######## design 1 ########
File: src/rtl/fixed_to_float_pipe.sv
// Three-stage signed fixed-point to float converter with valid/ready flow control,
// selectable round-nearest-even / truncate, and overflow / underflow flags.
module fixed_to_float_pipe #(
    parameter int FIX_W  = 16,
    parameter int FRAC_W = 8,
    parameter int EXP_W  = 5,
    parameter int MAN_W  = 10
) (
    input  logic                   clk,
    input  logic                   rst,
    input  logic                   rnd_mode,
    input  logic                   in_valid,
    output logic                   in_ready,
    input  logic [FIX_W-1:0]       fixed_in,
    output logic                   out_valid,
    input  logic                   out_ready,
    output logic [EXP_W+MAN_W:0]   float_out,
    output logic                   out_ovf,
    output logic                   out_unf
);

    localparam int PW    = (FIX_W > 1) ? $clog2(FIX_W) : 1;
    localparam int EW    = EXP_W + 2;
    localparam int BIAS  = 2**(EXP_W-1) - 1;
    localparam int EXT_W = (FIX_W - 1) + MAN_W + 2;
    localparam logic signed [EW-1:0] E_MAX  = EW'(2**EXP_W - 1);
    localparam logic signed [EW-1:0] E_ZERO = '0;

    logic [3:1] vld_pipe;
    logic       stall, adv;

    assign stall     = out_valid & ~out_ready;
    assign adv       = ~stall;
    assign in_ready  = adv;
    assign out_valid = vld_pipe[3];

    // ---------------- stage 1: sign / magnitude ----------------
    logic [FIX_W-1:0] mag_c;
    logic             s1_sign, s1_rnd;
    logic [FIX_W-1:0] s1_mag;

    assign mag_c = fixed_in[FIX_W-1] ? (~fixed_in + FIX_W'(1)) : fixed_in;

    always_ff @(posedge clk or posedge rst) begin
        if (rst) begin
            s1_sign <= 1'b0;
            s1_rnd  <= 1'b0;
            s1_mag  <= '0;
        end else if (adv && in_valid) begin
            s1_sign <= fixed_in[FIX_W-1];
            s1_rnd  <= rnd_mode;
            s1_mag  <= mag_c;
        end
    end

    // ---------------- stage 2: leading one / normalise ----------------
    logic [PW-1:0]    lead_p;
    logic [FIX_W-1:0] norm_c;
    logic             s2_sign, s2_rnd;
    logic [PW-1:0]    s2_p;
    logic [FIX_W-1:0] s2_norm;

    always_comb begin
        lead_p = '0;
        for (int i = 0; i < FIX_W; i++)
            if (s1_mag[i]) lead_p = PW'(i);
    end

    assign norm_c = s1_mag << (PW'(FIX_W - 1) - lead_p);

    always_ff @(posedge clk or posedge rst) begin
        if (rst) begin
            s2_sign <= 1'b0;
            s2_rnd  <= 1'b0;
            s2_p    <= '0;
            s2_norm <= '0;
        end else if (adv && vld_pipe[1]) begin
            s2_sign <= s1_sign;
            s2_rnd  <= s1_rnd;
            s2_p    <= lead_p;
            s2_norm <= norm_c;
        end
    end

    // ---------------- stage 3: round / bias / pack ----------------
    // After normalisation the MSB is set for every nonzero input, so it doubles as the zero flag.
    logic                   s2_zero;
    logic [EXT_W-1:0]       ext;
    logic [MAN_W-1:0]       man;
    logic                   guard, sticky, inc;
    logic [MAN_W:0]         man_r;
    logic signed [EW-1:0]   e_base, e_r;
    logic [EXP_W+MAN_W:0]   res_c;
    logic                   ovf_c, unf_c;

    assign s2_zero = ~s2_norm[FIX_W-1];
    assign ext     = {s2_norm[FIX_W-2:0], {(MAN_W+2){1'b0}}};
    assign man     = ext[EXT_W-1 -: MAN_W];
    assign guard   = ext[EXT_W-1-MAN_W];
    assign sticky  = |ext[EXT_W-2-MAN_W:0];
    assign inc     = ~s2_rnd & guard & (sticky | man[0]);
    assign man_r   = {1'b0, man} + (MAN_W+1)'(inc);
    assign e_base  = $signed(EW'(s2_p) + EW'(BIAS) - EW'(FRAC_W));
    // A mantissa carry leaves man_r[MAN_W-1:0] all-zero, so only the exponent moves.
    assign e_r     = e_base + $signed(EW'(man_r[MAN_W]));

    always_comb begin
        res_c = '0;
        ovf_c = 1'b0;
        unf_c = 1'b0;
        if (s2_zero) begin
            res_c = '0;
        end else if (e_r >= E_MAX) begin
            res_c = {s2_sign, {EXP_W{1'b1}}, {MAN_W{1'b0}}};
            ovf_c = 1'b1;
        end else if (e_r <= E_ZERO) begin
            res_c = {s2_sign, {(EXP_W+MAN_W){1'b0}}};
            unf_c = 1'b1;
        end else begin
            res_c = {s2_sign, e_r[EXP_W-1:0], man_r[MAN_W-1:0]};
        end
    end

    always_ff @(posedge clk or posedge rst) begin
        if (rst) begin
            vld_pipe  <= '0;
            float_out <= '0;
            out_ovf   <= 1'b0;
            out_unf   <= 1'b0;
        end else if (adv) begin
            vld_pipe <= {vld_pipe[2:1], in_valid};
            if (vld_pipe[2]) begin
                float_out <= res_c;
                out_ovf   <= ovf_c;
                out_unf   <= unf_c;
            end
        end
    end

endmodule

File: config.mk
export PLATFORM = sky130hd
export DESIGN_NAME = fixed_to_float_pipe
export DESIGN_NICKNAME = d
export VERILOG_FILES = /design/src/rtl/fixed_to_float_pipe.sv
export SDC_FILE = /design/constraint.sdc
export NUM_CORES = 1
export LEC_CHECK = 0
export CAP_MARGIN = 20
export CORE_MARGIN = 2
export CORE_UTILIZATION = 59
export CTS_BUF_LIST = sky130_fd_sc_hd__clkbuf_4
export CTS_CLUSTER_DIAMETER = 40
export DETAILED_ROUTE_END_ITERATION = 8
export GPL_TIMING_DRIVEN = 1
export MAX_ROUTING_LAYER = met4
export PLACE_DENSITY = 0.83
export SETUP_SLACK_MARGIN = 0.1
export SYNTH_ARGS = -nofsm -noshare
export SYNTH_HDL_FRONTEND = slang
export SYNTH_SLANG_ARGS = --single-unit
File: constraint.sdc
create_clock -name clk -period 3.55 [get_ports clk]
set_input_delay 0.5325 -clock clk [delete_from_list [all_inputs] [get_ports clk]]
set_output_delay 0.5325 -clock clk [all_outputs]
set_load 0.005 [all_outputs]
######## design 2 ########
### src/rtl/mul_sequencer_pkg.sv
// rtl/mul_sequencer_pkg.sv - shared types and constants for the multiplier sequencer
// State encoding, condition-code bit positions and the control-point bundle.
package mul_sequencer_pkg;

  typedef enum logic [2:0] {
    ST_IDLE,
    ST_LAUNCH,
    ST_WAIT,
    ST_WRITEBACK,
    ST_ERROR
  } mul_seq_state_t;

  localparam int CC_Z = 3;
  localparam int CC_N = 2;
  localparam int CC_C = 1;
  localparam int CC_V = 0;

  typedef struct packed {
    logic mul_start;
    logic mul_abort;
    logic busy;
    logic result_sel;
    logic load_rd_L;
    logic lcc_L;
  } control_pts_t;

  // Control points are a pure function of state, so the controlpath sees no input-to-output path.
  function automatic control_pts_t ctrl_for_state(input mul_seq_state_t st);
    control_pts_t c;
    c.mul_start  = 1'b0;
    c.mul_abort  = 1'b0;
    c.busy       = 1'b1;
    c.result_sel = 1'b0;
    c.load_rd_L  = 1'b1;
    c.lcc_L      = 1'b1;
    case (st)
      ST_IDLE:      c.busy = 1'b0;
      ST_LAUNCH:    c.mul_start = 1'b1;
      ST_WAIT:      c.busy = 1'b1;
      ST_WRITEBACK: begin
        c.result_sel = 1'b1;
        c.load_rd_L  = 1'b0;
        c.lcc_L      = 1'b0;
      end
      ST_ERROR:     c.mul_abort = 1'b1;
      default:      c.busy = 1'b0;
    endcase
    return c;
  endfunction

  function automatic logic [3:0] pack_cc(input logic [1:0] flags);
    logic [3:0] cc;
    cc       = 4'b0000;
    cc[CC_Z] = flags[0];
    cc[CC_N] = flags[1];
    return cc;
  endfunction

endpackage

### src/rtl/mul_watchdog.sv
// rtl/mul_watchdog.sv - clearable up-counter flagging TIMEOUT-1 for the multiplier wait
// Clear has priority over count; the terminal flag is decoded from the registered count.
module mul_watchdog #(
  parameter int TIMEOUT = 32
) (
  input  logic clock,
  input  logic reset_L,
  input  logic clr,
  input  logic en,
  output logic tc
);

  localparam int CW = (TIMEOUT > 2) ? $clog2(TIMEOUT) : 1;

  logic [CW-1:0] count_q;
  logic [CW-1:0] count_d;

  always_comb begin
    count_d = count_q;
    if (clr) begin
      count_d = '0;
    end else if (en) begin
      count_d = count_q + 1'b1;
    end
  end

  always_ff @(posedge clock or negedge reset_L) begin
    if (!reset_L) begin
      count_q <= '0;
    end else begin
      count_q <= count_d;
    end
  end

  assign tc = (count_q == CW'(TIMEOUT - 1));

endmodule

### src/rtl/mul_sequencer.sv
// rtl/mul_sequencer.sv - launches the 8x8 multiplier, waits with a watchdog, writes back once
// The controlpath stalls on busy; requests seen while busy are dropped, not queued.
module mul_sequencer
  import mul_sequencer_pkg::*;
#(
  parameter int WIDTH   = 8,
  parameter int TIMEOUT = 32
) (
  input  logic               clock,
  input  logic               reset_L,
  input  logic               mul_req,
  input  logic [WIDTH-1:0]   srcA,
  input  logic [WIDTH-1:0]   srcB,
  input  logic               clear_err,
  input  logic               mul_done,
  input  logic [2*WIDTH-1:0] mul_out,
  input  logic [1:0]         mul_flags,
  output logic               mul_start,
  output logic               mul_abort,
  output logic [WIDTH-1:0]   mul_a,
  output logic [WIDTH-1:0]   mul_b,
  output logic               busy,
  output logic               result_sel,
  output logic               load_rd_L,
  output logic               lcc_L,
  output logic [2*WIDTH-1:0] product,
  output logic [3:0]         cc_out,
  output logic               timeout_err,
  output logic [15:0]        op_count
);

  mul_seq_state_t state_q, state_d;
  control_pts_t   ctrl;
  logic           wd_tc;

  logic [WIDTH-1:0]   mul_a_q, mul_a_d;
  logic [WIDTH-1:0]   mul_b_q, mul_b_d;
  logic [2*WIDTH-1:0] product_q, product_d;
  logic [3:0]         cc_q, cc_d;
  logic               timeout_err_q, timeout_err_d;
  logic [15:0]        op_count_q, op_count_d;

  mul_watchdog #(
    .TIMEOUT(TIMEOUT)
  ) u_watchdog (
    .clock  (clock),
    .reset_L(reset_L),
    .clr    (state_q == ST_LAUNCH),
    .en     (state_q == ST_WAIT),
    .tc     (wd_tc)
  );

  always_ff @(posedge clock or negedge reset_L) begin
    if (!reset_L) begin
      state_q <= ST_IDLE;
    end else begin
      state_q <= state_d;
    end
  end

  // Done is checked before the watchdog so a completion on the last allowed cycle is kept.
  always_comb begin
    state_d = state_q;
    case (state_q)
      ST_IDLE:      if (mul_req) state_d = ST_LAUNCH;
      ST_LAUNCH:    state_d = ST_WAIT;
      ST_WAIT: begin
        if (mul_done) begin
          state_d = ST_WRITEBACK;
        end else if (wd_tc) begin
          state_d = ST_ERROR;
        end
      end
      ST_WRITEBACK: state_d = ST_IDLE;
      ST_ERROR:     state_d = ST_IDLE;
      default:      state_d = ST_IDLE;
    endcase
  end

  always_comb begin
    ctrl       = ctrl_for_state(state_q);
    mul_start  = ctrl.mul_start;
    mul_abort  = ctrl.mul_abort;
    busy       = ctrl.busy;
    result_sel = ctrl.result_sel;
    load_rd_L  = ctrl.load_rd_L;
    lcc_L      = ctrl.lcc_L;
  end

  always_comb begin
    mul_a_d       = mul_a_q;
    mul_b_d       = mul_b_q;
    product_d     = product_q;
    cc_d          = cc_q;
    timeout_err_d = timeout_err_q;
    op_count_d    = op_count_q;
    if (state_q == ST_IDLE && mul_req) begin
      mul_a_d = srcA;
      mul_b_d = srcB;
    end
    if (state_q == ST_WAIT && mul_done) begin
      product_d = mul_out;
      cc_d      = pack_cc(mul_flags);
    end
    if (state_q == ST_WRITEBACK) begin
      op_count_d = op_count_q + 16'd1;
    end
    if (state_q == ST_ERROR) begin
      timeout_err_d = 1'b1;
    end else if (clear_err) begin
      timeout_err_d = 1'b0;
    end
  end

  always_ff @(posedge clock or negedge reset_L) begin
    if (!reset_L) begin
      mul_a_q       <= '0;
      mul_b_q       <= '0;
      product_q     <= '0;
      cc_q          <= '0;
      timeout_err_q <= 1'b0;
      op_count_q    <= '0;
    end else begin
      mul_a_q       <= mul_a_d;
      mul_b_q       <= mul_b_d;
      product_q     <= product_d;
      cc_q          <= cc_d;
      timeout_err_q <= timeout_err_d;
      op_count_q    <= op_count_d;
    end
  end

  assign mul_a       = mul_a_q;
  assign mul_b       = mul_b_q;
  assign product     = product_q;
  assign cc_out      = cc_q;
  assign timeout_err = timeout_err_q;
  assign op_count    = op_count_q;

endmodule
### config.mk
export PLATFORM = sky130hd
export DESIGN_NAME = mul_sequencer
export DESIGN_NICKNAME = d
export VERILOG_FILES = /design/src/rtl/mul_sequencer_pkg.sv /design/src/rtl/mul_watchdog.sv /design/src/rtl/mul_sequencer.sv
export SDC_FILE = /design/constraint.sdc
export NUM_CORES = 1
export LEC_CHECK = 0
export CAP_MARGIN = 20
export CORE_MARGIN = 2
export CORE_UTILIZATION = 40
export CTS_CLUSTER_SIZE = 28
export DETAILED_ROUTE_END_ITERATION = 12
export PLACE_DENSITY = 0.74
export REMOVE_ABC_BUFFERS = 1
export SYNTH_ARGS = -nofsm -noshare
export SYNTH_HDL_FRONTEND = slang
export SYNTH_SLANG_ARGS = --single-unit
### constraint.sdc
create_clock -name clock -period 2.89 [get_ports clock]
set_clock_uncertainty 0.15 [all_clocks]
set_input_delay 0.7225 -clock clock [delete_from_list [all_inputs] [get_ports clock]]
set_output_delay 0.7225 -clock clock [all_outputs]
set_load 0.05 [all_outputs]
Design 1, signal wires on met2:
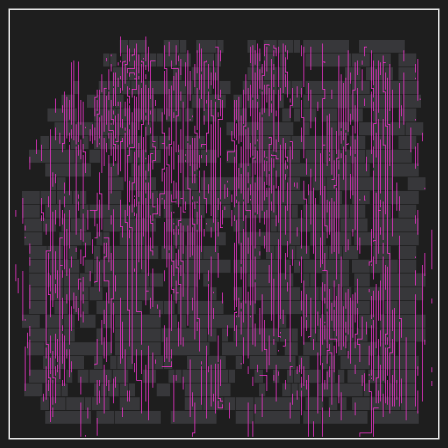
longest straight run: 36.9 um
nets with wire on the layer: 436
share of all routed wire: 50%
main direction: vertical
final WL: 9799 um
met2 Usage GRT: 0.4775
Vias: 3636

==> results.py, design 1 <==
# Synthesis and PnR figures
metrics = {
    "power": {
        "swShare": 0.3920,
        "irDropWorstVdd_mv": 0.5087,
        "maxPowerGroup": "combinational cells",
    },
    "sta": {
        "tightest_slew_ns": 0.6992,
        "max_freq_mhz": 295.3,
    },
    "detailed_routing": {
        "highest_layer": "met4",
        "drcViolationCount": 0,
        "ant_nets": 0,
    },
    "floorplanning": {
        "initCoreUtil": 0.6088,
        "rows": 29,
    },
    "layout": {
        "antenna_cells": 0,
        "layout-drive-gt1-share": 0.1063,
    },
    "clocking": {
        "cts_buffers": 9,
        "worstSkewPairLatency_ns": 0.41,
    },
    "place": {
        "placed_area_um2": 4287,
        "detailed_place_hpwl_um": 7042,
    },
    "outcome": {
        "outcome": "completed",
    },
    "logic_synthesis": {
        "syn-num-nets": 466,
        "ff_type": "dfrtp_1",
        "async_flop_share": 1.000,
        "ys.warnings.count": 0,
    },
    "worst_setup_path": {
        "path_cells": "nor2b_2 > and2_1 > ha_2 > nand3_2 > nor2_4 > and3_1 > and3_1 > ha_2 > ha_4 > nor2b_1 > o21ai_1 > o221ai_2 > nor4_2 > mux2i_1 > buf_4 > a32o_1",
        "slowest_delay_ns": 0.39,
        "r2r_setup_slack_ns": 0.16,
        "critPathLaunchType": "flip-flop",
    },
}
==> design 1: area by class of cell <==
cell class                 instances  area (um^2)
clock buffer                      10        75.07
clock inverter                     5        76.32
fill                             500         1788
inverter                          18        67.56
multi-input combinational        334         2196
sequential                        61         1526
tap                               77        96.34
timing repair buffer              52        488.0
==> design 1: sequential cells by signal (all words and copies together), names as in the netlist <==
| signal | cells |
|---|---|
| vld_pipe | 3 |
| s1_rnd | 1 |
| s1_sign | 1 |
| s2_p | 4 |
| s2_sign | 1 |
| s2_rnd | 1 |
| s1_mag | 16 |
| float_out | 16 |
| s2_norm | 16 |
| out_unf | 1 |
| out_ovf | 1 |
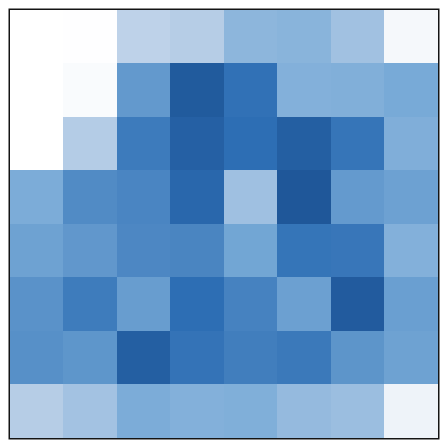
Design 2: placement density heat map
8 x 8 tiles, from white (low) to dark blue (high), 0 to 100% covered.
nearly empty tiles: 6.2%
emptiest ninth of the die: north-west
tiles over 75% full: 13%
Placeable Area: 5991 um^2
Final Util: 0.6151

==> results.py, design 2 <==
# Synthesis and PnR figures
metrics = {
    "sta": {
        "fin_ws_ns": 0.3270,
    },
    "outcome": {
        "outcome": "completed",
    },
    "logic_synthesis": {
        "synthTopCellsByCount": "59 x dfrtp_1, 34 x mux2_2, 14 x xnor2_1, 9 x nand2_1, 7 x nand3_1",
        "simple_gate_share": 0.1051,
        "numSynthFlops": 59,
        "yosysMostFrequentCell": "dfrtp_1",
    },
    "place": {
        "dp.cells": 349,
        "gp_congestion": 0.7812,
    },
    "flow_run": {
        "warning_count": 25,
    },
    "power": {
        "p_clk_uw": 702,
        "power.density_nw_per_um2": 1194,
    },
    "global_routing": {
        "grtUsageTotal": 0.1565,
    },
    "floorplanning": {
        "die-area_um2": 6931,
    },
    "layout": {
        "comb.multi_input.count": 113,
        "comb_area_share": 0.2560,
        "antenna_cells": 0,
        "seq_cells": 59,
    },
    "worst_setup_path": {
        "r2r-end": "op_count[11]",
    },
    "detailed_routing": {
        "ant_nets": 0,
    },
}
==> design 2: flip-flops by register name, summed over array words and instances, names as in the netlist <==
name and count:
cc_out 2, mul_a 8, mul_b 8, op_count 16, product 16, state_q 3, timeout_err 1, u_watchdog.count_q 5
==> design 2: per-layer routing <==
layer  vias up  global-route usage
li1        850                   -
met1       882              0.2006
met2        65              0.2405
met3        10             0.05070
met4         0             0.07303
met5         -                   0
==> design 2: worst reg2reg max path, stage by stage (launching register included) <==
cell	delay [ns]
dfrtp_1	0.70
and3b_1	0.39
and4_1	0.42
nand4_1	0.16
xnor2_1	0.15

######## design 3 ########
Design 3, placement density heat map:
9 x 13 tiles, from white (low) to dark blue (high), 0 to 100% covered.
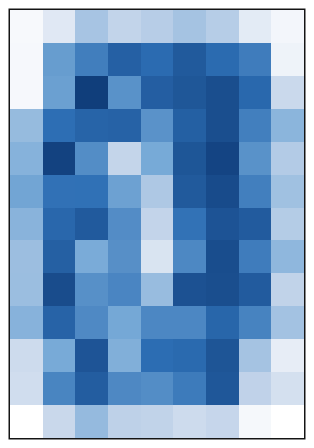

File: config.mk
export PLATFORM = sky130hd
export DESIGN_NAME = reception
export DESIGN_NICKNAME = d
export VERILOG_FILES = /design/src/rtl/ks_regs.sv /design/src/rtl/reg_access.sv /design/src/rtl/reception.sv
export SDC_FILE = /design/constraint.sdc
export NUM_CORES = 1
export LEC_CHECK = 0
export CAP_MARGIN = 20
export CORE_ASPECT_RATIO = 1.5
export CORE_MARGIN = 4
export CORE_UTILIZATION = 55
export CTS_BUF_LIST = sky130_fd_sc_hd__clkbuf_4
export CTS_CLUSTER_SIZE = 25
export DETAILED_ROUTE_END_ITERATION = 10
export GPL_TIMING_DRIVEN = 0
export PLACE_DENSITY = 0.81
export SETUP_SLACK_MARGIN = 0.1
export SLEW_MARGIN = 20
export SYNTH_ARGS = -nofsm -noshare
export SYNTH_HDL_FRONTEND = slang
export SYNTH_HIERARCHICAL = 1
export SYNTH_SLANG_ARGS = --single-unit
export TNS_END_PERCENT = 20
File: constraint.sdc
create_clock -name clk40m -period 4.4 [get_ports clk40m]
set_input_delay 0.88 -clock clk40m [delete_from_list [all_inputs] [get_ports clk40m]]
set_output_delay 0.88 -clock clk40m [all_outputs]
set_load 0.01 [all_outputs]
File: src/rtl/ks_regs.sv
// Shared KSZ8851 register map, bit masks and RegIO command helpers used by the
// reception, transmission and initialization engines.
package ks_regs;

   localparam logic [7:0] REG_ISR     = 8'h92;
   localparam logic [7:0] REG_RXFCTR  = 8'h9C;
   localparam logic [7:0] REG_RXFHSR  = 8'h7C;
   localparam logic [7:0] REG_RXFHBCR = 8'h7E;
   localparam logic [7:0] REG_RXFDPR  = 8'h86;
   localparam logic [7:0] REG_RXQCR   = 8'h82;

   localparam logic [15:0] ISR_RXIS      = 16'h2000;
   localparam logic [15:0] RXFHSR_RXFV   = 16'h8000;
   localparam logic [15:0] RXFHSR_ERR    = 16'h003F;
   localparam logic [15:0] RXQCR_SDA     = 16'h0008;
   localparam logic [15:0] RXQCR_RRXEF   = 16'h0001;
   localparam logic [15:0] RXFDPR_RXFPAI = 16'h5000;

   typedef enum logic [1:0] {
      RS_SETUP    = 2'b00,
      RS_XFER     = 2'b01,
      RS_INACTIVE = 2'b10,
      RS_RELEASE  = 2'b11
   } rx_status_e;

   typedef struct packed {
      logic [7:0]  offset;
      logic        wr;
      logic [15:0] wdata;
      logic        dq;
   } regio_cmd_t;

   function automatic regio_cmd_t rd_cmd(input logic [7:0] off);
      rd_cmd = '{offset: off, wr: 1'b0, wdata: 16'h0000, dq: 1'b0};
   endfunction

   function automatic regio_cmd_t wr_cmd(input logic [7:0] off, input logic [15:0] data);
      wr_cmd = '{offset: off, wr: 1'b1, wdata: data, dq: 1'b0};
   endfunction

   function automatic regio_cmd_t qrd_cmd();
      qrd_cmd = '{offset: 8'h00, wr: 1'b0, wdata: 16'h0000, dq: 1'b1};
   endfunction

   // 16-bit queue reads needed for a frame: byte count rounded up to dwords.
   function automatic logic [10:0] rx_words(input logic [11:0] len);
      return 11'(((13'(len) + 13'd3) >> 2) << 1);
   endfunction

endpackage

File: src/rtl/reg_access.sv
// Single RegIO access: issue a one-cycle command, wait for RegIO to go busy and
// return idle, then signal done with the read result valid in that cycle.
module reg_access
   import ks_regs::*;
(
   input  logic        clk_i,
   input  logic        rst_ni,
   input  logic        start_i,
   input  regio_cmd_t  cmd_i,
   input  logic [3:0]  state_i,
   input  logic [15:0] read_data_i,
   output logic [7:0]  offset_o,
   output logic        wr_o,
   output logic [15:0] write_data_o,
   output logic        data_queue_o,
   output logic        new_command_o,
   output logic        done_o,
   output logic [15:0] rdata_o
);

   localparam logic [1:0] PH_IDLE      = 2'd0;
   localparam logic [1:0] PH_WAIT_BUSY = 2'd1;
   localparam logic [1:0] PH_WAIT_IDLE = 2'd2;

   logic [1:0] phase_q, phase_d;
   regio_cmd_t cmd_q, cmd_d;
   logic       new_cmd_q, new_cmd_d;

   always_comb begin
      phase_d   = phase_q;
      cmd_d     = cmd_q;
      new_cmd_d = 1'b0;
      done_o    = 1'b0;
      case (phase_q)
         PH_IDLE: begin
            if (start_i && (state_i == 4'd0)) begin
               cmd_d     = cmd_i;
               new_cmd_d = 1'b1;
               phase_d   = PH_WAIT_BUSY;
            end
         end
         PH_WAIT_BUSY: begin
            if (state_i != 4'd0) phase_d = PH_WAIT_IDLE;
         end
         PH_WAIT_IDLE: begin
            if (state_i == 4'd0) begin
               done_o  = 1'b1;
               phase_d = PH_IDLE;
            end
         end
         default: phase_d = PH_IDLE;
      endcase
   end

   always_ff @(posedge clk_i or negedge rst_ni) begin
      if (!rst_ni) begin
         phase_q   <= PH_IDLE;
         cmd_q     <= '0;
         new_cmd_q <= 1'b0;
      end else begin
         phase_q   <= phase_d;
         cmd_q     <= cmd_d;
         new_cmd_q <= new_cmd_d;
      end
   end

   // Command fields are held in cmd_q, so they stay stable through the access.
   assign offset_o      = cmd_q.offset;
   assign wr_o          = cmd_q.wr;
   assign write_data_o  = cmd_q.wdata;
   assign data_queue_o  = cmd_q.dq;
   assign new_command_o = new_cmd_q;
   assign rdata_o       = read_data_i;

endmodule

File: src/rtl/reception.sv
// KSZ8851 receive engine: polls ISR, drains queued frames over RegIO and
// streams frame words downstream, releasing bad frames through RRXEF.
module reception
   import ks_regs::*;
#(
   parameter int unsigned POLL_GAP = 64,
   parameter int unsigned MAX_LEN  = 2000
) (
   input  logic        clk40m,
   input  logic        RSTN,
   input  logic        recevEn,
   input  logic [3:0]  state,
   input  logic [15:0] readData,
   output logic [7:0]  offset,
   output logic        length,
   output logic        WR,
   output logic [15:0] writeData,
   output logic        NewCommand,
   output logic        DataQueue,
   output logic [1:0]  receiveStatus,
   output logic [15:0] rxData,
   output logic        rxValid,
   output logic        rxSof,
   output logic        rxEof,
   output logic [11:0] rxLen
);

   localparam int unsigned PW = $clog2(POLL_GAP + 1);

   localparam logic [3:0] S_IDLE     = 4'd0;
   localparam logic [3:0] S_RD_ISR   = 4'd1;
   localparam logic [3:0] S_POLL     = 4'd2;
   localparam logic [3:0] S_ACK_ISR  = 4'd3;
   localparam logic [3:0] S_RD_FCNT  = 4'd4;
   localparam logic [3:0] S_RD_FHS   = 4'd5;
   localparam logic [3:0] S_RD_FHBC  = 4'd6;
   localparam logic [3:0] S_SET_FDP  = 4'd7;
   localparam logic [3:0] S_SET_SDA  = 4'd8;
   localparam logic [3:0] S_DUMMY    = 4'd9;
   localparam logic [3:0] S_RD_STAT  = 4'd10;
   localparam logic [3:0] S_RD_LEN   = 4'd11;
   localparam logic [3:0] S_RD_DATA  = 4'd12;
   localparam logic [3:0] S_CLR_SDA  = 4'd13;
   localparam logic [3:0] S_DROP     = 4'd14;
   localparam logic [3:0] S_DROP_CHK = 4'd15;

   logic [3:0]    st_q, st_d;
   logic [PW-1:0] poll_q, poll_d;
   logic [7:0]    fcnt_q, fcnt_d;
   logic          bad_q, bad_d;
   logic [11:0]   rx_len_q, rx_len_d;
   logic [10:0]   nwords_q, nwords_d;
   logic [10:0]   widx_q, widx_d;
   logic [15:0]   rx_data_q, rx_data_d;
   logic          rx_valid_q, rx_valid_d;
   logic          rx_sof_q, rx_sof_d;
   logic          rx_eof_q, rx_eof_d;

   logic          start;
   regio_cmd_t    cmd;
   logic          done;
   logic [15:0]   rdata;
   logic [11:0]   rd_len;
   logic          frame_end;

   assign rd_len = rdata[11:0];

   reg_access u_reg_access (
      .clk_i         (clk40m),
      .rst_ni        (RSTN),
      .start_i       (start),
      .cmd_i         (cmd),
      .state_i       (state),
      .read_data_i   (readData),
      .offset_o      (offset),
      .wr_o          (WR),
      .write_data_o  (writeData),
      .data_queue_o  (DataQueue),
      .new_command_o (NewCommand),
      .done_o        (done),
      .rdata_o       (rdata)
   );

   always_comb begin
      st_d       = st_q;
      poll_d     = poll_q;
      fcnt_d     = fcnt_q;
      bad_d      = bad_q;
      rx_len_d   = rx_len_q;
      nwords_d   = nwords_q;
      widx_d     = widx_q;
      rx_data_d  = rx_data_q;
      rx_valid_d = 1'b0;
      rx_sof_d   = 1'b0;
      rx_eof_d   = 1'b0;
      start      = 1'b0;
      cmd        = '0;
      frame_end  = 1'b0;
      case (st_q)
         S_IDLE: begin
            if (recevEn) st_d = S_RD_ISR;
         end
         S_RD_ISR: begin
            start = 1'b1;
            cmd   = rd_cmd(REG_ISR);
            if (done) begin
               if ((rdata & ISR_RXIS) != 16'h0000) begin
                  st_d = S_ACK_ISR;
               end else begin
                  poll_d = PW'(POLL_GAP - 1);
                  st_d   = S_POLL;
               end
            end
         end
         S_POLL: begin
            if (poll_q == '0) st_d = S_RD_ISR;
            else poll_d = poll_q - PW'(1);
         end
         S_ACK_ISR: begin
            start = 1'b1;
            cmd   = wr_cmd(REG_ISR, ISR_RXIS);
            if (done) st_d = S_RD_FCNT;
         end
         S_RD_FCNT: begin
            start = 1'b1;
            cmd   = rd_cmd(REG_RXFCTR);
            if (done) begin
               fcnt_d = rdata[15:8];
               st_d   = (rdata[15:8] == 8'd0) ? S_IDLE : S_RD_FHS;
            end
         end
         S_RD_FHS: begin
            start = 1'b1;
            cmd   = rd_cmd(REG_RXFHSR);
            if (done) begin
               bad_d = ((rdata & RXFHSR_RXFV) == 16'h0000) || ((rdata & RXFHSR_ERR) != 16'h0000);
               st_d  = S_RD_FHBC;
            end
         end
         S_RD_FHBC: begin
            start = 1'b1;
            cmd   = rd_cmd(REG_RXFHBCR);
            if (done) begin
               rx_len_d = rd_len;
               nwords_d = rx_words(rd_len);
               if (bad_q || (rd_len < 12'd4) || (32'(rd_len) > MAX_LEN)) st_d = S_DROP;
               else st_d = S_SET_FDP;
            end
         end
         S_SET_FDP: begin
            start = 1'b1;
            cmd   = wr_cmd(REG_RXFDPR, RXFDPR_RXFPAI);
            if (done) st_d = S_SET_SDA;
         end
         S_SET_SDA: begin
            start = 1'b1;
            cmd   = wr_cmd(REG_RXQCR, RXQCR_SDA);
            if (done) st_d = S_DUMMY;
         end
         // Dummy, status and length words precede the frame data in the queue.
         S_DUMMY, S_RD_STAT, S_RD_LEN: begin
            start = 1'b1;
            cmd   = qrd_cmd();
            if (done) begin
               widx_d = 11'd0;
               st_d   = st_q + 4'd1;
            end
         end
         S_RD_DATA: begin
            start = 1'b1;
            cmd   = qrd_cmd();
            if (done) begin
               rx_data_d  = rdata;
               rx_valid_d = 1'b1;
               rx_sof_d   = (widx_q == 11'd0);
               rx_eof_d   = (widx_q == nwords_q - 11'd1);
               widx_d     = widx_q + 11'd1;
               if (widx_q == nwords_q - 11'd1) st_d = S_CLR_SDA;
            end
         end
         S_CLR_SDA: begin
            start = 1'b1;
            cmd   = wr_cmd(REG_RXQCR, 16'h0000);
            if (done) frame_end = 1'b1;
         end
         S_DROP: begin
            start = 1'b1;
            cmd   = wr_cmd(REG_RXQCR, RXQCR_RRXEF);
            if (done) st_d = S_DROP_CHK;
         end
         S_DROP_CHK: begin
            start = 1'b1;
            cmd   = rd_cmd(REG_RXQCR);
            if (done && ((rdata & RXQCR_RRXEF) == 16'h0000)) frame_end = 1'b1;
         end
         default: st_d = S_IDLE;
      endcase

      if (frame_end) begin
         fcnt_d = (fcnt_q == 8'd0) ? 8'd0 : fcnt_q - 8'd1;
         if (!recevEn) st_d = S_IDLE;
         else if (fcnt_d != 8'd0) st_d = S_RD_FHS;
         else st_d = S_RD_ISR;
      end
   end

   always_ff @(posedge clk40m or negedge RSTN) begin
      if (!RSTN) begin
         st_q       <= S_IDLE;
         poll_q     <= '0;
         fcnt_q     <= 8'd0;
         bad_q      <= 1'b0;
         rx_len_q   <= 12'd0;
         nwords_q   <= 11'd0;
         widx_q     <= 11'd0;
         rx_data_q  <= 16'h0000;
         rx_valid_q <= 1'b0;
         rx_sof_q   <= 1'b0;
         rx_eof_q   <= 1'b0;
      end else begin
         st_q       <= st_d;
         poll_q     <= poll_d;
         fcnt_q     <= fcnt_d;
         bad_q      <= bad_d;
         rx_len_q   <= rx_len_d;
         nwords_q   <= nwords_d;
         widx_q     <= widx_d;
         rx_data_q  <= rx_data_d;
         rx_valid_q <= rx_valid_d;
         rx_sof_q   <= rx_sof_d;
         rx_eof_q   <= rx_eof_d;
      end
   end

   always_comb begin
      receiveStatus = RS_SETUP;
      case (st_q)
         S_IDLE:                       receiveStatus = RS_INACTIVE;
         S_SET_SDA, S_DUMMY, S_RD_STAT,
         S_RD_LEN, S_RD_DATA, S_CLR_SDA: receiveStatus = RS_XFER;
         S_DROP, S_DROP_CHK:           receiveStatus = RS_RELEASE;
         default:                      receiveStatus = RS_SETUP;
      endcase
   end

   assign length  = 1'b1;
   assign rxData  = rx_data_q;
   assign rxValid = rx_valid_q;
   assign rxSof   = rx_sof_q;
   assign rxEof   = rx_eof_q;
   assign rxLen   = rx_len_q;

endmodule

######## design 4 ########
**config.mk**
```make
export PLATFORM = sky130hd
export DESIGN_NAME = dr_sync_rx
export DESIGN_NICKNAME = d
export VERILOG_FILES = /design/src/rtl/dr_sync_rx.sv
export SDC_FILE = /design/constraint.sdc
export NUM_CORES = 1
export LEC_CHECK = 0
export CORE_ASPECT_RATIO = 1.5
export CORE_MARGIN = 2
export CORE_UTILIZATION = 27
export DETAILED_ROUTE_END_ITERATION = 8
export PLACE_DENSITY = 0.51
export SLEW_MARGIN = 10
export SYNTH_ARGS = -nofsm -noshare
export SYNTH_HDL_FRONTEND = slang
export SYNTH_SLANG_ARGS = --single-unit
```
**constraint.sdc**
```tcl
create_clock -name clk -period 15.45 [get_ports clk]
set_input_delay 3.09 -clock clk [delete_from_list [all_inputs] [get_ports clk]]
set_output_delay 3.09 -clock clk [all_outputs]
set_load 0.02 [all_outputs]
```
**src/rtl/dr_sync_rx.sv**
```systemverilog
// dr_sync_rx: receiver for a dual-rail async link (two-phase TP or four-phase RZ FP), synchronised into clk,
// decoded to single-rail and presented on a valid/ready stream. DR_SYNC_RX_ERR_EN builds encoding-violation detection.
module dr_sync_rx #(
  parameter int WIDTH       = 32,
  parameter     ENC         = "TP",
  parameter int SYNC_STAGES = 2
) (
  input  logic                  clk,
  input  logic                  rst,
  input  logic [WIDTH-1:0][1:0] in,
  output logic                  ack_o,
  output logic [WIDTH-1:0]      dat,
  output logic                  vld,
  input  logic                  rdy,
  output logic                  err
);
  localparam bit IS_FP = (ENC == "FP");

  typedef enum logic {WAIT_DATA, WAIT_SPACER} state_t;

  logic [SYNC_STAGES-1:0][WIDTH-1:0][1:0] sync_q;
  logic [WIDTH-1:0][1:0] view_q, ref_q, ref_d, delta;
  logic [WIDTH-1:0]      dec, bit_ok, dat_q, dat_d;
  state_t                state_q, state_d;
  logic                  ack_q, ack_d, vld_q, vld_d;
  logic                  complete, spacer, viol, slot_free, cap;

  // Extra view register after the synchroniser: completion is judged one cycle after s settles.
  always_ff @(posedge clk or posedge rst) begin
    if (rst) begin
      sync_q <= '0;
      view_q <= '0;
    end else begin
      sync_q <= {sync_q[SYNC_STAGES-2:0], in};
      view_q <= sync_q[SYNC_STAGES-1];
    end
  end

  // TP rails carry information as a change against ref; FP rails as a level.
  assign delta = IS_FP ? view_q : (view_q ^ ref_q);

  always_comb begin
    dec    = '0;
    bit_ok = '0;
    for (int i = 0; i < WIDTH; i++) begin
      dec[i] = delta[i][1];
`ifdef DR_SYNC_RX_ERR_EN
      bit_ok[i] = ^delta[i];
`else
      bit_ok[i] = |delta[i];
`endif
    end
  end

  assign complete  = &bit_ok;
  assign spacer    = (view_q == '0);
  assign slot_free = !vld_q || rdy;
  assign cap       = (state_q == WAIT_DATA) && complete && slot_free && !viol;

`ifdef DR_SYNC_RX_ERR_EN
  logic [WIDTH-1:0][1:0] prev_q;
  logic                  both, rise, err_q;

  always_comb begin
    both = 1'b0;
    for (int i = 0; i < WIDTH; i++) both = both | (&delta[i]);
  end
  assign rise = IS_FP && (state_q == WAIT_SPACER) && (|(view_q & ~prev_q));
  assign viol = both || rise;

  always_ff @(posedge clk or posedge rst) begin
    if (rst) begin
      prev_q <= '0;
      err_q  <= 1'b0;
    end else begin
      prev_q <= view_q;
      err_q  <= err_q | viol;
    end
  end
  assign err = err_q;
`else
  assign viol = 1'b0;
  assign err  = 1'b0;
`endif

  always_ff @(posedge clk or posedge rst) begin
    if (rst) begin
      state_q <= WAIT_DATA;
      ack_q   <= 1'b0;
      ref_q   <= '0;
      dat_q   <= '0;
      vld_q   <= 1'b0;
    end else begin
      state_q <= state_d;
      ack_q   <= ack_d;
      ref_q   <= ref_d;
      dat_q   <= dat_d;
      vld_q   <= vld_d;
    end
  end

  always_comb begin
    state_d = state_q;
    case (state_q)
      WAIT_DATA:   if (cap && IS_FP) state_d = WAIT_SPACER;
      WAIT_SPACER: if (spacer && !viol) state_d = WAIT_DATA;
      default:     state_d = WAIT_DATA;
    endcase
  end

  // Holding ack while the slot is full is what backpressures the transmitter.
  always_comb begin
    ack_d = ack_q;
    ref_d = ref_q;
    dat_d = dat_q;
    vld_d = vld_q && !rdy;
    if (cap) begin
      dat_d = dec;
      vld_d = 1'b1;
      if (IS_FP) begin
        ack_d = 1'b1;
      end else begin
        ack_d = !ack_q;
        ref_d = view_q;
      end
    end else if (state_q == WAIT_SPACER && spacer && !viol) begin
      ack_d = 1'b0;
    end
  end

  assign ack_o = ack_q;
  assign dat   = dat_q;
  assign vld   = vld_q;
endmodule

```
Design 4, placement density heat map:
16 x 23 tiles, from white (low) to dark blue (high), 0 to 100% covered.
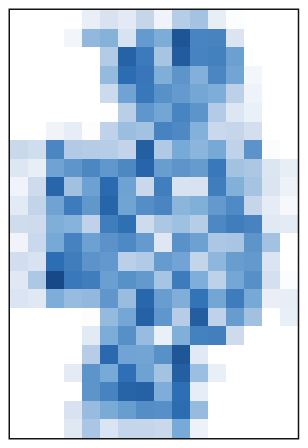
emptiest ninth of the die: north-west
fullest tile: 90%
tiles over 75% full: 5.7%
mean over tiles: 31%
nearly empty tiles: 29%
Placeable Area: 34170 um^2
Pre-Place Util: 0.2733
Final Util: 0.3448

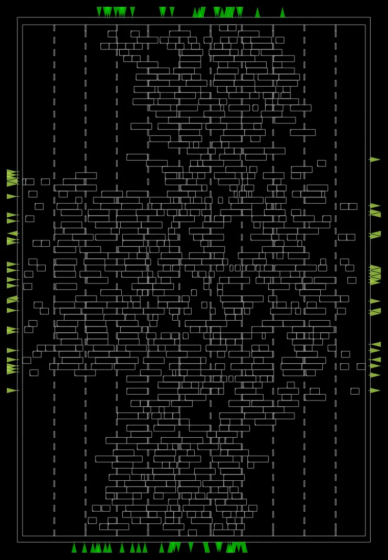
Design 4: cell placement
Tapcells: 425
flop share of the area: 0.6182
registers: 291
Filler cells: 3226
Finished Layout Cells: 1083

==> results.py, design 4 <==
# Synthesis and PnR figures
metrics = {
    "outcome": {
        "outcome": "completed",
    },
    "floorplanning": {
        "die_h_um": 231.8,
        "die_width_um": 155.8,
        "die-area_um2": 36120,
    },
    "sta": {
        "slew_headroom": 0.3134,
        "min_period_ns": 5.643,
    },
    "clocking": {
        "h-tree-depth": 1,
        "cts.sinks": 291,
    },
    "global_routing": {
        "antenna_found_initial": 0,
        "grtUsageTotal": 0.1040,
    },
    "logic_synthesis": {
        "syn_area_um2": 9338,
        "ys_top_logic_family": "multiplexers",
        "largest_area_cell": "dfrtp_1",
        "ys_sh_adder": 0,
    },
    "worst_setup_path": {
        "critPathLaunchType": "primary input",
    },
    "layout": {
        "num-nets-final": 706,
        "logic_area_um2": 1969,
    },
    "detailed_routing": {
        "dr.pass1.iters": 5,
        "viasPerCell": 4.060,
    },
    "min_path": {
        "hold_path.class": "reg2reg",
    },
    "power": {
        "total_power_mw": 1.545,
    },
    "place": {
        "place_ws_ns": 9.119,
    },
}
[design 4: final cells by class]
class | instances | share of cell area
clock inverters | 11 | 0.01200
flip-flops and latches | 291 | 0.6182
inverters | 2 | 0.001275
repair buffers | 104 | 0.08752
well taps | 425 | 0.04514
multi-input cells | 212 | 0.1672
clock buffers | 38 | 0.06872
[design 4: sequential cells by signal, summed over array words and instances (netlist names)]
signal and count:
state_q 1, vld 1, ref_q 64, view_q 64, dat 32, sync_q 128
ack_o 1
[design 4: power by group]
group	total [mW]	internal, mW	switching [mW]
Combinational	0.0499	0.0224	0.0274
Clock	0.691	0.416	0.275
Sequential	0.804	0.789	0.0154
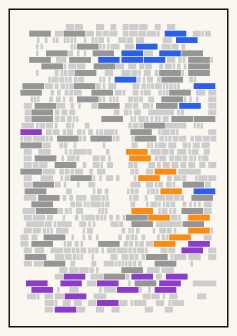
Design 3: sequential cells grouped by signal name
legend:
  blue:
    netlist_name: rxLen
    placed_flops: 12
  orange:
    netlist_name: widx_q
    placed_flops: 11
  purple:
    netlist_name: u_reg_access/write_data_o
    placed_flops: 16
not coloured: 62
flop share of the area: 0.3858
Sequential cell area: 2527 um^2
total sequential power: 1.19 mW
Final Util: 0.6723

About 'placement density heat map' of design 3:
fullest tile: 95%
tiles over 75% full: 31%
nearly empty tiles: 1.7%
Placeable Area: 9744 um^2
Pre-Place Util: 0.5674

==> results.py, design 3 <==
# Synthesis and PnR figures
metrics = {
    "outcome": {
        "outcome": "completed",
    },
    "clocking": {
        "cts_buffers": 9,
        "cts_resized": 0,
    },
    "layout": {
        "layout-drive-gt1-share": 0.1351,
        "comb.multi_input.count": 407,
    },
    "global_routing": {
        "grt_pass1_vias": 4376,
    },
    "detailed_routing": {
        "drt_iter0_drc": 220,
        "vias": 4444,
        "ant_nets": 0,
    },
    "place": {
        "place_ws_ns": 0.2209,
    },
    "power": {
        "maxPowerGroup": "sequential cells",
        "p_comb_frac": 0.402,
    },
    "floorplanning": {
        "ios": 84,
        "die_width_um": 89.87,
    },
    "worst_setup_path": {
        "critPathLaunchType": "primary input",
    },
    "sta": {
        "min_period_ns": 3.747,
        "skew_ns": 0.01590,
    },
}
==> design 3: layer usage <==
metal	up-vias	share of wire	track usage
met4	0	0.029	0.1109
met2	110	0.53	0.4100
li1	2127	-	-
met1	2175	0.40	0.2715
met5	-	0	0
met3	32	0.038	0.03379
==> design 3: metrics by stage <==
stage,instance area [um^2],utilization
4_1_cts,6549,0.6721
3_3_place_gp,6375,0.6542
3_5_place_dp,6404,0.6572
2_1_floorplan,5570,-
6_report,6551,0.6723
5_1_grt,6551,0.6723

######## design 5 ########
Design 5, signal wires on met2:
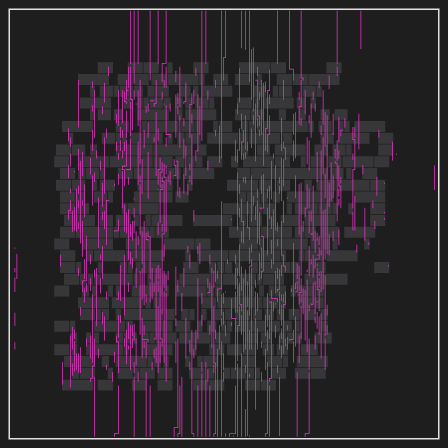

**config.mk**
```make
export PLATFORM = sky130hd
export DESIGN_NAME = instruction_sequencer_flat
export DESIGN_NICKNAME = d
export VERILOG_FILES = /design/src/rtl/instruction_sequencer_pkg.sv /design/src/rtl/instruction_sequencer_if.sv /design/src/rtl/sequencer_wait_timer.sv /design/src/rtl/instruction_sequencer.sv /design/src/flat_wrapper.sv
export SDC_FILE = /design/constraint.sdc
export NUM_CORES = 1
export LEC_CHECK = 0
export CAP_MARGIN = 15
export CORE_MARGIN = 10
export CORE_UTILIZATION = 45
export CTS_BUF_LIST = sky130_fd_sc_hd__clkbuf_16
export CTS_CLUSTER_SIZE = 8
export DETAILED_ROUTE_END_ITERATION = 16
export HOLD_SLACK_MARGIN = 0.02
export PLACE_DENSITY = 0.75
export RECOVER_POWER = 50
export SLEW_MARGIN = 20
export SYNTH_ARGS = -nofsm -noshare
export SYNTH_HDL_FRONTEND = slang
export SYNTH_SLANG_ARGS = --single-unit
```
**constraint.sdc**
```tcl
create_clock -name clk -period 8 [get_ports clk]
set_clock_uncertainty 0.2 [all_clocks]
set_input_delay 1.6 -clock clk [delete_from_list [all_inputs] [get_ports clk]]
set_output_delay 1.6 -clock clk [all_outputs]
set_load 0.005 [all_outputs]
```
**src/rtl/instruction_sequencer_pkg.sv**
```systemverilog
// Shared encodings for the RV32I multi-cycle sequencer: decode one-hot indices,
// FSM states, trap causes and PC / writeback mux codes.
package instruction_sequencer_pkg;

  localparam int unsigned ONEHOT_WIDTH           = 11;
  localparam int unsigned ONEHOT_LUI_INDEX       = 0;
  localparam int unsigned ONEHOT_AUIPC_INDEX     = 1;
  localparam int unsigned ONEHOT_JAL_INDEX       = 2;
  localparam int unsigned ONEHOT_JALR_INDEX      = 3;
  localparam int unsigned ONEHOT_BRANCH_INDEX    = 4;
  localparam int unsigned ONEHOT_LOAD_INDEX      = 5;
  localparam int unsigned ONEHOT_STORE_INDEX     = 6;
  localparam int unsigned ONEHOT_ITYPE_ALU_INDEX = 7;
  localparam int unsigned ONEHOT_RTYPE_ALU_INDEX = 8;
  localparam int unsigned ONEHOT_FENCE_INDEX     = 9;
  localparam int unsigned ONEHOT_DEBUG_INDEX     = 10;

  typedef enum logic [3:0] {
    SEQ_STATE_FETCH_REQ  = 4'd0,
    SEQ_STATE_FETCH_WAIT = 4'd1,
    SEQ_STATE_DECODE     = 4'd2,
    SEQ_STATE_EXECUTE    = 4'd3,
    SEQ_STATE_MEM_REQ    = 4'd4,
    SEQ_STATE_MEM_WAIT   = 4'd5,
    SEQ_STATE_WRITEBACK  = 4'd6,
    SEQ_STATE_TRAP       = 4'd7,
    SEQ_STATE_HALT       = 4'd8
  } seq_state_e;

  typedef enum logic [1:0] {
    TRAP_CAUSE_NONE        = 2'd0,
    TRAP_CAUSE_ILLEGAL     = 2'd1,
    TRAP_CAUSE_BUS_TIMEOUT = 2'd2
  } trap_cause_e;

  localparam logic [1:0] PC_SELECT_PLUS4   = 2'd0;
  localparam logic [1:0] PC_SELECT_PC_IMM  = 2'd1;
  localparam logic [1:0] PC_SELECT_RS1_IMM = 2'd2;

  localparam logic [1:0] WB_SELECT_ALU     = 2'd0;
  localparam logic [1:0] WB_SELECT_LOAD    = 2'd1;
  localparam logic [1:0] WB_SELECT_PC_PLUS4 = 2'd2;

  // Loads accept funct3 0,1,2,4,5; stores accept 0..2.
  function automatic logic is_illegal_encoding(input logic [ONEHOT_WIDTH-1:0] sel,
                                               input logic                    err,
                                               input logic [2:0]              funct3);
    logic bad_load;
    logic bad_store;
    bad_load  = sel[ONEHOT_LOAD_INDEX] &&
                ((funct3 == 3'd3) || (funct3 == 3'd6) || (funct3 == 3'd7));
    bad_store = sel[ONEHOT_STORE_INDEX] && (funct3 > 3'd2);
    return err || bad_load || bad_store;
  endfunction

endpackage

```
**src/rtl/instruction_sequencer_if.sv**
```systemverilog
// Instruction- and data-memory valid/ready handshake bundle.
interface instruction_sequencer_if;
  logic imem_req_valid;
  logic imem_req_ready;
  logic imem_resp_valid;
  logic dmem_req_valid;
  logic dmem_req_write;
  logic dmem_req_ready;
  logic dmem_resp_valid;

  modport master (
    output imem_req_valid,
    input  imem_req_ready,
    input  imem_resp_valid,
    output dmem_req_valid,
    output dmem_req_write,
    input  dmem_req_ready,
    input  dmem_resp_valid
  );

  modport slave (
    input  imem_req_valid,
    output imem_req_ready,
    output imem_resp_valid,
    input  dmem_req_valid,
    input  dmem_req_write,
    output dmem_req_ready,
    output dmem_resp_valid
  );
endinterface

```
**src/rtl/sequencer_wait_timer.sv**
```systemverilog
// Bus wait counter: counts enabled cycles, flags the LIMIT-th cycle as expired.
module sequencer_wait_timer #(
  parameter int unsigned LIMIT = 255
) (
  input  logic clk,
  input  logic reset,
  input  logic clear,
  input  logic enable,
  output logic expired
);

  localparam int unsigned COUNT_WIDTH = (LIMIT < 2) ? 1 : $clog2(LIMIT);
  localparam logic [COUNT_WIDTH-1:0] LAST = COUNT_WIDTH'(LIMIT - 1);

  logic [COUNT_WIDTH-1:0] count;

  always_ff @(posedge clk) begin
    if (reset || clear || !enable) begin
      count <= '0;
    end else if (count != LAST) begin
      count <= count + 1'b1;
    end
  end

  // Counter value k means this is the (k+1)-th wait cycle.
  assign expired = (count == LAST);

endmodule

```
**src/rtl/instruction_sequencer.sv**
```systemverilog
// Multi-cycle RV32I control FSM: fetch, decode, execute, memory, writeback,
// with illegal-instruction / bus-timeout traps and a debug halt.
module instruction_sequencer
  import instruction_sequencer_pkg::*;
#(
  parameter int unsigned RETIRE_COUNT_WIDTH = 32,
  parameter int unsigned BUS_TIMEOUT_CYCLES = 255
) (
  input  logic                          clk,
  input  logic                          reset,
  instruction_sequencer_if.master       bus,
  output logic                          instruction_latch_en,
  input  logic [ONEHOT_WIDTH-1:0]       opcode_selection,
  input  logic                          decoding_error,
  input  logic [2:0]                    subfunction_3,
  input  logic [4:0]                    destination_reg,
  input  logic                          branch_condition,
  output logic                          pc_write_en,
  output logic [1:0]                    pc_select,
  output logic                          reg_write_en,
  output logic [1:0]                    writeback_select,
  output logic [RETIRE_COUNT_WIDTH-1:0] retired_count,
  output logic                          trap,
  output logic [1:0]                    trap_cause,
  output logic                          halted
);

  seq_state_e                    state;
  seq_state_e                    next_state;
  logic [ONEHOT_WIDTH-1:0]       class_q;
  logic [4:0]                    rd_q;
  logic                          branch_taken_q;
  trap_cause_e                   cause_q;
  logic [RETIRE_COUNT_WIDTH-1:0] retired_q;

  logic timer_enable;
  logic timer_clear;
  logic timer_expired;

  assign timer_enable = (state == SEQ_STATE_FETCH_REQ) || (state == SEQ_STATE_FETCH_WAIT) ||
                        (state == SEQ_STATE_MEM_REQ)   || (state == SEQ_STATE_MEM_WAIT);
  assign timer_clear  = (next_state != state);

  sequencer_wait_timer #(
    .LIMIT (BUS_TIMEOUT_CYCLES)
  ) u_wait_timer (
    .clk     (clk),
    .reset   (reset),
    .clear   (timer_clear),
    .enable  (timer_enable),
    .expired (timer_expired)
  );

  always_ff @(posedge clk) begin
    if (reset) begin
      state          <= SEQ_STATE_FETCH_REQ;
      class_q        <= '0;
      rd_q           <= '0;
      branch_taken_q <= 1'b0;
      cause_q        <= TRAP_CAUSE_NONE;
      retired_q      <= '0;
    end else begin
      state <= next_state;
      if (state == SEQ_STATE_DECODE) begin
        class_q <= opcode_selection;
        rd_q    <= destination_reg;
      end
      if (state == SEQ_STATE_EXECUTE) begin
        branch_taken_q <= branch_condition;
      end
      // Only DECODE traps for encoding; every other trap entry is a wait-state timeout.
      if ((next_state == SEQ_STATE_TRAP) && (state != SEQ_STATE_TRAP)) begin
        cause_q <= (state == SEQ_STATE_DECODE) ? TRAP_CAUSE_ILLEGAL : TRAP_CAUSE_BUS_TIMEOUT;
      end
      if (state == SEQ_STATE_WRITEBACK) begin
        retired_q <= retired_q + 1'b1;
      end
    end
  end

  always_comb begin
    next_state           = state;
    bus.imem_req_valid   = 1'b0;
    bus.dmem_req_valid   = 1'b0;
    bus.dmem_req_write   = 1'b0;
    instruction_latch_en = 1'b0;
    pc_write_en          = 1'b0;
    pc_select            = PC_SELECT_PLUS4;
    reg_write_en         = 1'b0;
    writeback_select     = WB_SELECT_ALU;

    case (state)
      SEQ_STATE_FETCH_REQ: begin
        bus.imem_req_valid = 1'b1;
        if (bus.imem_req_ready)  next_state = SEQ_STATE_FETCH_WAIT;
        else if (timer_expired)  next_state = SEQ_STATE_TRAP;
      end
      SEQ_STATE_FETCH_WAIT: begin
        if (bus.imem_resp_valid) next_state = SEQ_STATE_DECODE;
        else if (timer_expired)  next_state = SEQ_STATE_TRAP;
      end
      SEQ_STATE_DECODE: begin
        instruction_latch_en = 1'b1;
        if (is_illegal_encoding(opcode_selection, decoding_error, subfunction_3))
          next_state = SEQ_STATE_TRAP;
        else if (opcode_selection[ONEHOT_DEBUG_INDEX])
          next_state = SEQ_STATE_HALT;
        else
          next_state = SEQ_STATE_EXECUTE;
      end
      SEQ_STATE_EXECUTE: begin
        if (class_q[ONEHOT_LOAD_INDEX] || class_q[ONEHOT_STORE_INDEX])
          next_state = SEQ_STATE_MEM_REQ;
        else
          next_state = SEQ_STATE_WRITEBACK;
      end
      SEQ_STATE_MEM_REQ: begin
        bus.dmem_req_valid = 1'b1;
        bus.dmem_req_write = class_q[ONEHOT_STORE_INDEX];
        if (bus.dmem_req_ready)  next_state = SEQ_STATE_MEM_WAIT;
        else if (timer_expired)  next_state = SEQ_STATE_TRAP;
      end
      SEQ_STATE_MEM_WAIT: begin
        if (bus.dmem_resp_valid) next_state = SEQ_STATE_WRITEBACK;
        else if (timer_expired)  next_state = SEQ_STATE_TRAP;
      end
      SEQ_STATE_WRITEBACK: begin
        pc_write_en = 1'b1;
        if (class_q[ONEHOT_JAL_INDEX])
          pc_select = PC_SELECT_PC_IMM;
        else if (class_q[ONEHOT_JALR_INDEX])
          pc_select = PC_SELECT_RS1_IMM;
        else if (class_q[ONEHOT_BRANCH_INDEX] && branch_taken_q)
          pc_select = PC_SELECT_PC_IMM;
        reg_write_en = (rd_q != 5'd0) &&
                       (class_q[ONEHOT_LUI_INDEX]  || class_q[ONEHOT_AUIPC_INDEX] ||
                        class_q[ONEHOT_JAL_INDEX]  || class_q[ONEHOT_JALR_INDEX]  ||
                        class_q[ONEHOT_LOAD_INDEX] || class_q[ONEHOT_ITYPE_ALU_INDEX] ||
                        class_q[ONEHOT_RTYPE_ALU_INDEX]);
        if (class_q[ONEHOT_LOAD_INDEX])
          writeback_select = WB_SELECT_LOAD;
        else if (class_q[ONEHOT_JAL_INDEX] || class_q[ONEHOT_JALR_INDEX])
          writeback_select = WB_SELECT_PC_PLUS4;
        next_state = SEQ_STATE_FETCH_REQ;
      end
      SEQ_STATE_TRAP: next_state = SEQ_STATE_TRAP;
      SEQ_STATE_HALT: next_state = SEQ_STATE_HALT;
      default:        next_state = SEQ_STATE_FETCH_REQ;
    endcase
  end

  assign retired_count = retired_q;
  assign trap          = (state == SEQ_STATE_TRAP);
  assign trap_cause    = cause_q;
  assign halted        = (state == SEQ_STATE_HALT);

endmodule

```
**src/flat_wrapper.sv**
```systemverilog
// flat-port wrapper written by rule: the top's interface ports become plain ports
module instruction_sequencer_flat import instruction_sequencer_pkg::*;
#(
  parameter int unsigned RETIRE_COUNT_WIDTH = 32,
  parameter int unsigned BUS_TIMEOUT_CYCLES = 255
)
  (clk, reset, instruction_latch_en, opcode_selection, decoding_error, subfunction_3, destination_reg, branch_condition, pc_write_en, pc_select, reg_write_en, writeback_select, retired_count, trap, trap_cause, halted, bus_imem_req_valid, bus_imem_req_ready, bus_imem_resp_valid, bus_dmem_req_valid, bus_dmem_req_write, bus_dmem_req_ready, bus_dmem_resp_valid);
  instruction_sequencer_if bus_i ();
  input  logic clk;
  input  logic reset;
  output logic instruction_latch_en;
  input  logic [ONEHOT_WIDTH-1:0] opcode_selection;
  input  logic decoding_error;
  input  logic [2:0] subfunction_3;
  input  logic [4:0] destination_reg;
  input  logic branch_condition;
  output logic pc_write_en;
  output logic [1:0] pc_select;
  output logic reg_write_en;
  output logic [1:0] writeback_select;
  output logic [RETIRE_COUNT_WIDTH-1:0] retired_count;
  output logic trap;
  output logic [1:0] trap_cause;
  output logic halted;
  output wire logic [$bits(bus_i.imem_req_valid)-1:0] bus_imem_req_valid;
  input wire logic [$bits(bus_i.imem_req_ready)-1:0] bus_imem_req_ready;
  input wire logic [$bits(bus_i.imem_resp_valid)-1:0] bus_imem_resp_valid;
  output wire logic [$bits(bus_i.dmem_req_valid)-1:0] bus_dmem_req_valid;
  output wire logic [$bits(bus_i.dmem_req_write)-1:0] bus_dmem_req_write;
  input wire logic [$bits(bus_i.dmem_req_ready)-1:0] bus_dmem_req_ready;
  input wire logic [$bits(bus_i.dmem_resp_valid)-1:0] bus_dmem_resp_valid;
  assign bus_imem_req_valid = bus_i.imem_req_valid;
  assign bus_i.imem_req_ready = bus_imem_req_ready;
  assign bus_i.imem_resp_valid = bus_imem_resp_valid;
  assign bus_dmem_req_valid = bus_i.dmem_req_valid;
  assign bus_dmem_req_write = bus_i.dmem_req_write;
  assign bus_i.dmem_req_ready = bus_dmem_req_ready;
  assign bus_i.dmem_resp_valid = bus_dmem_resp_valid;
  instruction_sequencer #(.RETIRE_COUNT_WIDTH(RETIRE_COUNT_WIDTH), .BUS_TIMEOUT_CYCLES(BUS_TIMEOUT_CYCLES)) u_core (.clk(clk), .reset(reset), .bus(bus_i), .instruction_latch_en(instruction_latch_en), .opcode_selection(opcode_selection), .decoding_error(decoding_error), .subfunction_3(subfunction_3), .destination_reg(destination_reg), .branch_condition(branch_condition), .pc_write_en(pc_write_en), .pc_select(pc_select), .reg_write_en(reg_write_en), .writeback_select(writeback_select), .retired_count(retired_count), .trap(trap), .trap_cause(trap_cause), .halted(halted));
endmodule
```
######## design 6 ########
--- config.mk ---
export PLATFORM = sky130hd
export DESIGN_NAME = z80_bus_sync
export DESIGN_NICKNAME = d
export VERILOG_FILES = /design/src/rtl/z80_bus_sync.sv
export SDC_FILE = /design/constraint.sdc
export NUM_CORES = 1
export LEC_CHECK = 0
export CAP_MARGIN = 15
export CORE_ASPECT_RATIO = 2
export CORE_UTILIZATION = 45
export DETAILED_ROUTE_END_ITERATION = 8
export GPL_TIMING_DRIVEN = 1
export PLACE_DENSITY = 0.7
export SETUP_SLACK_MARGIN = 0.02
export SLEW_MARGIN = 10
export SYNTH_ARGS = -nofsm -noshare
export SYNTH_HDL_FRONTEND = slang
export SYNTH_SLANG_ARGS = --single-unit
--- constraint.sdc ---
create_clock -name CLK -period 5.8 [get_ports CLK]
set_input_delay 1.16 -clock CLK [delete_from_list [all_inputs] [get_ports CLK]]
set_output_delay 1.16 -clock CLK [all_outputs]
set_load 0.005 [all_outputs]
--- src/rtl/z80_bus_sync.sv ---
// Z80 bus cycle synchronizer: brings asynchronous Z80 strobes into the CLK domain,
// qualifies each bus cycle for QUAL_CYCLES clocks and emits one strobe per cycle.
module z80_bus_sync #(
  parameter int unsigned QUAL_CYCLES = 2
) (
  input  logic        CLK,
  input  logic        RST,
  input  logic [15:0] A,
  input  logic [7:0]  D,
  input  logic        RD,
  input  logic        WR,
  input  logic        IORQ,
  input  logic        MRQ,
  input  logic        M1,
  output logic        CYC_STB,
  output logic [1:0]  CYC_TYPE,
  output logic [15:0] CYC_A,
  output logic [7:0]  CYC_D,
  output logic        INTA_STB,
  output logic        BUSY
);

  typedef enum logic [1:0] {ST_IDLE, ST_QUAL, ST_STROBE, ST_HOLD} state_t;
  typedef enum logic [2:0] {CLS_NONE, CLS_IO_WR, CLS_IO_RD, CLS_MEM_WR, CLS_MEM_RD, CLS_INTA} cls_t;

  localparam logic [3:0] QUAL_LIM = 4'(QUAL_CYCLES);

  // Control bit order: {M1, MRQ, IORQ, WR, RD}
  logic [4:0]  ctl_s1_r, ctl_s2_r;
  logic [15:0] a_p1_r, a_p2_r;
  logic [7:0]  d_p1_r, d_p2_r;
  logic        rd_s, wr_s, iorq_s, mrq_s, m1_s;
  cls_t        cls_s, cls_r, cls_nxt_s;
  state_t      state_r, state_nxt_s;
  logic [3:0]  cnt_r, cnt_nxt_s;

  function automatic logic [1:0] cls_type(input cls_t c);
    case (c)
      CLS_IO_WR:  cls_type = 2'b00;
      CLS_IO_RD:  cls_type = 2'b01;
      CLS_MEM_WR: cls_type = 2'b10;
      CLS_MEM_RD: cls_type = 2'b11;
      default:    cls_type = 2'b00;
    endcase
  endfunction

  function automatic logic cls_is_write(input cls_t c);
    cls_is_write = (c == CLS_IO_WR) || (c == CLS_MEM_WR);
  endfunction

  // Two-flop synchronizers for strobes, matching two-stage pipeline for A/D
  always_ff @(posedge CLK or posedge RST) begin
    if (RST) begin
      ctl_s1_r <= 5'b11111;
      ctl_s2_r <= 5'b11111;
      a_p1_r   <= 16'h0000;
      a_p2_r   <= 16'h0000;
      d_p1_r   <= 8'h00;
      d_p2_r   <= 8'h00;
    end else begin
      ctl_s1_r <= {M1, MRQ, IORQ, WR, RD};
      ctl_s2_r <= ctl_s1_r;
      a_p1_r   <= A;
      a_p2_r   <= a_p1_r;
      d_p1_r   <= D;
      d_p2_r   <= d_p1_r;
    end
  end

  assign {m1_s, mrq_s, iorq_s, wr_s, rd_s} = ctl_s2_r;

  // Classify the synchronized bus; IORQ outranks MRQ so MEM never appears with IORQ low
  always_comb begin
    cls_s = CLS_NONE;
    if (!iorq_s && !m1_s) begin
      cls_s = CLS_INTA;
    end else if (!iorq_s) begin
      if (!rd_s && wr_s) begin
        cls_s = CLS_IO_RD;
      end else if (rd_s && !wr_s) begin
        cls_s = CLS_IO_WR;
      end else begin
        cls_s = CLS_NONE;
      end
    end else if (!mrq_s) begin
      if (!rd_s && wr_s) begin
        cls_s = CLS_MEM_RD;
      end else if (rd_s && !wr_s) begin
        cls_s = CLS_MEM_WR;
      end else begin
        cls_s = CLS_NONE;
      end
    end else begin
      cls_s = CLS_NONE;
    end
  end

  // Next-state logic for qualification FSM
  always_comb begin
    state_nxt_s = state_r;
    cnt_nxt_s   = cnt_r;
    cls_nxt_s   = cls_r;
    case (state_r)
      ST_IDLE: begin
        if (cls_s != CLS_NONE) begin
          cls_nxt_s = cls_s;
          cnt_nxt_s = 4'd1;
          if (QUAL_LIM <= 4'd1) begin
            state_nxt_s = ST_STROBE;
          end else begin
            state_nxt_s = ST_QUAL;
          end
        end else begin
          state_nxt_s = ST_IDLE;
        end
      end
      ST_QUAL: begin
        if (cls_s == cls_r) begin
          cnt_nxt_s = cnt_r + 4'd1;
          if (cnt_nxt_s >= QUAL_LIM) begin
            state_nxt_s = ST_STROBE;
          end else begin
            state_nxt_s = ST_QUAL;
          end
        end else begin
          state_nxt_s = ST_IDLE;
          cnt_nxt_s   = 4'd0;
        end
      end
      ST_STROBE: begin
        state_nxt_s = ST_HOLD;
      end
      ST_HOLD: begin
        if (rd_s && wr_s && iorq_s && mrq_s) begin
          state_nxt_s = ST_IDLE;
          cnt_nxt_s   = 4'd0;
        end else begin
          state_nxt_s = ST_HOLD;
        end
      end
      default: begin
        state_nxt_s = ST_IDLE;
        cnt_nxt_s   = 4'd0;
      end
    endcase
  end

  // State register and registered outputs; capture happens only on STROBE entry
  always_ff @(posedge CLK or posedge RST) begin
    if (RST) begin
      state_r  <= ST_IDLE;
      cnt_r    <= 4'd0;
      cls_r    <= CLS_NONE;
      CYC_STB  <= 1'b0;
      INTA_STB <= 1'b0;
      BUSY     <= 1'b0;
      CYC_TYPE <= 2'b00;
      CYC_A    <= 16'h0000;
      CYC_D    <= 8'h00;
    end else begin
      state_r  <= state_nxt_s;
      cnt_r    <= cnt_nxt_s;
      cls_r    <= cls_nxt_s;
      CYC_STB  <= (state_nxt_s == ST_STROBE) && (cls_nxt_s != CLS_INTA);
      INTA_STB <= (state_nxt_s == ST_STROBE) && (cls_nxt_s == CLS_INTA);
      BUSY     <= (state_nxt_s != ST_IDLE);
      if ((state_nxt_s == ST_STROBE) && (cls_nxt_s != CLS_INTA)) begin
        CYC_TYPE <= cls_type(cls_nxt_s);
        CYC_A    <= a_p2_r;
        CYC_D    <= cls_is_write(cls_nxt_s) ? d_p2_r : 8'h00;
      end
    end
  end

endmodule

######## design 7 ########
File: config.mk
export PLATFORM = sky130hd
export DESIGN_NAME = mpq_cmd_sched
export DESIGN_NICKNAME = d
export VERILOG_FILES = /design/src/rtl/mpq_cmd_sched.sv
export SDC_FILE = /design/constraint.sdc
export NUM_CORES = 1
export LEC_CHECK = 0
export CORE_AREA = 8 8 112 114
export DETAILED_ROUTE_END_ITERATION = 16
export DIE_AREA = 0 0 120 122
export GPL_TIMING_DRIVEN = 0
export HOLD_SLACK_MARGIN = 0.1
export PLACE_DENSITY = 0.78
export SETUP_SLACK_MARGIN = 0.5
export SYNTH_ARGS = -nofsm -noshare
export SYNTH_HDL_FRONTEND = slang
export SYNTH_SLANG_ARGS = --single-unit
File: constraint.sdc
create_clock -name clk -period 4.55 [get_ports clk]
set_input_delay 0.455 -clock clk [delete_from_list [all_inputs] [get_ports clk]]
set_output_delay 0.455 -clock clk [all_outputs]
set_load 0.01 [all_outputs]
File: src/rtl/mpq_cmd_sched.sv
// Round-robin scheduler that feeds A/B command FIFOs (2 deep each) to the priority-queue engine, one command at a time.
// Issue one cycle after a push lands in an idle scheduler; x_ready is low while that requester's FIFO holds two entries.

module mpq_fifo2 #(
    parameter int W = 19
) (
    input  logic         clk,
    input  logic         rst,
    input  logic         push,
    input  logic [W-1:0] push_dat,
    input  logic         pop,
    output logic [W-1:0] head,
    output logic         not_empty,
    output logic         ready
);
    logic [W-1:0] mem [2];
    logic         wr_ptr;
    logic         rd_ptr;
    logic [1:0]   count;

    assign head      = mem[rd_ptr];
    assign not_empty = (count != 2'd0);
    // count never exceeds 2, so bit 1 alone marks full
    assign ready     = ~count[1];

    always_ff @(posedge clk or posedge rst) begin
        if (rst) begin
            wr_ptr <= 1'b0;
            rd_ptr <= 1'b0;
            count  <= 2'd0;
            mem[0] <= '0;
            mem[1] <= '0;
        end else begin
            if (push) begin
                mem[wr_ptr] <= push_dat;
                wr_ptr      <= ~wr_ptr;
            end
            if (pop) begin
                rd_ptr <= ~rd_ptr;
            end
            count <= count + {1'b0, push} - {1'b0, pop};
        end
    end
endmodule

module mpq_cmd_sched #(
    parameter int TIMEOUT = 15
) (
    input  logic       clk,
    input  logic       rst,
    input  logic       a_valid,
    input  logic [2:0] a_cmd,
    input  logic [7:0] a_index,
    input  logic [7:0] a_value,
    output logic       a_ready,
    input  logic       b_valid,
    input  logic [2:0] b_cmd,
    input  logic [7:0] b_index,
    input  logic [7:0] b_value,
    output logic       b_ready,
    input  logic       mpq_busy,
    input  logic       mpq_done,
    output logic       cmd_valid,
    output logic [2:0] cmd,
    output logic [7:0] index,
    output logic [7:0] value,
    output logic       grant_id,
    output logic       cmd_complete,
    output logic       err
);
    typedef enum logic [1:0] {IDLE, ISSUE, WAIT_BUSY, WAIT_DONE} state_t;

    state_t      state;
    logic        last_grant;
    logic [3:0]  cnt;
    logic        a_hs, b_hs, a_push, b_push, a_pop, b_pop, a_ne, b_ne, pick_b;
    logic [18:0] a_head, b_head, pick_head;

    assign a_hs   = a_valid & a_ready;
    assign b_hs   = b_valid & b_ready;
    // codes 5..7 complete the handshake but are dropped here and flagged via err
    assign a_push = a_hs & (a_cmd <= 3'd4);
    assign b_push = b_hs & (b_cmd <= 3'd4);
    assign a_pop  = (state == ISSUE) & ~grant_id;
    assign b_pop  = (state == ISSUE) & grant_id;

    // B wins only if A is empty or A was served last
    assign pick_b    = b_ne & (~a_ne | ~last_grant);
    assign pick_head = pick_b ? b_head : a_head;

    mpq_fifo2 #(.W(19)) u_fifo_a (
        .clk       (clk),
        .rst       (rst),
        .push      (a_push),
        .push_dat  ({a_cmd, a_index, a_value}),
        .pop       (a_pop),
        .head      (a_head),
        .not_empty (a_ne),
        .ready     (a_ready)
    );

    mpq_fifo2 #(.W(19)) u_fifo_b (
        .clk       (clk),
        .rst       (rst),
        .push      (b_push),
        .push_dat  ({b_cmd, b_index, b_value}),
        .pop       (b_pop),
        .head      (b_head),
        .not_empty (b_ne),
        .ready     (b_ready)
    );

    always_ff @(posedge clk or posedge rst) begin
        if (rst) begin
            state        <= IDLE;
            last_grant   <= 1'b1;
            cnt          <= 4'd0;
            cmd_valid    <= 1'b0;
            cmd          <= 3'd0;
            index        <= 8'd0;
            value        <= 8'd0;
            grant_id     <= 1'b0;
            cmd_complete <= 1'b0;
            err          <= 1'b0;
        end else begin
            cmd_valid    <= 1'b0;
            cmd_complete <= 1'b0;
            err          <= (a_hs & (a_cmd > 3'd4)) | (b_hs & (b_cmd > 3'd4));
            case (state)
                IDLE: begin
                    if (a_ne | b_ne) begin
                        grant_id              <= pick_b;
                        {cmd, index, value}   <= pick_head;
                        cmd_valid             <= 1'b1;
                        state                 <= ISSUE;
                    end
                end
                ISSUE: begin
                    last_grant <= grant_id;
                    cnt        <= 4'd0;
                    state      <= WAIT_BUSY;
                end
                WAIT_BUSY: begin
                    if (mpq_busy) begin
                        state <= WAIT_DONE;
                    end else if (cnt == 4'(TIMEOUT - 1)) begin
                        err   <= 1'b1;
                        state <= IDLE;
                    end else begin
                        cnt <= cnt + 4'd1;
                    end
                end
                WAIT_DONE: begin
                    // writes finish on the RAM write-out, everything else on busy falling
                    if ((cmd == 3'd4) ? mpq_done : ~mpq_busy) begin
                        cmd_complete <= 1'b1;
                        state        <= IDLE;
                    end
                end
                default: state <= IDLE;
            endcase
        end
    end
endmodule

######## design 8 ########
### config.mk
export PLATFORM = sky130hd
export DESIGN_NAME = bus_timer
export DESIGN_NICKNAME = d
export VERILOG_FILES = /design/src/rtl/bus_timer.sv
export SDC_FILE = /design/constraint.sdc
export NUM_CORES = 1
export LEC_CHECK = 0
export CAP_MARGIN = 5
export CORE_MARGIN = 2
export CORE_UTILIZATION = 45
export CTS_CLUSTER_DIAMETER = 150
export DETAILED_ROUTE_END_ITERATION = 8
export PLACE_DENSITY = 0.75
export SLEW_MARGIN = 20
export SYNTH_ARGS = -nofsm -noshare
export SYNTH_HDL_FRONTEND = slang
export SYNTH_SLANG_ARGS = --single-unit
### constraint.sdc
create_clock -name clk -period 6.8 [get_ports clk]
set_input_delay 1.36 -clock clk [delete_from_list [all_inputs] [get_ports clk]]
set_output_delay 1.36 -clock clk [all_outputs]
set_load 0.01 [all_outputs]
### src/rtl/bus_timer.sv
// -----------------------------------------------------------------------------
// bus_timer
//
// Memory-mapped countdown timer on the responder side of the CPU data port.
// Decodes a 16-byte register window at BASE_ADDR:
//   +0x0 CTRL   [0] EN, [2:1] MODE (00 one-shot, 01 auto-reload), [3] IM
//   +0x4 PRESET 32-bit read/write reload value
//   +0x8 COUNT  32-bit read-only down-counter
//   +0xC reserved (reads 0, writes ignored)
// Counts down from PRESET and raises a level interrupt (irq = IM & IRQF).
//
// Ports:
//   clk     in   1  rising-edge clock
//   reset   in   1  asynchronous reset, active low
//   addr    in  32  CPU data address
//   byteen  in   4  per-lane write enables (all zero = no write)
//   wdata   in  32  lane-aligned write data
//   rdata   out 32  combinational read data (0 on address miss)
//   irq     out  1  level interrupt request to HWInt
//
// Configuration macro: BUS_TIMER_AUTORELOAD_EN
//   defined   : MODE 01 reloads PRESET after each expiry
//   undefined : MODE bits are not stored, read as 0, every mode is one-shot
// -----------------------------------------------------------------------------
module bus_timer #(
    parameter logic [31:0] BASE_ADDR = 32'h0000_7F00
) (
    input  logic        clk,
    input  logic        reset,
    input  logic [31:0] addr,
    input  logic [3:0]  byteen,
    input  logic [31:0] wdata,
    output logic [31:0] rdata,
    output logic        irq
);

    typedef enum logic [1:0] {
        IDLE = 2'd0,
        LOAD = 2'd1,
        CNT  = 2'd2,
        INT  = 2'd3
    } state_t;

    localparam logic [1:0] SEL_CTRL   = 2'd0;
    localparam logic [1:0] SEL_PRESET = 2'd1;
    localparam logic [1:0] SEL_COUNT  = 2'd2;

`ifdef BUS_TIMER_AUTORELOAD_EN
    localparam logic [3:0] CTRL_MASK = 4'b1111;
`else
    // MODE bits are simply never stored, so they read back as 0.
    localparam logic [3:0] CTRL_MASK = 4'b1001;
`endif

    state_t      state_q;
    logic [3:0]  ctrl_q;
    logic [31:0] preset_q;
    logic [31:0] count_q;
    logic        irqf_q;

    logic        hit;
    logic [1:0]  sel;
    logic        wr_any;
    logic        wr_ctrl;
    logic        wr_preset;
    logic [3:0]  ctrl_d;
    logic [31:0] preset_d;
    logic        reload;
    logic        expire;
    logic        unused_addr_lo;

    // Byte-lane merge of a CPU write into an existing 32-bit register.
    function automatic logic [31:0] lane_merge(input logic [31:0] old_val,
                                               input logic [31:0] new_val,
                                               input logic [3:0]  be);
        logic [31:0] res;
        res = old_val;
        for (int i = 0; i < 4; i++) begin
            if (be[i]) begin
                res[8*i +: 8] = new_val[8*i +: 8];
            end
        end
        return res;
    endfunction

    assign hit       = (addr[31:4] == BASE_ADDR[31:4]);
    assign sel       = addr[3:2];
    assign wr_any    = |byteen;
    assign wr_ctrl   = hit && (sel == SEL_CTRL)   && wr_any;
    assign wr_preset = hit && (sel == SEL_PRESET) && wr_any;
    assign unused_addr_lo = ^addr[1:0];

    // CTRL only has bits in lane 0; the upper lanes carry nothing to store.
    assign ctrl_d   = (byteen[0] ? wdata[3:0] : ctrl_q) & CTRL_MASK;
    assign preset_d = lane_merge(preset_q, wdata, byteen);

`ifdef BUS_TIMER_AUTORELOAD_EN
    assign reload = (ctrl_q[2:1] == 2'b01);
`else
    assign reload = 1'b0;
`endif

    // Final CNT cycle: enabled and COUNT at 1 or 0 (PRESET=0 acts like 1).
    assign expire = (state_q == CNT) && ctrl_q[0] && (count_q <= 32'd1);

    always_comb begin
        rdata = 32'd0;
        if (hit) begin
            case (sel)
                SEL_CTRL:   rdata = {28'd0, ctrl_q};
                SEL_PRESET: rdata = preset_q;
                SEL_COUNT:  rdata = count_q;
                default:    rdata = 32'd0;
            endcase
        end
    end

    assign irq = ctrl_q[3] & irqf_q;

    always_ff @(posedge clk or negedge reset) begin
        if (!reset) begin
            state_q  <= IDLE;
            ctrl_q   <= 4'd0;
            preset_q <= 32'd0;
            count_q  <= 32'd0;
            irqf_q   <= 1'b0;
        end else begin
            // A CPU write to CTRL takes priority over the one-shot EN clear.
            if (wr_ctrl) begin
                ctrl_q <= ctrl_d;
            end else if ((state_q == INT) && !reload) begin
                ctrl_q[0] <= 1'b0;
            end

            if (wr_preset) begin
                preset_q <= preset_d;
            end

            // Register writes clear IRQF even when expiry happens on the same edge.
            if (wr_ctrl || wr_preset) begin
                irqf_q <= 1'b0;
            end else if (expire) begin
                irqf_q <= 1'b1;
            end else if ((state_q == LOAD) || ((state_q == INT) && reload)) begin
                irqf_q <= 1'b0;
            end

            case (state_q)
                IDLE: begin
                    if (ctrl_q[0]) begin
                        state_q <= LOAD;
                    end
                end
                LOAD: begin
                    count_q <= preset_q;
                    state_q <= CNT;
                end
                CNT: begin
                    if (!ctrl_q[0]) begin
                        state_q <= IDLE;
                    end else if (count_q > 32'd1) begin
                        count_q <= count_q - 32'd1;
                    end else begin
                        count_q <= 32'd0;
                        state_q <= INT;
                    end
                end
                INT: begin
                    state_q <= reload ? LOAD : IDLE;
                end
                default: state_q <= IDLE;
            endcase
        end
    end

endmodule

Design 7, metal 1:
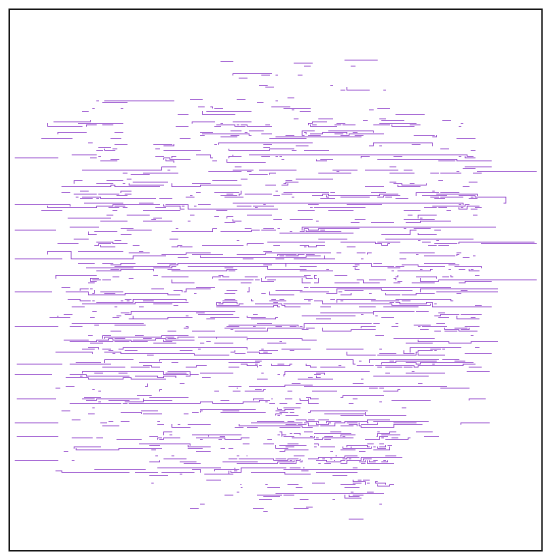
main direction: horizontal
wire length on this layer: 4830 um
longest straight run: 52.0 um
final WL: 11290 um
Vias: 3123
GR Layer Usage met1: 0.1848

==> results.py, design 7 <==
# Synthesis and PnR figures
metrics = {
    "power": {
        "maxPowerGroup": "combinational cells",
        "p_clk_mw": 1.33,
        "irDropWorstVdd_mv": 0.3424,
        "p_clk_frac": 0.261,
    },
    "logic_synthesis": {
        "synthTopCellsByCount": "113 x dfrtp_1, 82 x mux2_2, 57 x mux2i_1, 10 x inv_1, 10 x mux2_4",
        "simple_gate_share": 0.03324,
    },
    "worst_setup_path": {
        "cp-end-kind": "flip-flop",
        "r2r-end": "index[3]",
        "cp.arrival_ns": 2.45,
    },
    "layout": {
        "layout_top_cell": "dfrtp_1",
    },
    "sta": {
        "holdWs_ns": 0.4759,
        "max_freq_mhz": 485.3,
        "hold_viol": 0,
    },
    "global_routing": {
        "grt_max_degree": 73,
    },
    "outcome": {
        "outcome": "completed",
    },
}
design 7: critical path: stages (launching register included):
cell	delay, ns
dfrtp_1	0.36
clkbuf_1	0.18
nor3_1	0.60
buf_2	0.42
mux2_2	0.38
design 7: layout make-up:
type                       count  area, um^2
clock inverter                10       130.1
inverter                      11       43.79
buffer                        16       113.9
timing repair buffer          69       700.7
clock buffer                  22       473.0
sequential                   114        2854
fill                         839        4098
multi-input combinational    214        2110
tap                          140       175.2
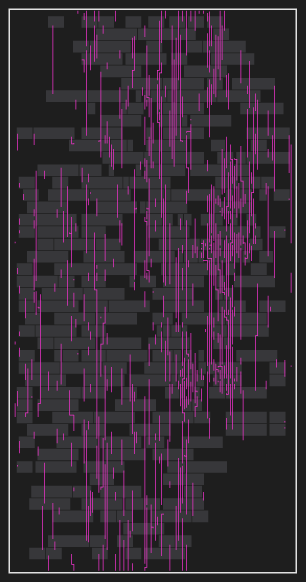
Design 6: signal wires on met2
nets with wire on the layer: 277
wire length on this layer: 2730 um
main direction: vertical
longest straight run: 36.7 um
met2 Usage GRT: 0.2405
Vias: 1881
final WL: 5218 um

==> results.py, design 6 <==
# Synthesis and PnR figures
metrics = {
    "outcome": {
        "outcome": "completed",
    },
    "layout": {
        "area_share_nonclk_buffers": 0.1383,
        "comb.multi_input.count": 104,
        "layout-drive-gt1-share": 0.1649,
        "final_util": 0.5998,
        "num-nets-final": 319,
        "reg.largest.list": "CYC_A x16, a_p1_r x16, a_p2_r x16",
    },
    "sta": {
        "rsz0062_at_grt": "false",
        "tightest_slew_ns": 1.058,
        "holdWs_ns": 0.3475,
    },
    "floorplanning": {
        "ios": 60,
        "taps": 92,
    },
    "logic_synthesis": {
        "top_cells_by_area": "dfrtp_1 65%, dfstp_2 7.9%, mux2_4 5.0%",
        "mux_share": 0.09654,
        "ys.warnings.count": 0,
    },
    "global_routing": {
        "grt_max_degree": 54,
        "grtUsageTotal": 0.1529,
        "grt_overflow_total": 0,
    },
    "worst_setup_path": {
        "regToRegStartpoint": "ctl_s2_r[2]",
        "endpoint": "CYC_A[0]",
    },
    "detailed_routing": {
        "viasPerCell": 4.911,
        "ant_nets": 0,
    },
    "power": {
        "total_power_mw": 1.984,
        "power.net_switching_uw": 537.4,
    },
}
[design 6: metal layers]
metal | global-route usage | vias up | share of wire
met3 | 0.04579 | 10 | 0.042
met5 | 0 | - | 0
met2 | 0.2405 | 55 | 0.52
li1 | - | 875 | -
met1 | 0.1800 | 941 | 0.40
met4 | 0.1047 | 0 | 0.030
[design 6: power by group through the flow]
stage	clock network [mW]	registers [mW]	logic, mW
6_report	0.584	0.884	0.516
5_1_grt	0.625	0.901	0.570
4_1_cts	0.603	0.886	0.524
3_5_place_dp	0	0.894	0.521
3_3_place_gp	0	0.897	0.504
2_1_floorplan	0	0.881	0.273
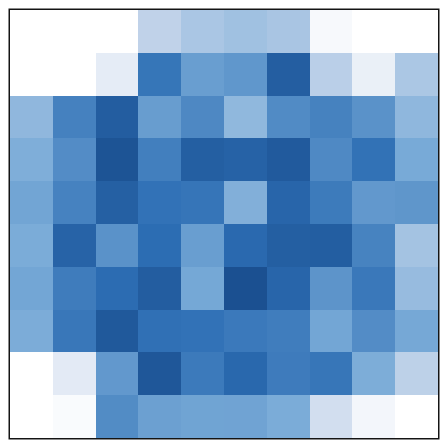
Design 8: placement density heat map
10 x 10 tiles, from white (low) to dark blue (high), 0 to 100% covered.
fullest tile: 87%
mean over tiles: 52%
emptiest ninth of the die: north-west
nearly empty tiles: 10%
tiles over 75% full: 20%
Placeable Area: 8763 um^2
Pre-Place Util: 0.4640

==> results.py, design 8 <==
# Synthesis and PnR figures
metrics = {
    "outcome": {
        "outcome": "completed",
    },
    "worst_setup_path": {
        "worstPathMaxFanout": 34,
        "critPathKind": "in2out",
        "r2r-end": "count_q[9]",
    },
    "detailed_routing": {
        "viasPerCell": 6.229,
        "postRouteWirelength_um": 11150,
        "highest_layer": "met4",
        "wl_met3_um": 582,
        "dr.pass1.iters": 5,
    },
    "power": {
        "total_power_uw": 757.0,
        "power.leakage_nw": 2.268,
    },
    "global_routing": {
        "antenna_found_initial": 0,
        "grt_use_met3": 0.03972,
    },
    "sta": {
        "slew_headroom": 0.3059,
        "fin_ws_ns": 1.533,
        "min_period_ns": 5.267,
        "setup_violations": 0,
    },
    "layout": {
        "reg.largest.list": "count_q x32, preset_q x32",
        "syn_to_final_growth_pct": 29.38,
        "final_area_um2": 5261,
        "final_util": 0.6004,
    },
    "logic_synthesis": {
        "syn_area_um2": 4066,
        "mux_share": 0.1037,
        "synth_area_per_cell_um2": 9.870,
    },
    "place": {
        "gp_congestion": 0.8724,
    },
    "min_path": {
        "hold_path.class": "reg2reg",
    },
}
==> design 8: final cells by class <==
| cell class | count | area [um^2] |
|---|---|---|
| Tap cell | 108 | 135.1 |
| Timing Repair Buffer | 107 | 1049 |
| Inverter | 5 | 18.77 |
| Sequential cell | 69 | 1727 |
| Multi-Input combinational cell | 302 | 2173 |
| Clock buffer | 13 | 148.9 |
| Clock inverter | 2 | 10.01 |
| Fill cell | 779 | 3502 |
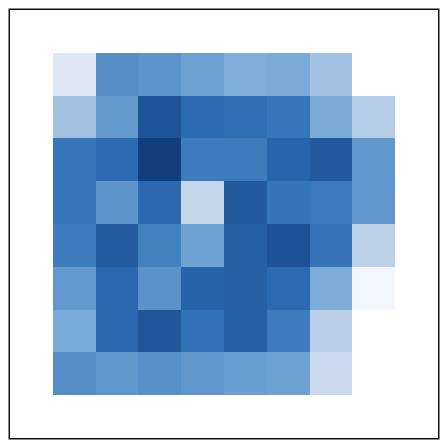
Design 5: placement density heat map
10 x 10 tiles, from white (low) to dark blue (high), 0 to 100% covered.
tiles over 75% full: 18%
densest ninth of the die: centre
emptiest ninth of the die: south-east
fullest tile: 94%
Final Util: 0.6351
Pre-Place Util: 0.4693
Placeable Area: 5991 um^2

Notes on 'signal wires on met2' of design 5 above:
nets with wire on the layer: 380
wire length on this layer: 3430 um
Vias: 2580
final WL: 6920 um
met2 Usage GRT: 0.2295

==> results.py, design 5 <==
# Synthesis and PnR figures
metrics = {
    "logic_synthesis": {
        "syn_area_um2": 2811,
        "yosysMostFrequentCell": "dfxtp_1",
        "largest_area_cell": "dfxtp_1",
    },
    "power": {
        "power.net_switching_uw": 226.3,
        "swShare": 0.2769,
    },
    "place": {
        "placed_area_um2": 3541,
    },
    "flow_run": {
        "maxCapViolCount": 1,
    },
    "sta": {
        "maxSlewViolCount": 55,
        "rsz0062_at_grt": "false",
    },
    "floorplanning": {
        "ios": 73,
    },
    "worst_setup_path": {
        "r2r_setup_slack_ns": 4.84,
        "rr_worst_depth": 8,
        "crit_cells": 4,
        "cp-end-kind": "primary output",
        "critPathBufInv": 2,
    },
    "clocking": {
        "cts_setup_buffers": 0,
        "cts_resized": 0,
    },
    "layout": {
        "num-nets-final": 440,
        "layout-drive-gt1-share": 0.05314,
    },
    "outcome": {
        "violations": "max-capacitance violations, max-slew violations",
        "outcome": "finished, violations left",
    },
    "global_routing": {
        "antenna_found_initial": 0,
        "grt_pass1_wl_um": 11530,
    },
    "detailed_routing": {
        "dr_wl_met2_um": 3429,
    },
}
design 5: placed cells by master, fill, tap and decap left out, drive strengths merged, types with 2 or more instances in the layout:
cell,count
dfxtp,61
clkdlybuf4s50,58
nand2,51
nor2,45
a21oi,35
xor2,24
nand3,16
nor3,13
dlygate4sd3,12
xnor2,10
clkbuf,10
inv,8
and4,7
nand4,6
and3,5
and2,5
or3,5
a211oi,5
o21ai,4
nor2b,3
nor3b,3
ha,3
clkinvlp,3
clkinv,3
o211a,2
nand2b,2
a21boi,2
or4,2

######## design 9 ########
Design 9, placement density heat map:
8 x 14 tiles, from white (low) to dark blue (high), 0 to 100% covered.
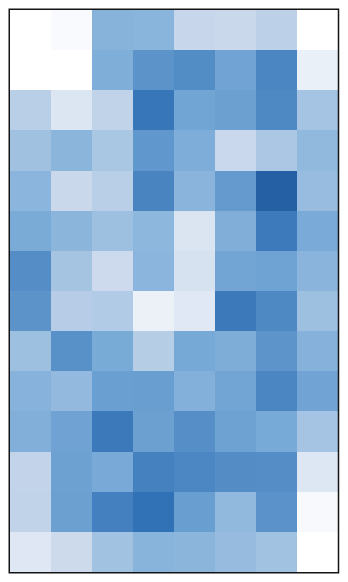

### src/rtl/rx_transport.sv
// JESD204B transport deframer: reassembles L*F-octet frames and maps them to M*S 16-bit samples; outputs registered, 1 cycle after the last beat.
// No backpressure (one beat per cycle). `RX_TRANSPORT_SIGN_EXT_EN selects N-bit MSB-justified sign extension of each sample.
module rx_transport #(
    parameter int L               = 2,
    parameter int PARALLEL_OCTETS = 4,
    parameter int DATA_WIDTH      = 32,
    parameter int F               = 4,
    parameter int M               = 2,
    parameter int S               = 2,
    parameter int N               = 14
) (
    input  logic                         clk_i,
    input  logic                         rst_i,
    input  logic [L*DATA_WIDTH-1:0]      rx_data_i,
    input  logic                         rx_valid_i,
    input  logic [PARALLEL_OCTETS-1:0]   rx_sof_i,
    input  logic [PARALLEL_OCTETS-1:0]   rx_somf_i,
    output logic [M*S*16-1:0]            sample_o,
    output logic                         sample_valid_o,
    output logic                         somf_o,
    output logic                         frame_err_o,
    output logic [15:0]                  frame_cnt_o
);

    localparam int BPF = F / PARALLEL_OCTETS;
    localparam int BW  = (BPF > 1) ? $clog2(BPF) : 1;
    localparam int FW  = L * F * 8;
    localparam int NS  = M * S;
    localparam logic [BW-1:0] BCNT_LAST = BW'(BPF - 1);

    localparam logic [0:0] ST_IDLE     = 1'b0;
    localparam logic [0:0] ST_ASSEMBLE = 1'b1;

    generate
        if (DATA_WIDTH != PARALLEL_OCTETS * 8) begin : g_chk_dw
            $error("DATA_WIDTH must equal PARALLEL_OCTETS*8");
        end
        if ((F % PARALLEL_OCTETS) != 0 || F > 64) begin : g_chk_f
            $error("F must be a multiple of PARALLEL_OCTETS and at most 64");
        end
        if (M * S * 2 != L * F) begin : g_chk_map
            $error("M*S*2 must equal L*F");
        end
        if (N < 1 || N > 16) begin : g_chk_n
            $error("N must be in 1..16");
        end
    endgenerate

    logic [0:0]        state_q, state_d;
    logic [BW-1:0]     bcnt_q, bcnt_d;
    logic              somf_first_q, somf_first_d;
    logic [FW-1:0]     acc_q, acc_wr;
    logic [NS*16-1:0]  sample_q, sample_d;
    logic              valid_q, somf_q, err_q;
    logic [15:0]       cnt_q;

    logic              store, complete, err, misalign, cpl_somf;
    logic [BW-1:0]     wr_beat;

    // Frame control; error cases take priority over normal assembly.
    always_comb begin
        misalign     = 1'b0;
        for (int k = 1; k < PARALLEL_OCTETS; k++) begin
            misalign = misalign | rx_sof_i[k] | rx_somf_i[k];
        end
        state_d      = state_q;
        bcnt_d       = bcnt_q;
        somf_first_d = somf_first_q;
        store        = 1'b0;
        complete     = 1'b0;
        err          = 1'b0;
        wr_beat      = bcnt_q;
        if (rx_valid_i) begin
            if (misalign) begin
                err     = 1'b1;
                state_d = ST_IDLE;
                bcnt_d  = '0;
            end else if (rx_sof_i[0] && bcnt_q != '0) begin
                err          = 1'b1;
                store        = 1'b1;
                wr_beat      = '0;
                bcnt_d       = BW'(1);
                state_d      = ST_ASSEMBLE;
                somf_first_d = rx_somf_i[0];
            end else if (state_q == ST_ASSEMBLE && bcnt_q == '0 && !rx_sof_i[0]) begin
                err     = 1'b1;
                state_d = ST_IDLE;
            end else if (state_q == ST_IDLE) begin
                if (rx_sof_i[0]) begin
                    store        = 1'b1;
                    wr_beat      = '0;
                    somf_first_d = rx_somf_i[0];
                    if (BPF == 1) begin
                        complete = 1'b1;
                    end else begin
                        bcnt_d  = BW'(1);
                        state_d = ST_ASSEMBLE;
                    end
                end
            end else begin
                store = 1'b1;
                if (bcnt_q == '0) begin
                    somf_first_d = rx_somf_i[0];
                end
                if (bcnt_q == BCNT_LAST) begin
                    complete = 1'b1;
                    bcnt_d   = '0;
                end else begin
                    bcnt_d = bcnt_q + 1'b1;
                end
            end
        end else if (state_q == ST_ASSEMBLE) begin
            state_d = ST_IDLE;
            bcnt_d  = '0;
        end
    end

    // Single-beat frames have no earlier beat to have captured the flag.
    assign cpl_somf = (BPF == 1) ? rx_somf_i[0] : somf_first_q;

    always_comb begin
        acc_wr = acc_q;
        for (int l = 0; l < L; l++) begin
            for (int p = 0; p < PARALLEL_OCTETS; p++) begin
                acc_wr[(l*F + int'(wr_beat)*PARALLEL_OCTETS + p)*8 +: 8] = rx_data_i[l*DATA_WIDTH + p*8 +: 8];
            end
        end
    end

    // Even frame octet is the sample MSB.
    always_comb begin
        sample_d = '0;
        for (int j = 0; j < NS; j++) begin
`ifdef RX_TRANSPORT_SIGN_EXT_EN
            sample_d[j*16 +: 16] = 16'($signed({acc_wr[2*j*8 +: 8], acc_wr[(2*j+1)*8 +: 8]}) >>> (16 - N));
`else
            sample_d[j*16 +: 16] = {acc_wr[2*j*8 +: 8], acc_wr[(2*j+1)*8 +: 8]};
`endif
        end
    end

    always_ff @(posedge clk_i or posedge rst_i) begin
        if (rst_i) begin
            state_q      <= ST_IDLE;
            bcnt_q       <= '0;
            somf_first_q <= 1'b0;
            acc_q        <= '0;
            sample_q     <= '0;
            valid_q      <= 1'b0;
            somf_q       <= 1'b0;
            err_q        <= 1'b0;
            cnt_q        <= '0;
        end else begin
            state_q      <= state_d;
            bcnt_q       <= bcnt_d;
            somf_first_q <= somf_first_d;
            if (store) begin
                acc_q <= acc_wr;
            end
            if (complete) begin
                sample_q <= sample_d;
                cnt_q    <= cnt_q + 16'd1;
            end
            valid_q <= complete;
            somf_q  <= complete & cpl_somf;
            err_q   <= err;
        end
    end

    assign sample_o       = sample_q;
    assign sample_valid_o = valid_q;
    assign somf_o         = somf_q;
    assign frame_err_o    = err_q;
    assign frame_cnt_o    = cnt_q;

endmodule

### config.mk
export PLATFORM = sky130hd
export DESIGN_NAME = rx_transport
export DESIGN_NICKNAME = d
export VERILOG_FILES = /design/src/rtl/rx_transport.sv
export SDC_FILE = /design/constraint.sdc
export NUM_CORES = 1
export LEC_CHECK = 0
export CAP_MARGIN = 20
export CELL_PAD_IN_SITES_DETAIL_PLACEMENT = 1
export CELL_PAD_IN_SITES_GLOBAL_PLACEMENT = 1
export CORE_ASPECT_RATIO = 1.75
export CORE_MARGIN = 2
export CORE_UTILIZATION = 30
export CTS_CLUSTER_DIAMETER = 50
export DETAILED_ROUTE_END_ITERATION = 16
export PLACE_DENSITY_LB_ADDON = 0.3
export SETUP_SLACK_MARGIN = 0.05
export SKIP_CTS_REPAIR_TIMING = 1
export SLEW_MARGIN = 20
export SYNTH_ARGS = -nofsm -noshare
export SYNTH_HDL_FRONTEND = slang
export SYNTH_SLANG_ARGS = --single-unit
### constraint.sdc
create_clock -name clk_i -period 7.14 [get_ports clk_i]
set_input_delay 1.428 -clock clk_i [delete_from_list [all_inputs] [get_ports clk_i]]
set_output_delay 1.428 -clock clk_i [all_outputs]
set_load 0.01 [all_outputs]
######## design 10 ########
### src/rtl/interrupt_controller.sv
// Interrupt request producer: synchronizes and edge-detects irq_in, keeps masked pending bits,
// and runs a single-level request/service handshake with the core. Optional macro IRQ_SYNC2_EN.
module interrupt_controller #(
  parameter int                   NUM_SRC    = 4,
  parameter int                   ID_W       = 2,
  parameter logic [NUM_SRC-1:0]   MASK_RESET = {NUM_SRC{1'b1}}
) (
  input  logic               CLOCK_50,
  input  logic               reset,
  input  logic [NUM_SRC-1:0] irq_in,
  input  logic               int_ack,
  input  logic               int_return,
  input  logic               mask_wr,
  input  logic [NUM_SRC-1:0] mask_data,
  input  logic [NUM_SRC-1:0] pend_clr,
  output logic               int_req,
  output logic [ID_W-1:0]    int_id,
  output logic               in_service,
  output logic [NUM_SRC-1:0] pending
);

  typedef enum logic [1:0] {
    S_IDLE    = 2'd0,
    S_REQUEST = 2'd1,
    S_SERVICE = 2'd2
  } state_t;

  state_t             r_state;
  state_t             w_state_nxt;
  logic               r_int_req;
  logic [ID_W-1:0]    r_int_id;
  logic               r_in_service;
  logic [NUM_SRC-1:0] r_pending;
  logic [NUM_SRC-1:0] r_mask;
  logic [NUM_SRC-1:0] r_hist;
  logic [NUM_SRC-1:0] r_rise;
  logic [NUM_SRC-1:0] w_sync_out;
  logic [NUM_SRC-1:0] w_eligible;
  logic [NUM_SRC-1:0] w_ack_clr;
  logic [ID_W-1:0]    w_winner;
  logic               w_any;
  logic               w_req_nxt;
  logic [ID_W-1:0]    w_id_nxt;
  logic               w_svc_nxt;
  logic               w_ack_hit;

`ifdef IRQ_SYNC2_EN
  logic [NUM_SRC-1:0] r_sync1;
  logic [NUM_SRC-1:0] r_sync2;

  always_ff @(posedge CLOCK_50 or posedge reset) begin
    if (reset) begin
      r_sync1 <= '0;
      r_sync2 <= '0;
    end else begin
      r_sync1 <= irq_in;
      r_sync2 <= r_sync1;
    end
  end

  assign w_sync_out = r_sync2;
`else
  logic [NUM_SRC-1:0] r_sync1;

  always_ff @(posedge CLOCK_50 or posedge reset) begin
    if (reset) begin
      r_sync1 <= '0;
    end else begin
      r_sync1 <= irq_in;
    end
  end

  assign w_sync_out = r_sync1;
`endif

  // The rise is registered before it reaches pending, so a new edge costs one extra cycle.
  always_ff @(posedge CLOCK_50 or posedge reset) begin
    if (reset) begin
      r_hist <= '0;
      r_rise <= '0;
    end else begin
      r_hist <= w_sync_out;
      r_rise <= w_sync_out & ~r_hist;
    end
  end

  assign w_eligible = r_pending & r_mask;
  assign w_any      = |w_eligible;

  // Scan from the top so the lowest eligible index is the last one written.
  always_comb begin
    w_winner = '0;
    for (int i = NUM_SRC - 1; i >= 0; i--) begin
      if (w_eligible[i]) begin
        w_winner = ID_W'(i);
      end
    end
  end

  always_comb begin
    w_state_nxt = r_state;
    w_req_nxt   = r_int_req;
    w_id_nxt    = r_int_id;
    w_svc_nxt   = r_in_service;
    w_ack_hit   = 1'b0;
    case (r_state)
      S_IDLE: begin
        w_req_nxt = 1'b0;
        if (w_any) begin
          w_state_nxt = S_REQUEST;
          w_req_nxt   = 1'b1;
          w_id_nxt    = w_winner;
        end
      end
      S_REQUEST: begin
        if (int_ack) begin
          w_ack_hit   = 1'b1;
          w_svc_nxt   = 1'b1;
          w_req_nxt   = 1'b0;
          w_state_nxt = S_SERVICE;
        end else if (!w_any) begin
          w_req_nxt   = 1'b0;
          w_state_nxt = S_IDLE;
        end else begin
          w_id_nxt = w_winner;
        end
      end
      S_SERVICE: begin
        if (int_return) begin
          w_svc_nxt   = 1'b0;
          w_state_nxt = S_IDLE;
        end
      end
      default: begin
        w_state_nxt = S_IDLE;
        w_req_nxt   = 1'b0;
        w_svc_nxt   = 1'b0;
      end
    endcase
  end

  always_comb begin
    w_ack_clr = '0;
    for (int i = 0; i < NUM_SRC; i++) begin
      w_ack_clr[i] = w_ack_hit && (r_int_id == ID_W'(i));
    end
  end

  always_ff @(posedge CLOCK_50 or posedge reset) begin
    if (reset) begin
      r_state      <= S_IDLE;
      r_int_req    <= 1'b0;
      r_int_id     <= '0;
      r_in_service <= 1'b0;
    end else begin
      r_state      <= w_state_nxt;
      r_int_req    <= w_req_nxt;
      r_int_id     <= w_id_nxt;
      r_in_service <= w_svc_nxt;
    end
  end

  // A fresh rise overrides both software clear and acknowledge clear in the same cycle.
  always_ff @(posedge CLOCK_50 or posedge reset) begin
    if (reset) begin
      r_pending <= '0;
      r_mask    <= MASK_RESET;
    end else begin
      r_pending <= r_rise | (r_pending & ~pend_clr & ~w_ack_clr);
      if (mask_wr) begin
        r_mask <= mask_data;
      end
    end
  end

  assign int_req    = r_int_req;
  assign int_id     = r_int_id;
  assign in_service = r_in_service;
  assign pending    = r_pending;

endmodule

### config.mk
export PLATFORM = sky130hd
export DESIGN_NAME = interrupt_controller
export DESIGN_NICKNAME = d
export VERILOG_FILES = /design/src/rtl/interrupt_controller.sv
export SDC_FILE = /design/constraint.sdc
export NUM_CORES = 1
export LEC_CHECK = 0
export ABC_AREA = 1
export CELL_PAD_IN_SITES_DETAIL_PLACEMENT = 0
export CELL_PAD_IN_SITES_GLOBAL_PLACEMENT = 2
export CORE_UTILIZATION = 33
export CTS_BUF_LIST = sky130_fd_sc_hd__clkbuf_2 sky130_fd_sc_hd__clkbuf_4 sky130_fd_sc_hd__clkbuf_8
export CTS_CLUSTER_SIZE = 28
export DETAILED_ROUTE_END_ITERATION = 16
export PLACE_DENSITY = 0.9
export SLEW_MARGIN = 20
export SYNTH_ARGS = -nofsm -noshare
export SYNTH_HDL_FRONTEND = slang
export SYNTH_SLANG_ARGS = --single-unit
### constraint.sdc
create_clock -name CLOCK_50 -period 3.4 [get_ports CLOCK_50]
set_clock_uncertainty 0.15 [all_clocks]
set_input_delay 1.02 -clock CLOCK_50 [delete_from_list [all_inputs] [get_ports CLOCK_50]]
set_output_delay 1.02 -clock CLOCK_50 [all_outputs]
set_load 0.05 [all_outputs]
######## design 11 ########
**config.mk**
```make
export PLATFORM = sky130hd
export DESIGN_NAME = mitm_byte_substitutor
export DESIGN_NICKNAME = d
export VERILOG_FILES = /design/src/rtl/mitm_pkg.sv /design/src/rtl/mitm_channel.sv /design/src/rtl/mitm_byte_substitutor.sv
export SDC_FILE = /design/constraint.sdc
export NUM_CORES = 1
export LEC_CHECK = 0
export CAP_MARGIN = 20
export CORE_UTILIZATION = 57
export CTS_BUF_LIST = sky130_fd_sc_hd__clkbuf_8
export DETAILED_ROUTE_END_ITERATION = 10
export PLACE_DENSITY = 0.89
export SLEW_MARGIN = 20
export SYNTH_ARGS = -nofsm -noshare
export SYNTH_HDL_FRONTEND = slang
export SYNTH_SLANG_ARGS = --single-unit
export TNS_END_PERCENT = 30
```
**constraint.sdc**
```tcl
create_clock -name sys_clk -period 2.6 [get_ports sys_clk]
set_input_delay 0.52 -clock sys_clk [delete_from_list [all_inputs] [get_ports sys_clk]]
set_output_delay 0.52 -clock sys_clk [all_outputs]
set_load 0.02 [all_outputs]
```
**src/rtl/mitm_pkg.sv**
```systemverilog
// Shared definitions for the man-in-the-middle byte substitutor:
// send-FSM state encoding, substitution-counter width and a saturating
// increment helper used when MITM_SUBST_COUNT_EN is defined.
package mitm_pkg;

  // Width of the optional per-direction substitution counters.
  localparam int unsigned SUBST_CNT_W = 16;

  // Per-channel send FSM: hand a word to the transmitter, wait for it to go
  // busy, then wait for it to become idle again.
  typedef enum logic [1:0] {
    ST_IDLE      = 2'd0,
    ST_WAIT_BUSY = 2'd1,
    ST_WAIT_DONE = 2'd2
  } send_state_e;

  // Increment that sticks at all-ones instead of wrapping.
  function automatic logic [SUBST_CNT_W-1:0] sat_inc(input logic [SUBST_CNT_W-1:0] v);
    return (&v) ? v : v + SUBST_CNT_W'(1);
  endfunction

endpackage

```
**src/rtl/mitm_channel.sv**
```systemverilog
// One direction of the man-in-the-middle path: receive strobes are pushed
// (optionally substituted) into a small FIFO while the fake transmitter is
// selected, and a three-state FSM re-sends them one at a time on the
// opposite interface. The select flop only moves while the channel is
// quiescent, so a hand-over never cuts a word in half.
// Optional feature: define MITM_SUBST_COUNT_EN to add a saturating counter
// of pushes whose word was substituted.
module mitm_channel
  import mitm_pkg::*;
#(
  parameter int unsigned NUM_DATA_BITS = 8,
  parameter int unsigned FIFO_DEPTH    = 4   // power of two, >= 2
) (
  input  logic                     sys_clk,
  input  logic                     rst,
  input  logic                     enable,
  input  logic                     cfg_subst_en,
  input  logic [NUM_DATA_BITS-1:0] cfg_match,
  input  logic [NUM_DATA_BITS-1:0] cfg_replace,
  input  logic                     recv_strobe,
  input  logic [NUM_DATA_BITS-1:0] recv_data,
  input  logic                     send_ready,
  output logic                     send_select,
  output logic                     send_start,
  output logic [NUM_DATA_BITS-1:0] send_data,
  output logic                     ovf
`ifdef MITM_SUBST_COUNT_EN
  ,
  output logic [SUBST_CNT_W-1:0]   subst_cnt
`endif
);

  localparam int unsigned    PTR_W    = $clog2(FIFO_DEPTH);
  localparam logic [PTR_W:0] FULL_CNT = (PTR_W + 1)'(FIFO_DEPTH);
  localparam logic [PTR_W:0] CNT_ONE  = (PTR_W + 1)'(1);
  localparam logic [PTR_W-1:0] PTR_ONE = PTR_W'(1);

  // Word storage and its bookkeeping.
  logic [NUM_DATA_BITS-1:0] mem_q [FIFO_DEPTH];
  logic [PTR_W-1:0]         wr_ptr_q, wr_ptr_d;
  logic [PTR_W-1:0]         rd_ptr_q, rd_ptr_d;
  logic [PTR_W:0]           count_q,  count_d;

  // Registered outputs and FSM state.
  logic                     select_q, select_d;
  logic                     start_q,  start_d;
  logic [NUM_DATA_BITS-1:0] data_q,   data_d;
  logic                     ovf_q,    ovf_d;
  send_state_e              state_q,  state_d;

`ifdef MITM_SUBST_COUNT_EN
  logic [SUBST_CNT_W-1:0]   cnt_q, cnt_d;
`endif

  // Decoded conditions for this cycle.
  logic                     fifo_empty;
  logic                     fifo_full;
  logic                     quiescent;
  logic                     subst_hit;
  logic [NUM_DATA_BITS-1:0] push_word;
  logic                     push_req;
  logic                     push;
  logic                     pop;
  logic                     drop;

  assign fifo_empty = (count_q == '0);
  assign fifo_full  = (count_q == FULL_CNT);

  // Nothing buffered, nothing in flight and the transmitter idle: the only
  // moment the output line may change hands.
  assign quiescent  = fifo_empty && (state_q == ST_IDLE) && send_ready;

  // Substitution is decided on the word as it arrives.
  assign subst_hit  = cfg_subst_en && (recv_data == cfg_match);
  assign push_word  = subst_hit ? cfg_replace : recv_data;

  // While deselected the word already crossed electrically, so ignore it.
  assign push_req   = select_q && recv_strobe;

  // The head leaves the FIFO in the same cycle it is loaded for sending.
  assign pop        = (state_q == ST_IDLE) && !fifo_empty && send_ready && select_q;

  // A full FIFO still accepts a word if the head leaves in the same cycle.
  assign push       = push_req && (!fifo_full || pop);
  assign drop       = push_req && fifo_full && !pop;

  // Next-state logic: FIFO bookkeeping, select hand-over, send FSM and flags.
  always_comb begin
    // NOTE: every signal gets its default first so no path leaves it unassigned and no latch is inferred.
    wr_ptr_d = wr_ptr_q;
    rd_ptr_d = rd_ptr_q;
    count_d  = count_q;
    select_d = select_q;
    state_d  = state_q;
    start_d  = 1'b0;
    data_d   = data_q;
    ovf_d    = ovf_q | drop;

    if (quiescent) begin
      select_d = enable;
    end

    if (push) begin
      wr_ptr_d = wr_ptr_q + PTR_ONE;
    end
    if (pop) begin
      rd_ptr_d = rd_ptr_q + PTR_ONE;
    end

    case ({push, pop})
      2'b10:   count_d = count_q + CNT_ONE;
      2'b01:   count_d = count_q - CNT_ONE;
      default: count_d = count_q;
    endcase

    case (state_q)
      ST_IDLE: begin
        if (pop) begin
          data_d  = mem_q[rd_ptr_q];
          start_d = 1'b1;
          state_d = ST_WAIT_BUSY;
        end
      end
      ST_WAIT_BUSY: begin
        if (!send_ready) begin
          state_d = ST_WAIT_DONE;
        end
      end
      ST_WAIT_DONE: begin
        if (send_ready) begin
          state_d = ST_IDLE;
        end
      end
      default: begin
        state_d = ST_IDLE;
      end
    endcase
  end

`ifdef MITM_SUBST_COUNT_EN
  // Count accepted pushes that carried a substituted word.
  always_comb begin
    cnt_d = cnt_q;
    if (push && subst_hit) begin
      cnt_d = sat_inc(cnt_q);
    end
  end
`endif

  // Control and output registers; reset empties the FIFO and parks the FSM.
  always_ff @(posedge sys_clk) begin
    // NOTE: sequential state uses non-blocking assignments so every flop samples pre-edge values.
    if (!rst) begin
      wr_ptr_q <= '0;
      rd_ptr_q <= '0;
      count_q  <= '0;
      select_q <= 1'b0;
      start_q  <= 1'b0;
      data_q   <= '0;
      ovf_q    <= 1'b0;
      state_q  <= ST_IDLE;
`ifdef MITM_SUBST_COUNT_EN
      cnt_q    <= '0;
`endif
    end else begin
      wr_ptr_q <= wr_ptr_d;
      rd_ptr_q <= rd_ptr_d;
      count_q  <= count_d;
      select_q <= select_d;
      start_q  <= start_d;
      data_q   <= data_d;
      ovf_q    <= ovf_d;
      state_q  <= state_d;
`ifdef MITM_SUBST_COUNT_EN
      cnt_q    <= cnt_d;
`endif
    end
  end

  // FIFO storage write port.
  always_ff @(posedge sys_clk) begin
    // NOTE: the storage array is not reset; clearing the pointers already discards its contents.
    if (push) begin
      mem_q[wr_ptr_q] <= push_word;
    end
  end

  assign send_select = select_q;
  assign send_start  = start_q;
  assign send_data   = data_q;
  assign ovf         = ovf_q;
`ifdef MITM_SUBST_COUNT_EN
  assign subst_cnt   = cnt_q;
`endif

endmodule

```
**src/rtl/mitm_byte_substitutor.sv**
```systemverilog
// Man-in-the-middle byte substitutor: two independent store-and-forward
// channels between bus interfaces if0 and if1. Channel 0to1 buffers words
// received on if0 and re-sends them on if1; channel 1to0 is the mirror.
// Optional feature: define MITM_SUBST_COUNT_EN to add the 16-bit
// subst_cnt_0to1 / subst_cnt_1to0 outputs.
module mitm_byte_substitutor
  import mitm_pkg::*;
#(
  parameter int unsigned NUM_DATA_BITS = 8,
  parameter int unsigned FIFO_DEPTH    = 4
) (
  input  logic                     sys_clk,
  input  logic                     rst,
  input  logic                     enable,
  input  logic                     cfg_subst_en,
  input  logic [NUM_DATA_BITS-1:0] cfg_match,
  input  logic [NUM_DATA_BITS-1:0] cfg_replace,
  input  logic                     if0_recv_new_data_ready,
  input  logic                     if1_recv_new_data_ready,
  input  logic [NUM_DATA_BITS-1:0] real_if0_recv_data,
  input  logic [NUM_DATA_BITS-1:0] real_if1_recv_data,
  input  logic                     if0_send_ready,
  input  logic                     if1_send_ready,
  output logic                     fake_if0_send_select,
  output logic                     fake_if1_send_select,
  output logic                     fake_if0_send_start,
  output logic                     fake_if1_send_start,
  output logic [NUM_DATA_BITS-1:0] fake_if0_send_data,
  output logic [NUM_DATA_BITS-1:0] fake_if1_send_data,
  output logic                     ovf_0to1,
  output logic                     ovf_1to0
`ifdef MITM_SUBST_COUNT_EN
  ,
  output logic [SUBST_CNT_W-1:0]   subst_cnt_0to1,
  output logic [SUBST_CNT_W-1:0]   subst_cnt_1to0
`endif
);

  // if0 receive -> if1 fake transmit.
  mitm_channel #(
    .NUM_DATA_BITS (NUM_DATA_BITS),
    .FIFO_DEPTH    (FIFO_DEPTH)
  ) u_ch_0to1 (
    .sys_clk      (sys_clk),
    .rst          (rst),
    .enable       (enable),
    .cfg_subst_en (cfg_subst_en),
    .cfg_match    (cfg_match),
    .cfg_replace  (cfg_replace),
    .recv_strobe  (if0_recv_new_data_ready),
    .recv_data    (real_if0_recv_data),
    .send_ready   (if1_send_ready),
    .send_select  (fake_if1_send_select),
    .send_start   (fake_if1_send_start),
    .send_data    (fake_if1_send_data),
    .ovf          (ovf_0to1)
`ifdef MITM_SUBST_COUNT_EN
    ,
    .subst_cnt    (subst_cnt_0to1)
`endif
  );

  // if1 receive -> if0 fake transmit.
  mitm_channel #(
    .NUM_DATA_BITS (NUM_DATA_BITS),
    .FIFO_DEPTH    (FIFO_DEPTH)
  ) u_ch_1to0 (
    .sys_clk      (sys_clk),
    .rst          (rst),
    .enable       (enable),
    .cfg_subst_en (cfg_subst_en),
    .cfg_match    (cfg_match),
    .cfg_replace  (cfg_replace),
    .recv_strobe  (if1_recv_new_data_ready),
    .recv_data    (real_if1_recv_data),
    .send_ready   (if0_send_ready),
    .send_select  (fake_if0_send_select),
    .send_start   (fake_if0_send_start),
    .send_data    (fake_if0_send_data),
    .ovf          (ovf_1to0)
`ifdef MITM_SUBST_COUNT_EN
    ,
    .subst_cnt    (subst_cnt_1to0)
`endif
  );

endmodule

```
Design 11, sequential cells grouped by signal name:
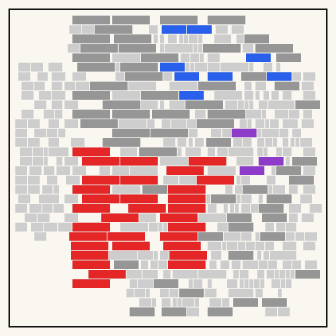
legend:
  purple:
    netlist_name: u_ch_0to1.count_q
    placed_flops: 3
  blue:
    netlist_name: u_ch_0to1.send_data
    placed_flops: 8
    where: north
  red:
    netlist_name: u_ch_1to0.mem_q
    placed_flops: 32
not coloured: 61
Sequential cell area: 2723 um^2
Final Util: 0.7210
total sequential power: 1.77 mW

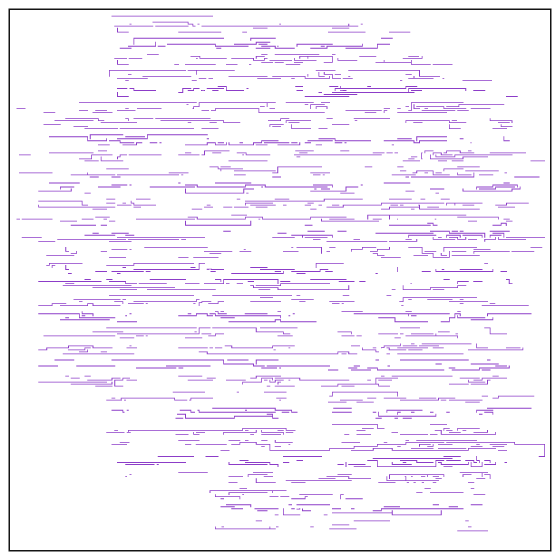
Design 11: metal 1
nets with wire on the layer: 401
share of all routed wire: 42%
GR Layer Usage met1: 0.2824
Vias: 2807
final WL: 8513 um

==> results.py, design 11 <==
# Synthesis and PnR figures
metrics = {
    "detailed_routing": {
        "highest_layer": "met4",
        "dr_wl_met2_um": 4345,
        "wl_per_cell_um": 16.56,
    },
    "clocking": {
        "clk_pin_slew_ns": 0.10,
        "ctsHoldBuffers": 0,
        "worstSkewPairLatency_ns": 0.37,
        "cts_buffers": 9,
        "cts_setup_buffers": 0,
    },
    "outcome": {
        "outcome": "completed",
    },
    "worst_setup_path": {
        "critPathTopFamily": "simple AND/OR/NAND/NOR gates",
        "cp_data_required_time_ns": 2.90,
    },
    "place": {
        "gp_congestion": 0.7656,
        "io_buffers": 61,
    },
    "logic_synthesis": {
        "ys_sh_adder": 0.03633,
        "top_area_frac": 0.4228,
        "numSynthFlops": 104,
        "ys_sh_aoi": 0.05560,
        "yosysSeqAreaShare": 0.5990,
        "top_cells_by_area": "edfxtp_1 42%, dfxtp_1 18%, mux4_2 7.9%",
    },
    "power": {
        "swShare": 0.2349,
    },
    "sta": {
        "slew_headroom": 0.5592,
        "maxSlewViolCount": 0,
        "setup_violations": 0,
        "min_period_ns": 2.424,
    },
    "global_routing": {
        "grt_overflow_total": 0,
    },
}
-- design 11: sequential cells by signal, summed over array words and instances (netlist names), 3 cells and up --
signal,flops
u_ch_1to0.count_q,3
u_ch_1to0.mem_q,32
u_ch_0to1.send_data,8
u_ch_0to1.count_q,3
u_ch_0to1.mem_q,32
u_ch_1to0.send_data,8
-- design 11: cell type report --
class	count	area [um^2]
Sequential cell	104	2723
Fill cell	484	2156
Multi-Input combinational cell	198	1723
Timing Repair Buffer	80	765.7
Tap cell	102	127.6
Clock buffer	9	123.9
Clock inverter	7	56.30
Inverter	14	52.55
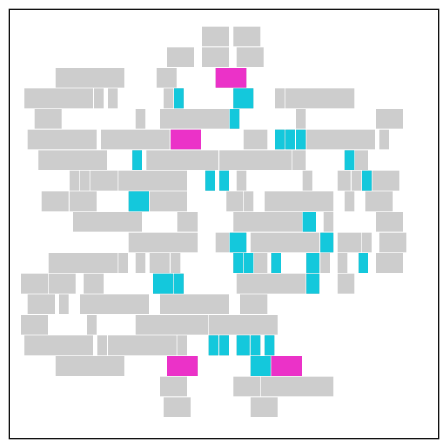
Design 10: logic cells by family
legend:
  cyan:
    family: nand cells
    cells: 29
    most_used: nand2_1
  magenta:
    family: mux cells
    cells: 4
    most_used: mux2_2
Finished Layout Cells: 153
Commonest Layout Cell: clkdlybuf4s50_1
Comb area share: 0.1985

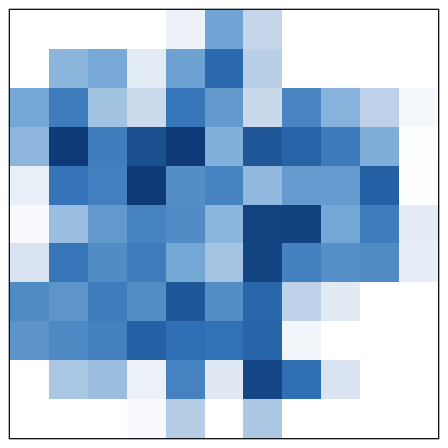
Design 10: placement density heat map
11 x 11 tiles, from white (low) to dark blue (high), 0 to 100% covered.
mean over tiles: 40%
tiles over 75% full: 13%
densest ninth of the die: centre
nearly empty tiles: 26%
Final Util: 0.4692
Pre-Place Util: 0.3531
Placeable Area: 2781 um^2

==> results.py, design 10 <==
# Synthesis and PnR figures
metrics = {
    "logic_synthesis": {
        "largest_area_cell": "dfrtp_1",
        "ys_sh_adder": 0,
        "numSynthFlops": 26,
        "top_cells_by_area": "dfrtp_1 56%, dfstp_2 11%, nand2_1 7.3%",
    },
    "min_path": {
        "min_path_cells": 0,
        "hold_path.class": "reg2reg",
    },
    "detailed_routing": {
        "drt_iter0_drc": 19,
    },
    "sta": {
        "setup_violations": 0,
        "hold_viol": 0,
        "fin_ws_ns": 0.6657,
    },
    "worst_setup_path": {
        "critPathTopFamily": "buffers and inverters",
        "crit_cells": 1,
        "crit_slowest_cell": "clkdlybuf4s50_1",
    },
    "layout": {
        "antenna_cells": 0,
    },
    "clocking": {
        "ctsHoldBuffers": 0,
    },
    "place": {
        "gp_congestion": 0.7625,
    },
    "floorplanning": {
        "rows": 19,
        "die_width_um": 56.56,
    },
    "outcome": {
        "outcome": "completed",
    },
}
design 10: cell usage in the layout (no fill, tap or decap), drive strengths merged:
cell type	n
clkdlybuf4s50	24
dfstp	4
mux2	4
nand2	19
nor2	9
o21ai	6
a21oi	1
dfrtp	22
nand4	1
buf	1
nand3b	4
clkbuf	4
inv	18
nand3	5
design 10: cell type report:
type / instances / area, um^2
well taps: 31 / 38.79
repair buffers: 25 / 247.7
clock buffers: 4 / 36.28
multi-input cells: 49 / 259.0
flip-flops and latches: 26 / 655.6
fillers: 262 / 1476
inverters: 18 / 67.56
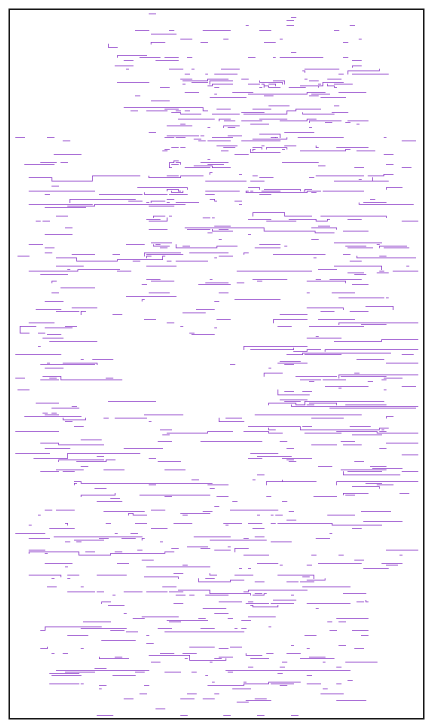
Design 9: metal 1
nets with wire on the layer: 398
wire length on this layer: 3290 um
final WL: 9083 um
Vias: 2425

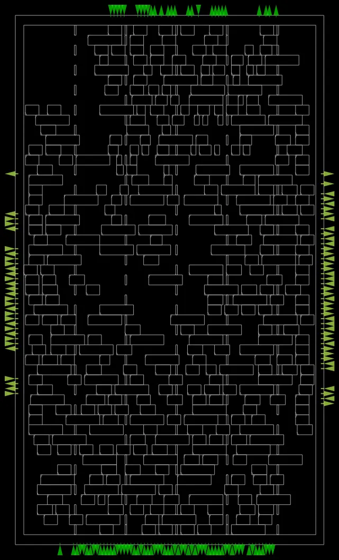
Design 9: cell placement
registers: 85
Rows: 51
Placeable Area: 11040 um^2
Final Util: 0.4832

Notes on 'placement density heat map' of design 9 above:
mean over tiles: 43%
fullest tile: 81%
nearly empty tiles: 4.5%
Pre-Place Util: 0.3049

==> results.py, design 9 <==
# Synthesis and PnR figures
metrics = {
    "place": {
        "place_ws_ns": 3.091,
    },
    "clocking": {
        "worstSkewPairLatency_ns": 0.34,
        "cts_buffer_depth": 2,
        "cts_buffers": 9,
        "h-tree-depth": 3,
    },
    "outcome": {
        "outcome": "completed",
    },
    "layout": {
        "clock_area_frac": 0.05231,
        "seq_share": 0.3988,
        "n_all_inverters": 1,
        "num-nets-final": 456,
        "stdcell_count": 517,
        "seqCellArea_um2": 2127,
        "fillers": 1127,
    },
    "detailed_routing": {
        "ant_nets": 0,
        "drcViolationCount": 0,
        "wl_met1_um": 3292,
        "viasPerCell": 4.691,
        "drt_iter0_drc": 51,
    },
    "sta": {
        "setup_violations": 0,
        "slew_headroom": 0.4099,
    },
    "global_routing": {
        "grt_max_degree": 68,
    },
    "worst_setup_path": {
        "worstPathMaxFanout": 67,
        "cp.arrival_ns": 3.89,
    },
    "logic_synthesis": {
        "simple_gate_share": 0.07472,
    },
}
design 9: final timing paths:
check | from | end | slack (ns)
hold reg to reg | frame_cnt_o[15] | frame_cnt_o[15] | 0.48
min in group asynchronous | rst_i | sample_o[14] | 1.37
setup reg to reg | bcnt_q | sample_o[27] | 5.17
hold / removal | frame_cnt_o[15] | frame_cnt_o[15] | 0.48
setup / recovery | rx_somf_i[1] | sample_o[27] | 3.46
max in group asynchronous | rst_i | sample_o[26] | 4.60
design 9: power by group:
part           switching, mW  internal (mW)
combinational         0.0570          0.104
clock                  0.188          0.245
sequential            0.0166          0.513
total                  0.262          0.862

==> layout pictures side by side <==
Signal wires on met2.
picture 1
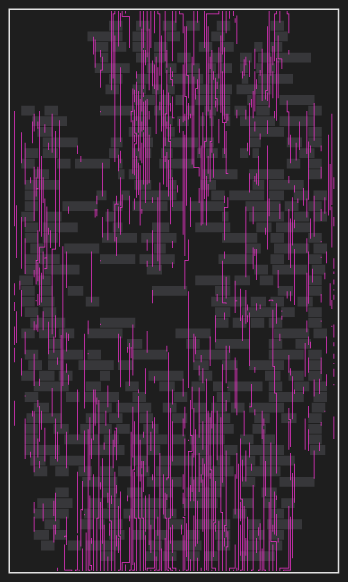
picture 2
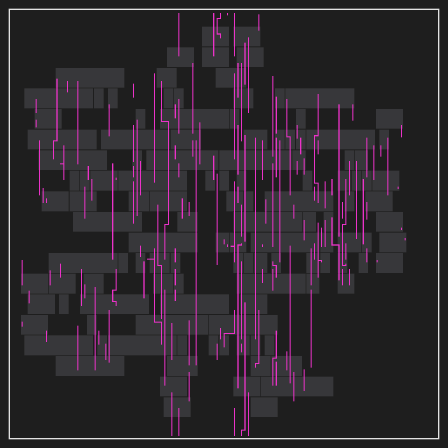
picture 3
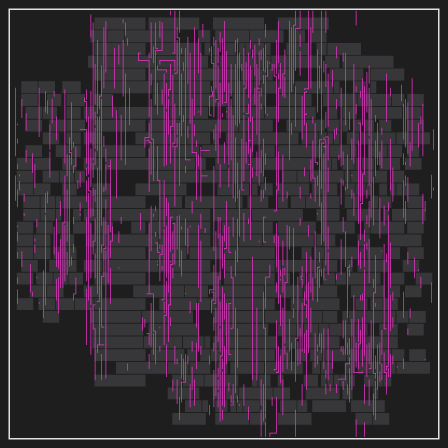
| picture | from |
|---|---|
| picture 2 | design 10 |
| picture 3 | design 11 |
| picture 1 | design 9 |

Key to picture 1:
longest straight run: 49.0 um
nets with wire on the layer: 433



==> layout pictures side by side <==
Signal wires on met2.
panel A
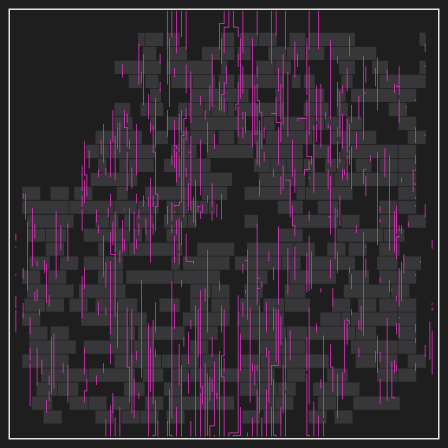
panel B
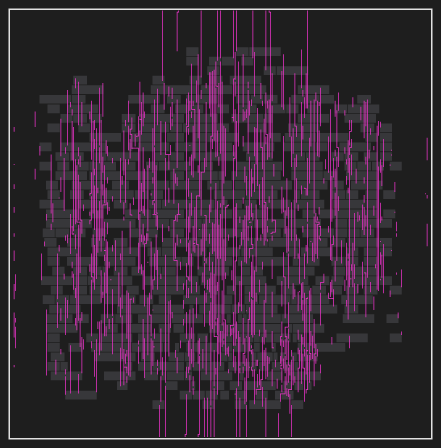
panel C
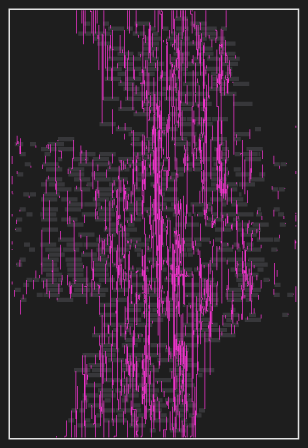
panel D
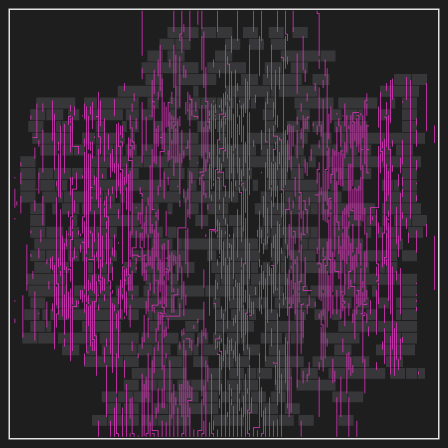
panel E
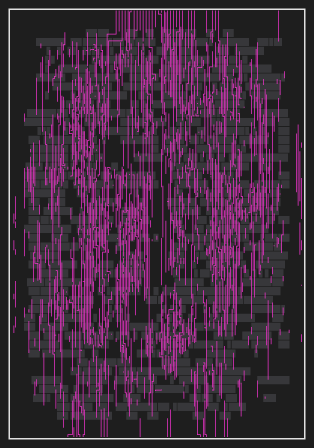
| picture | from |
|---|---|
| panel C | design 4 |
| panel E | design 3 |
| panel D | design 8 |
| panel A | design 2 |
| panel B | design 7 |


==> screenshots <==
Metal 1.
Plate I
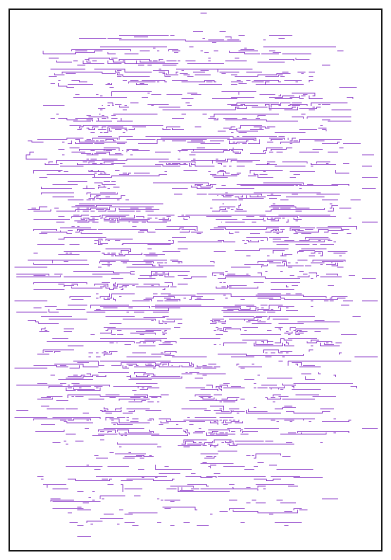
Plate II
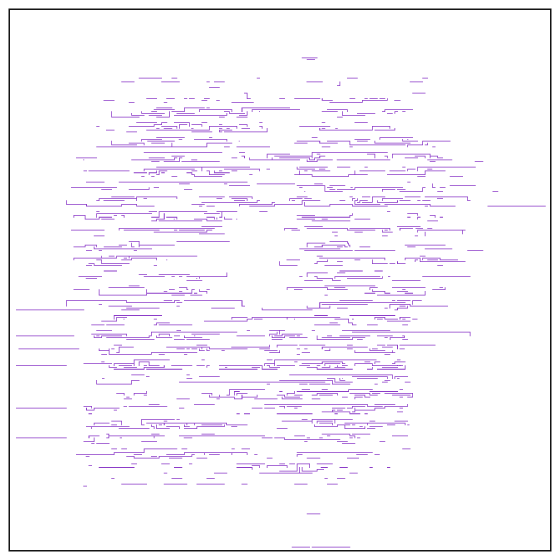
Plate III
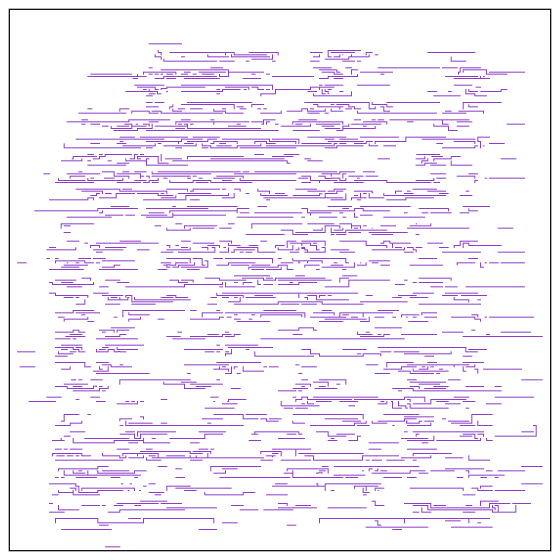
Plate IV
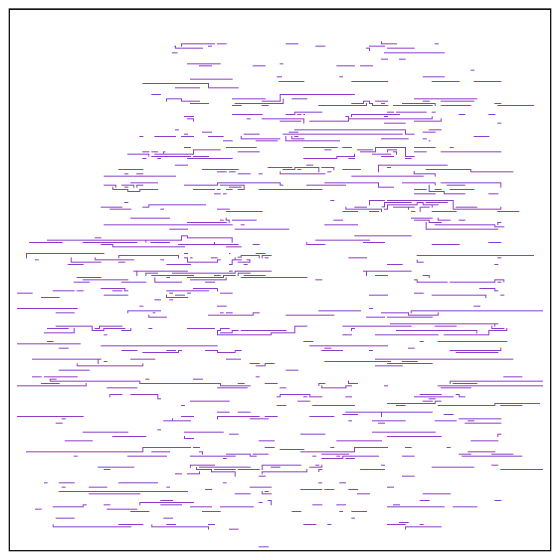
Plate V
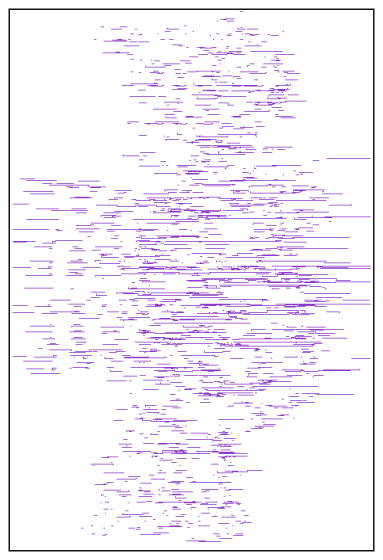
Plate VI
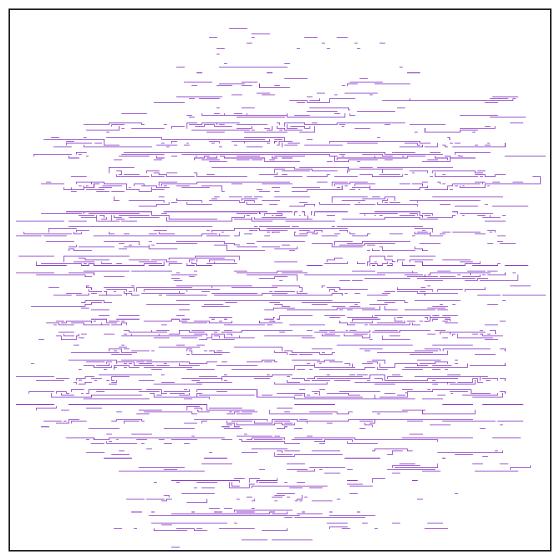
Design 5 is Plate II.
Design 3 is Plate I.
Design 8 is Plate VI.
Design 1 is Plate III.
Design 4 is Plate V.
Design 2 is Plate IV.

No activity file was given, so power comes from the tool's default toggle rates.
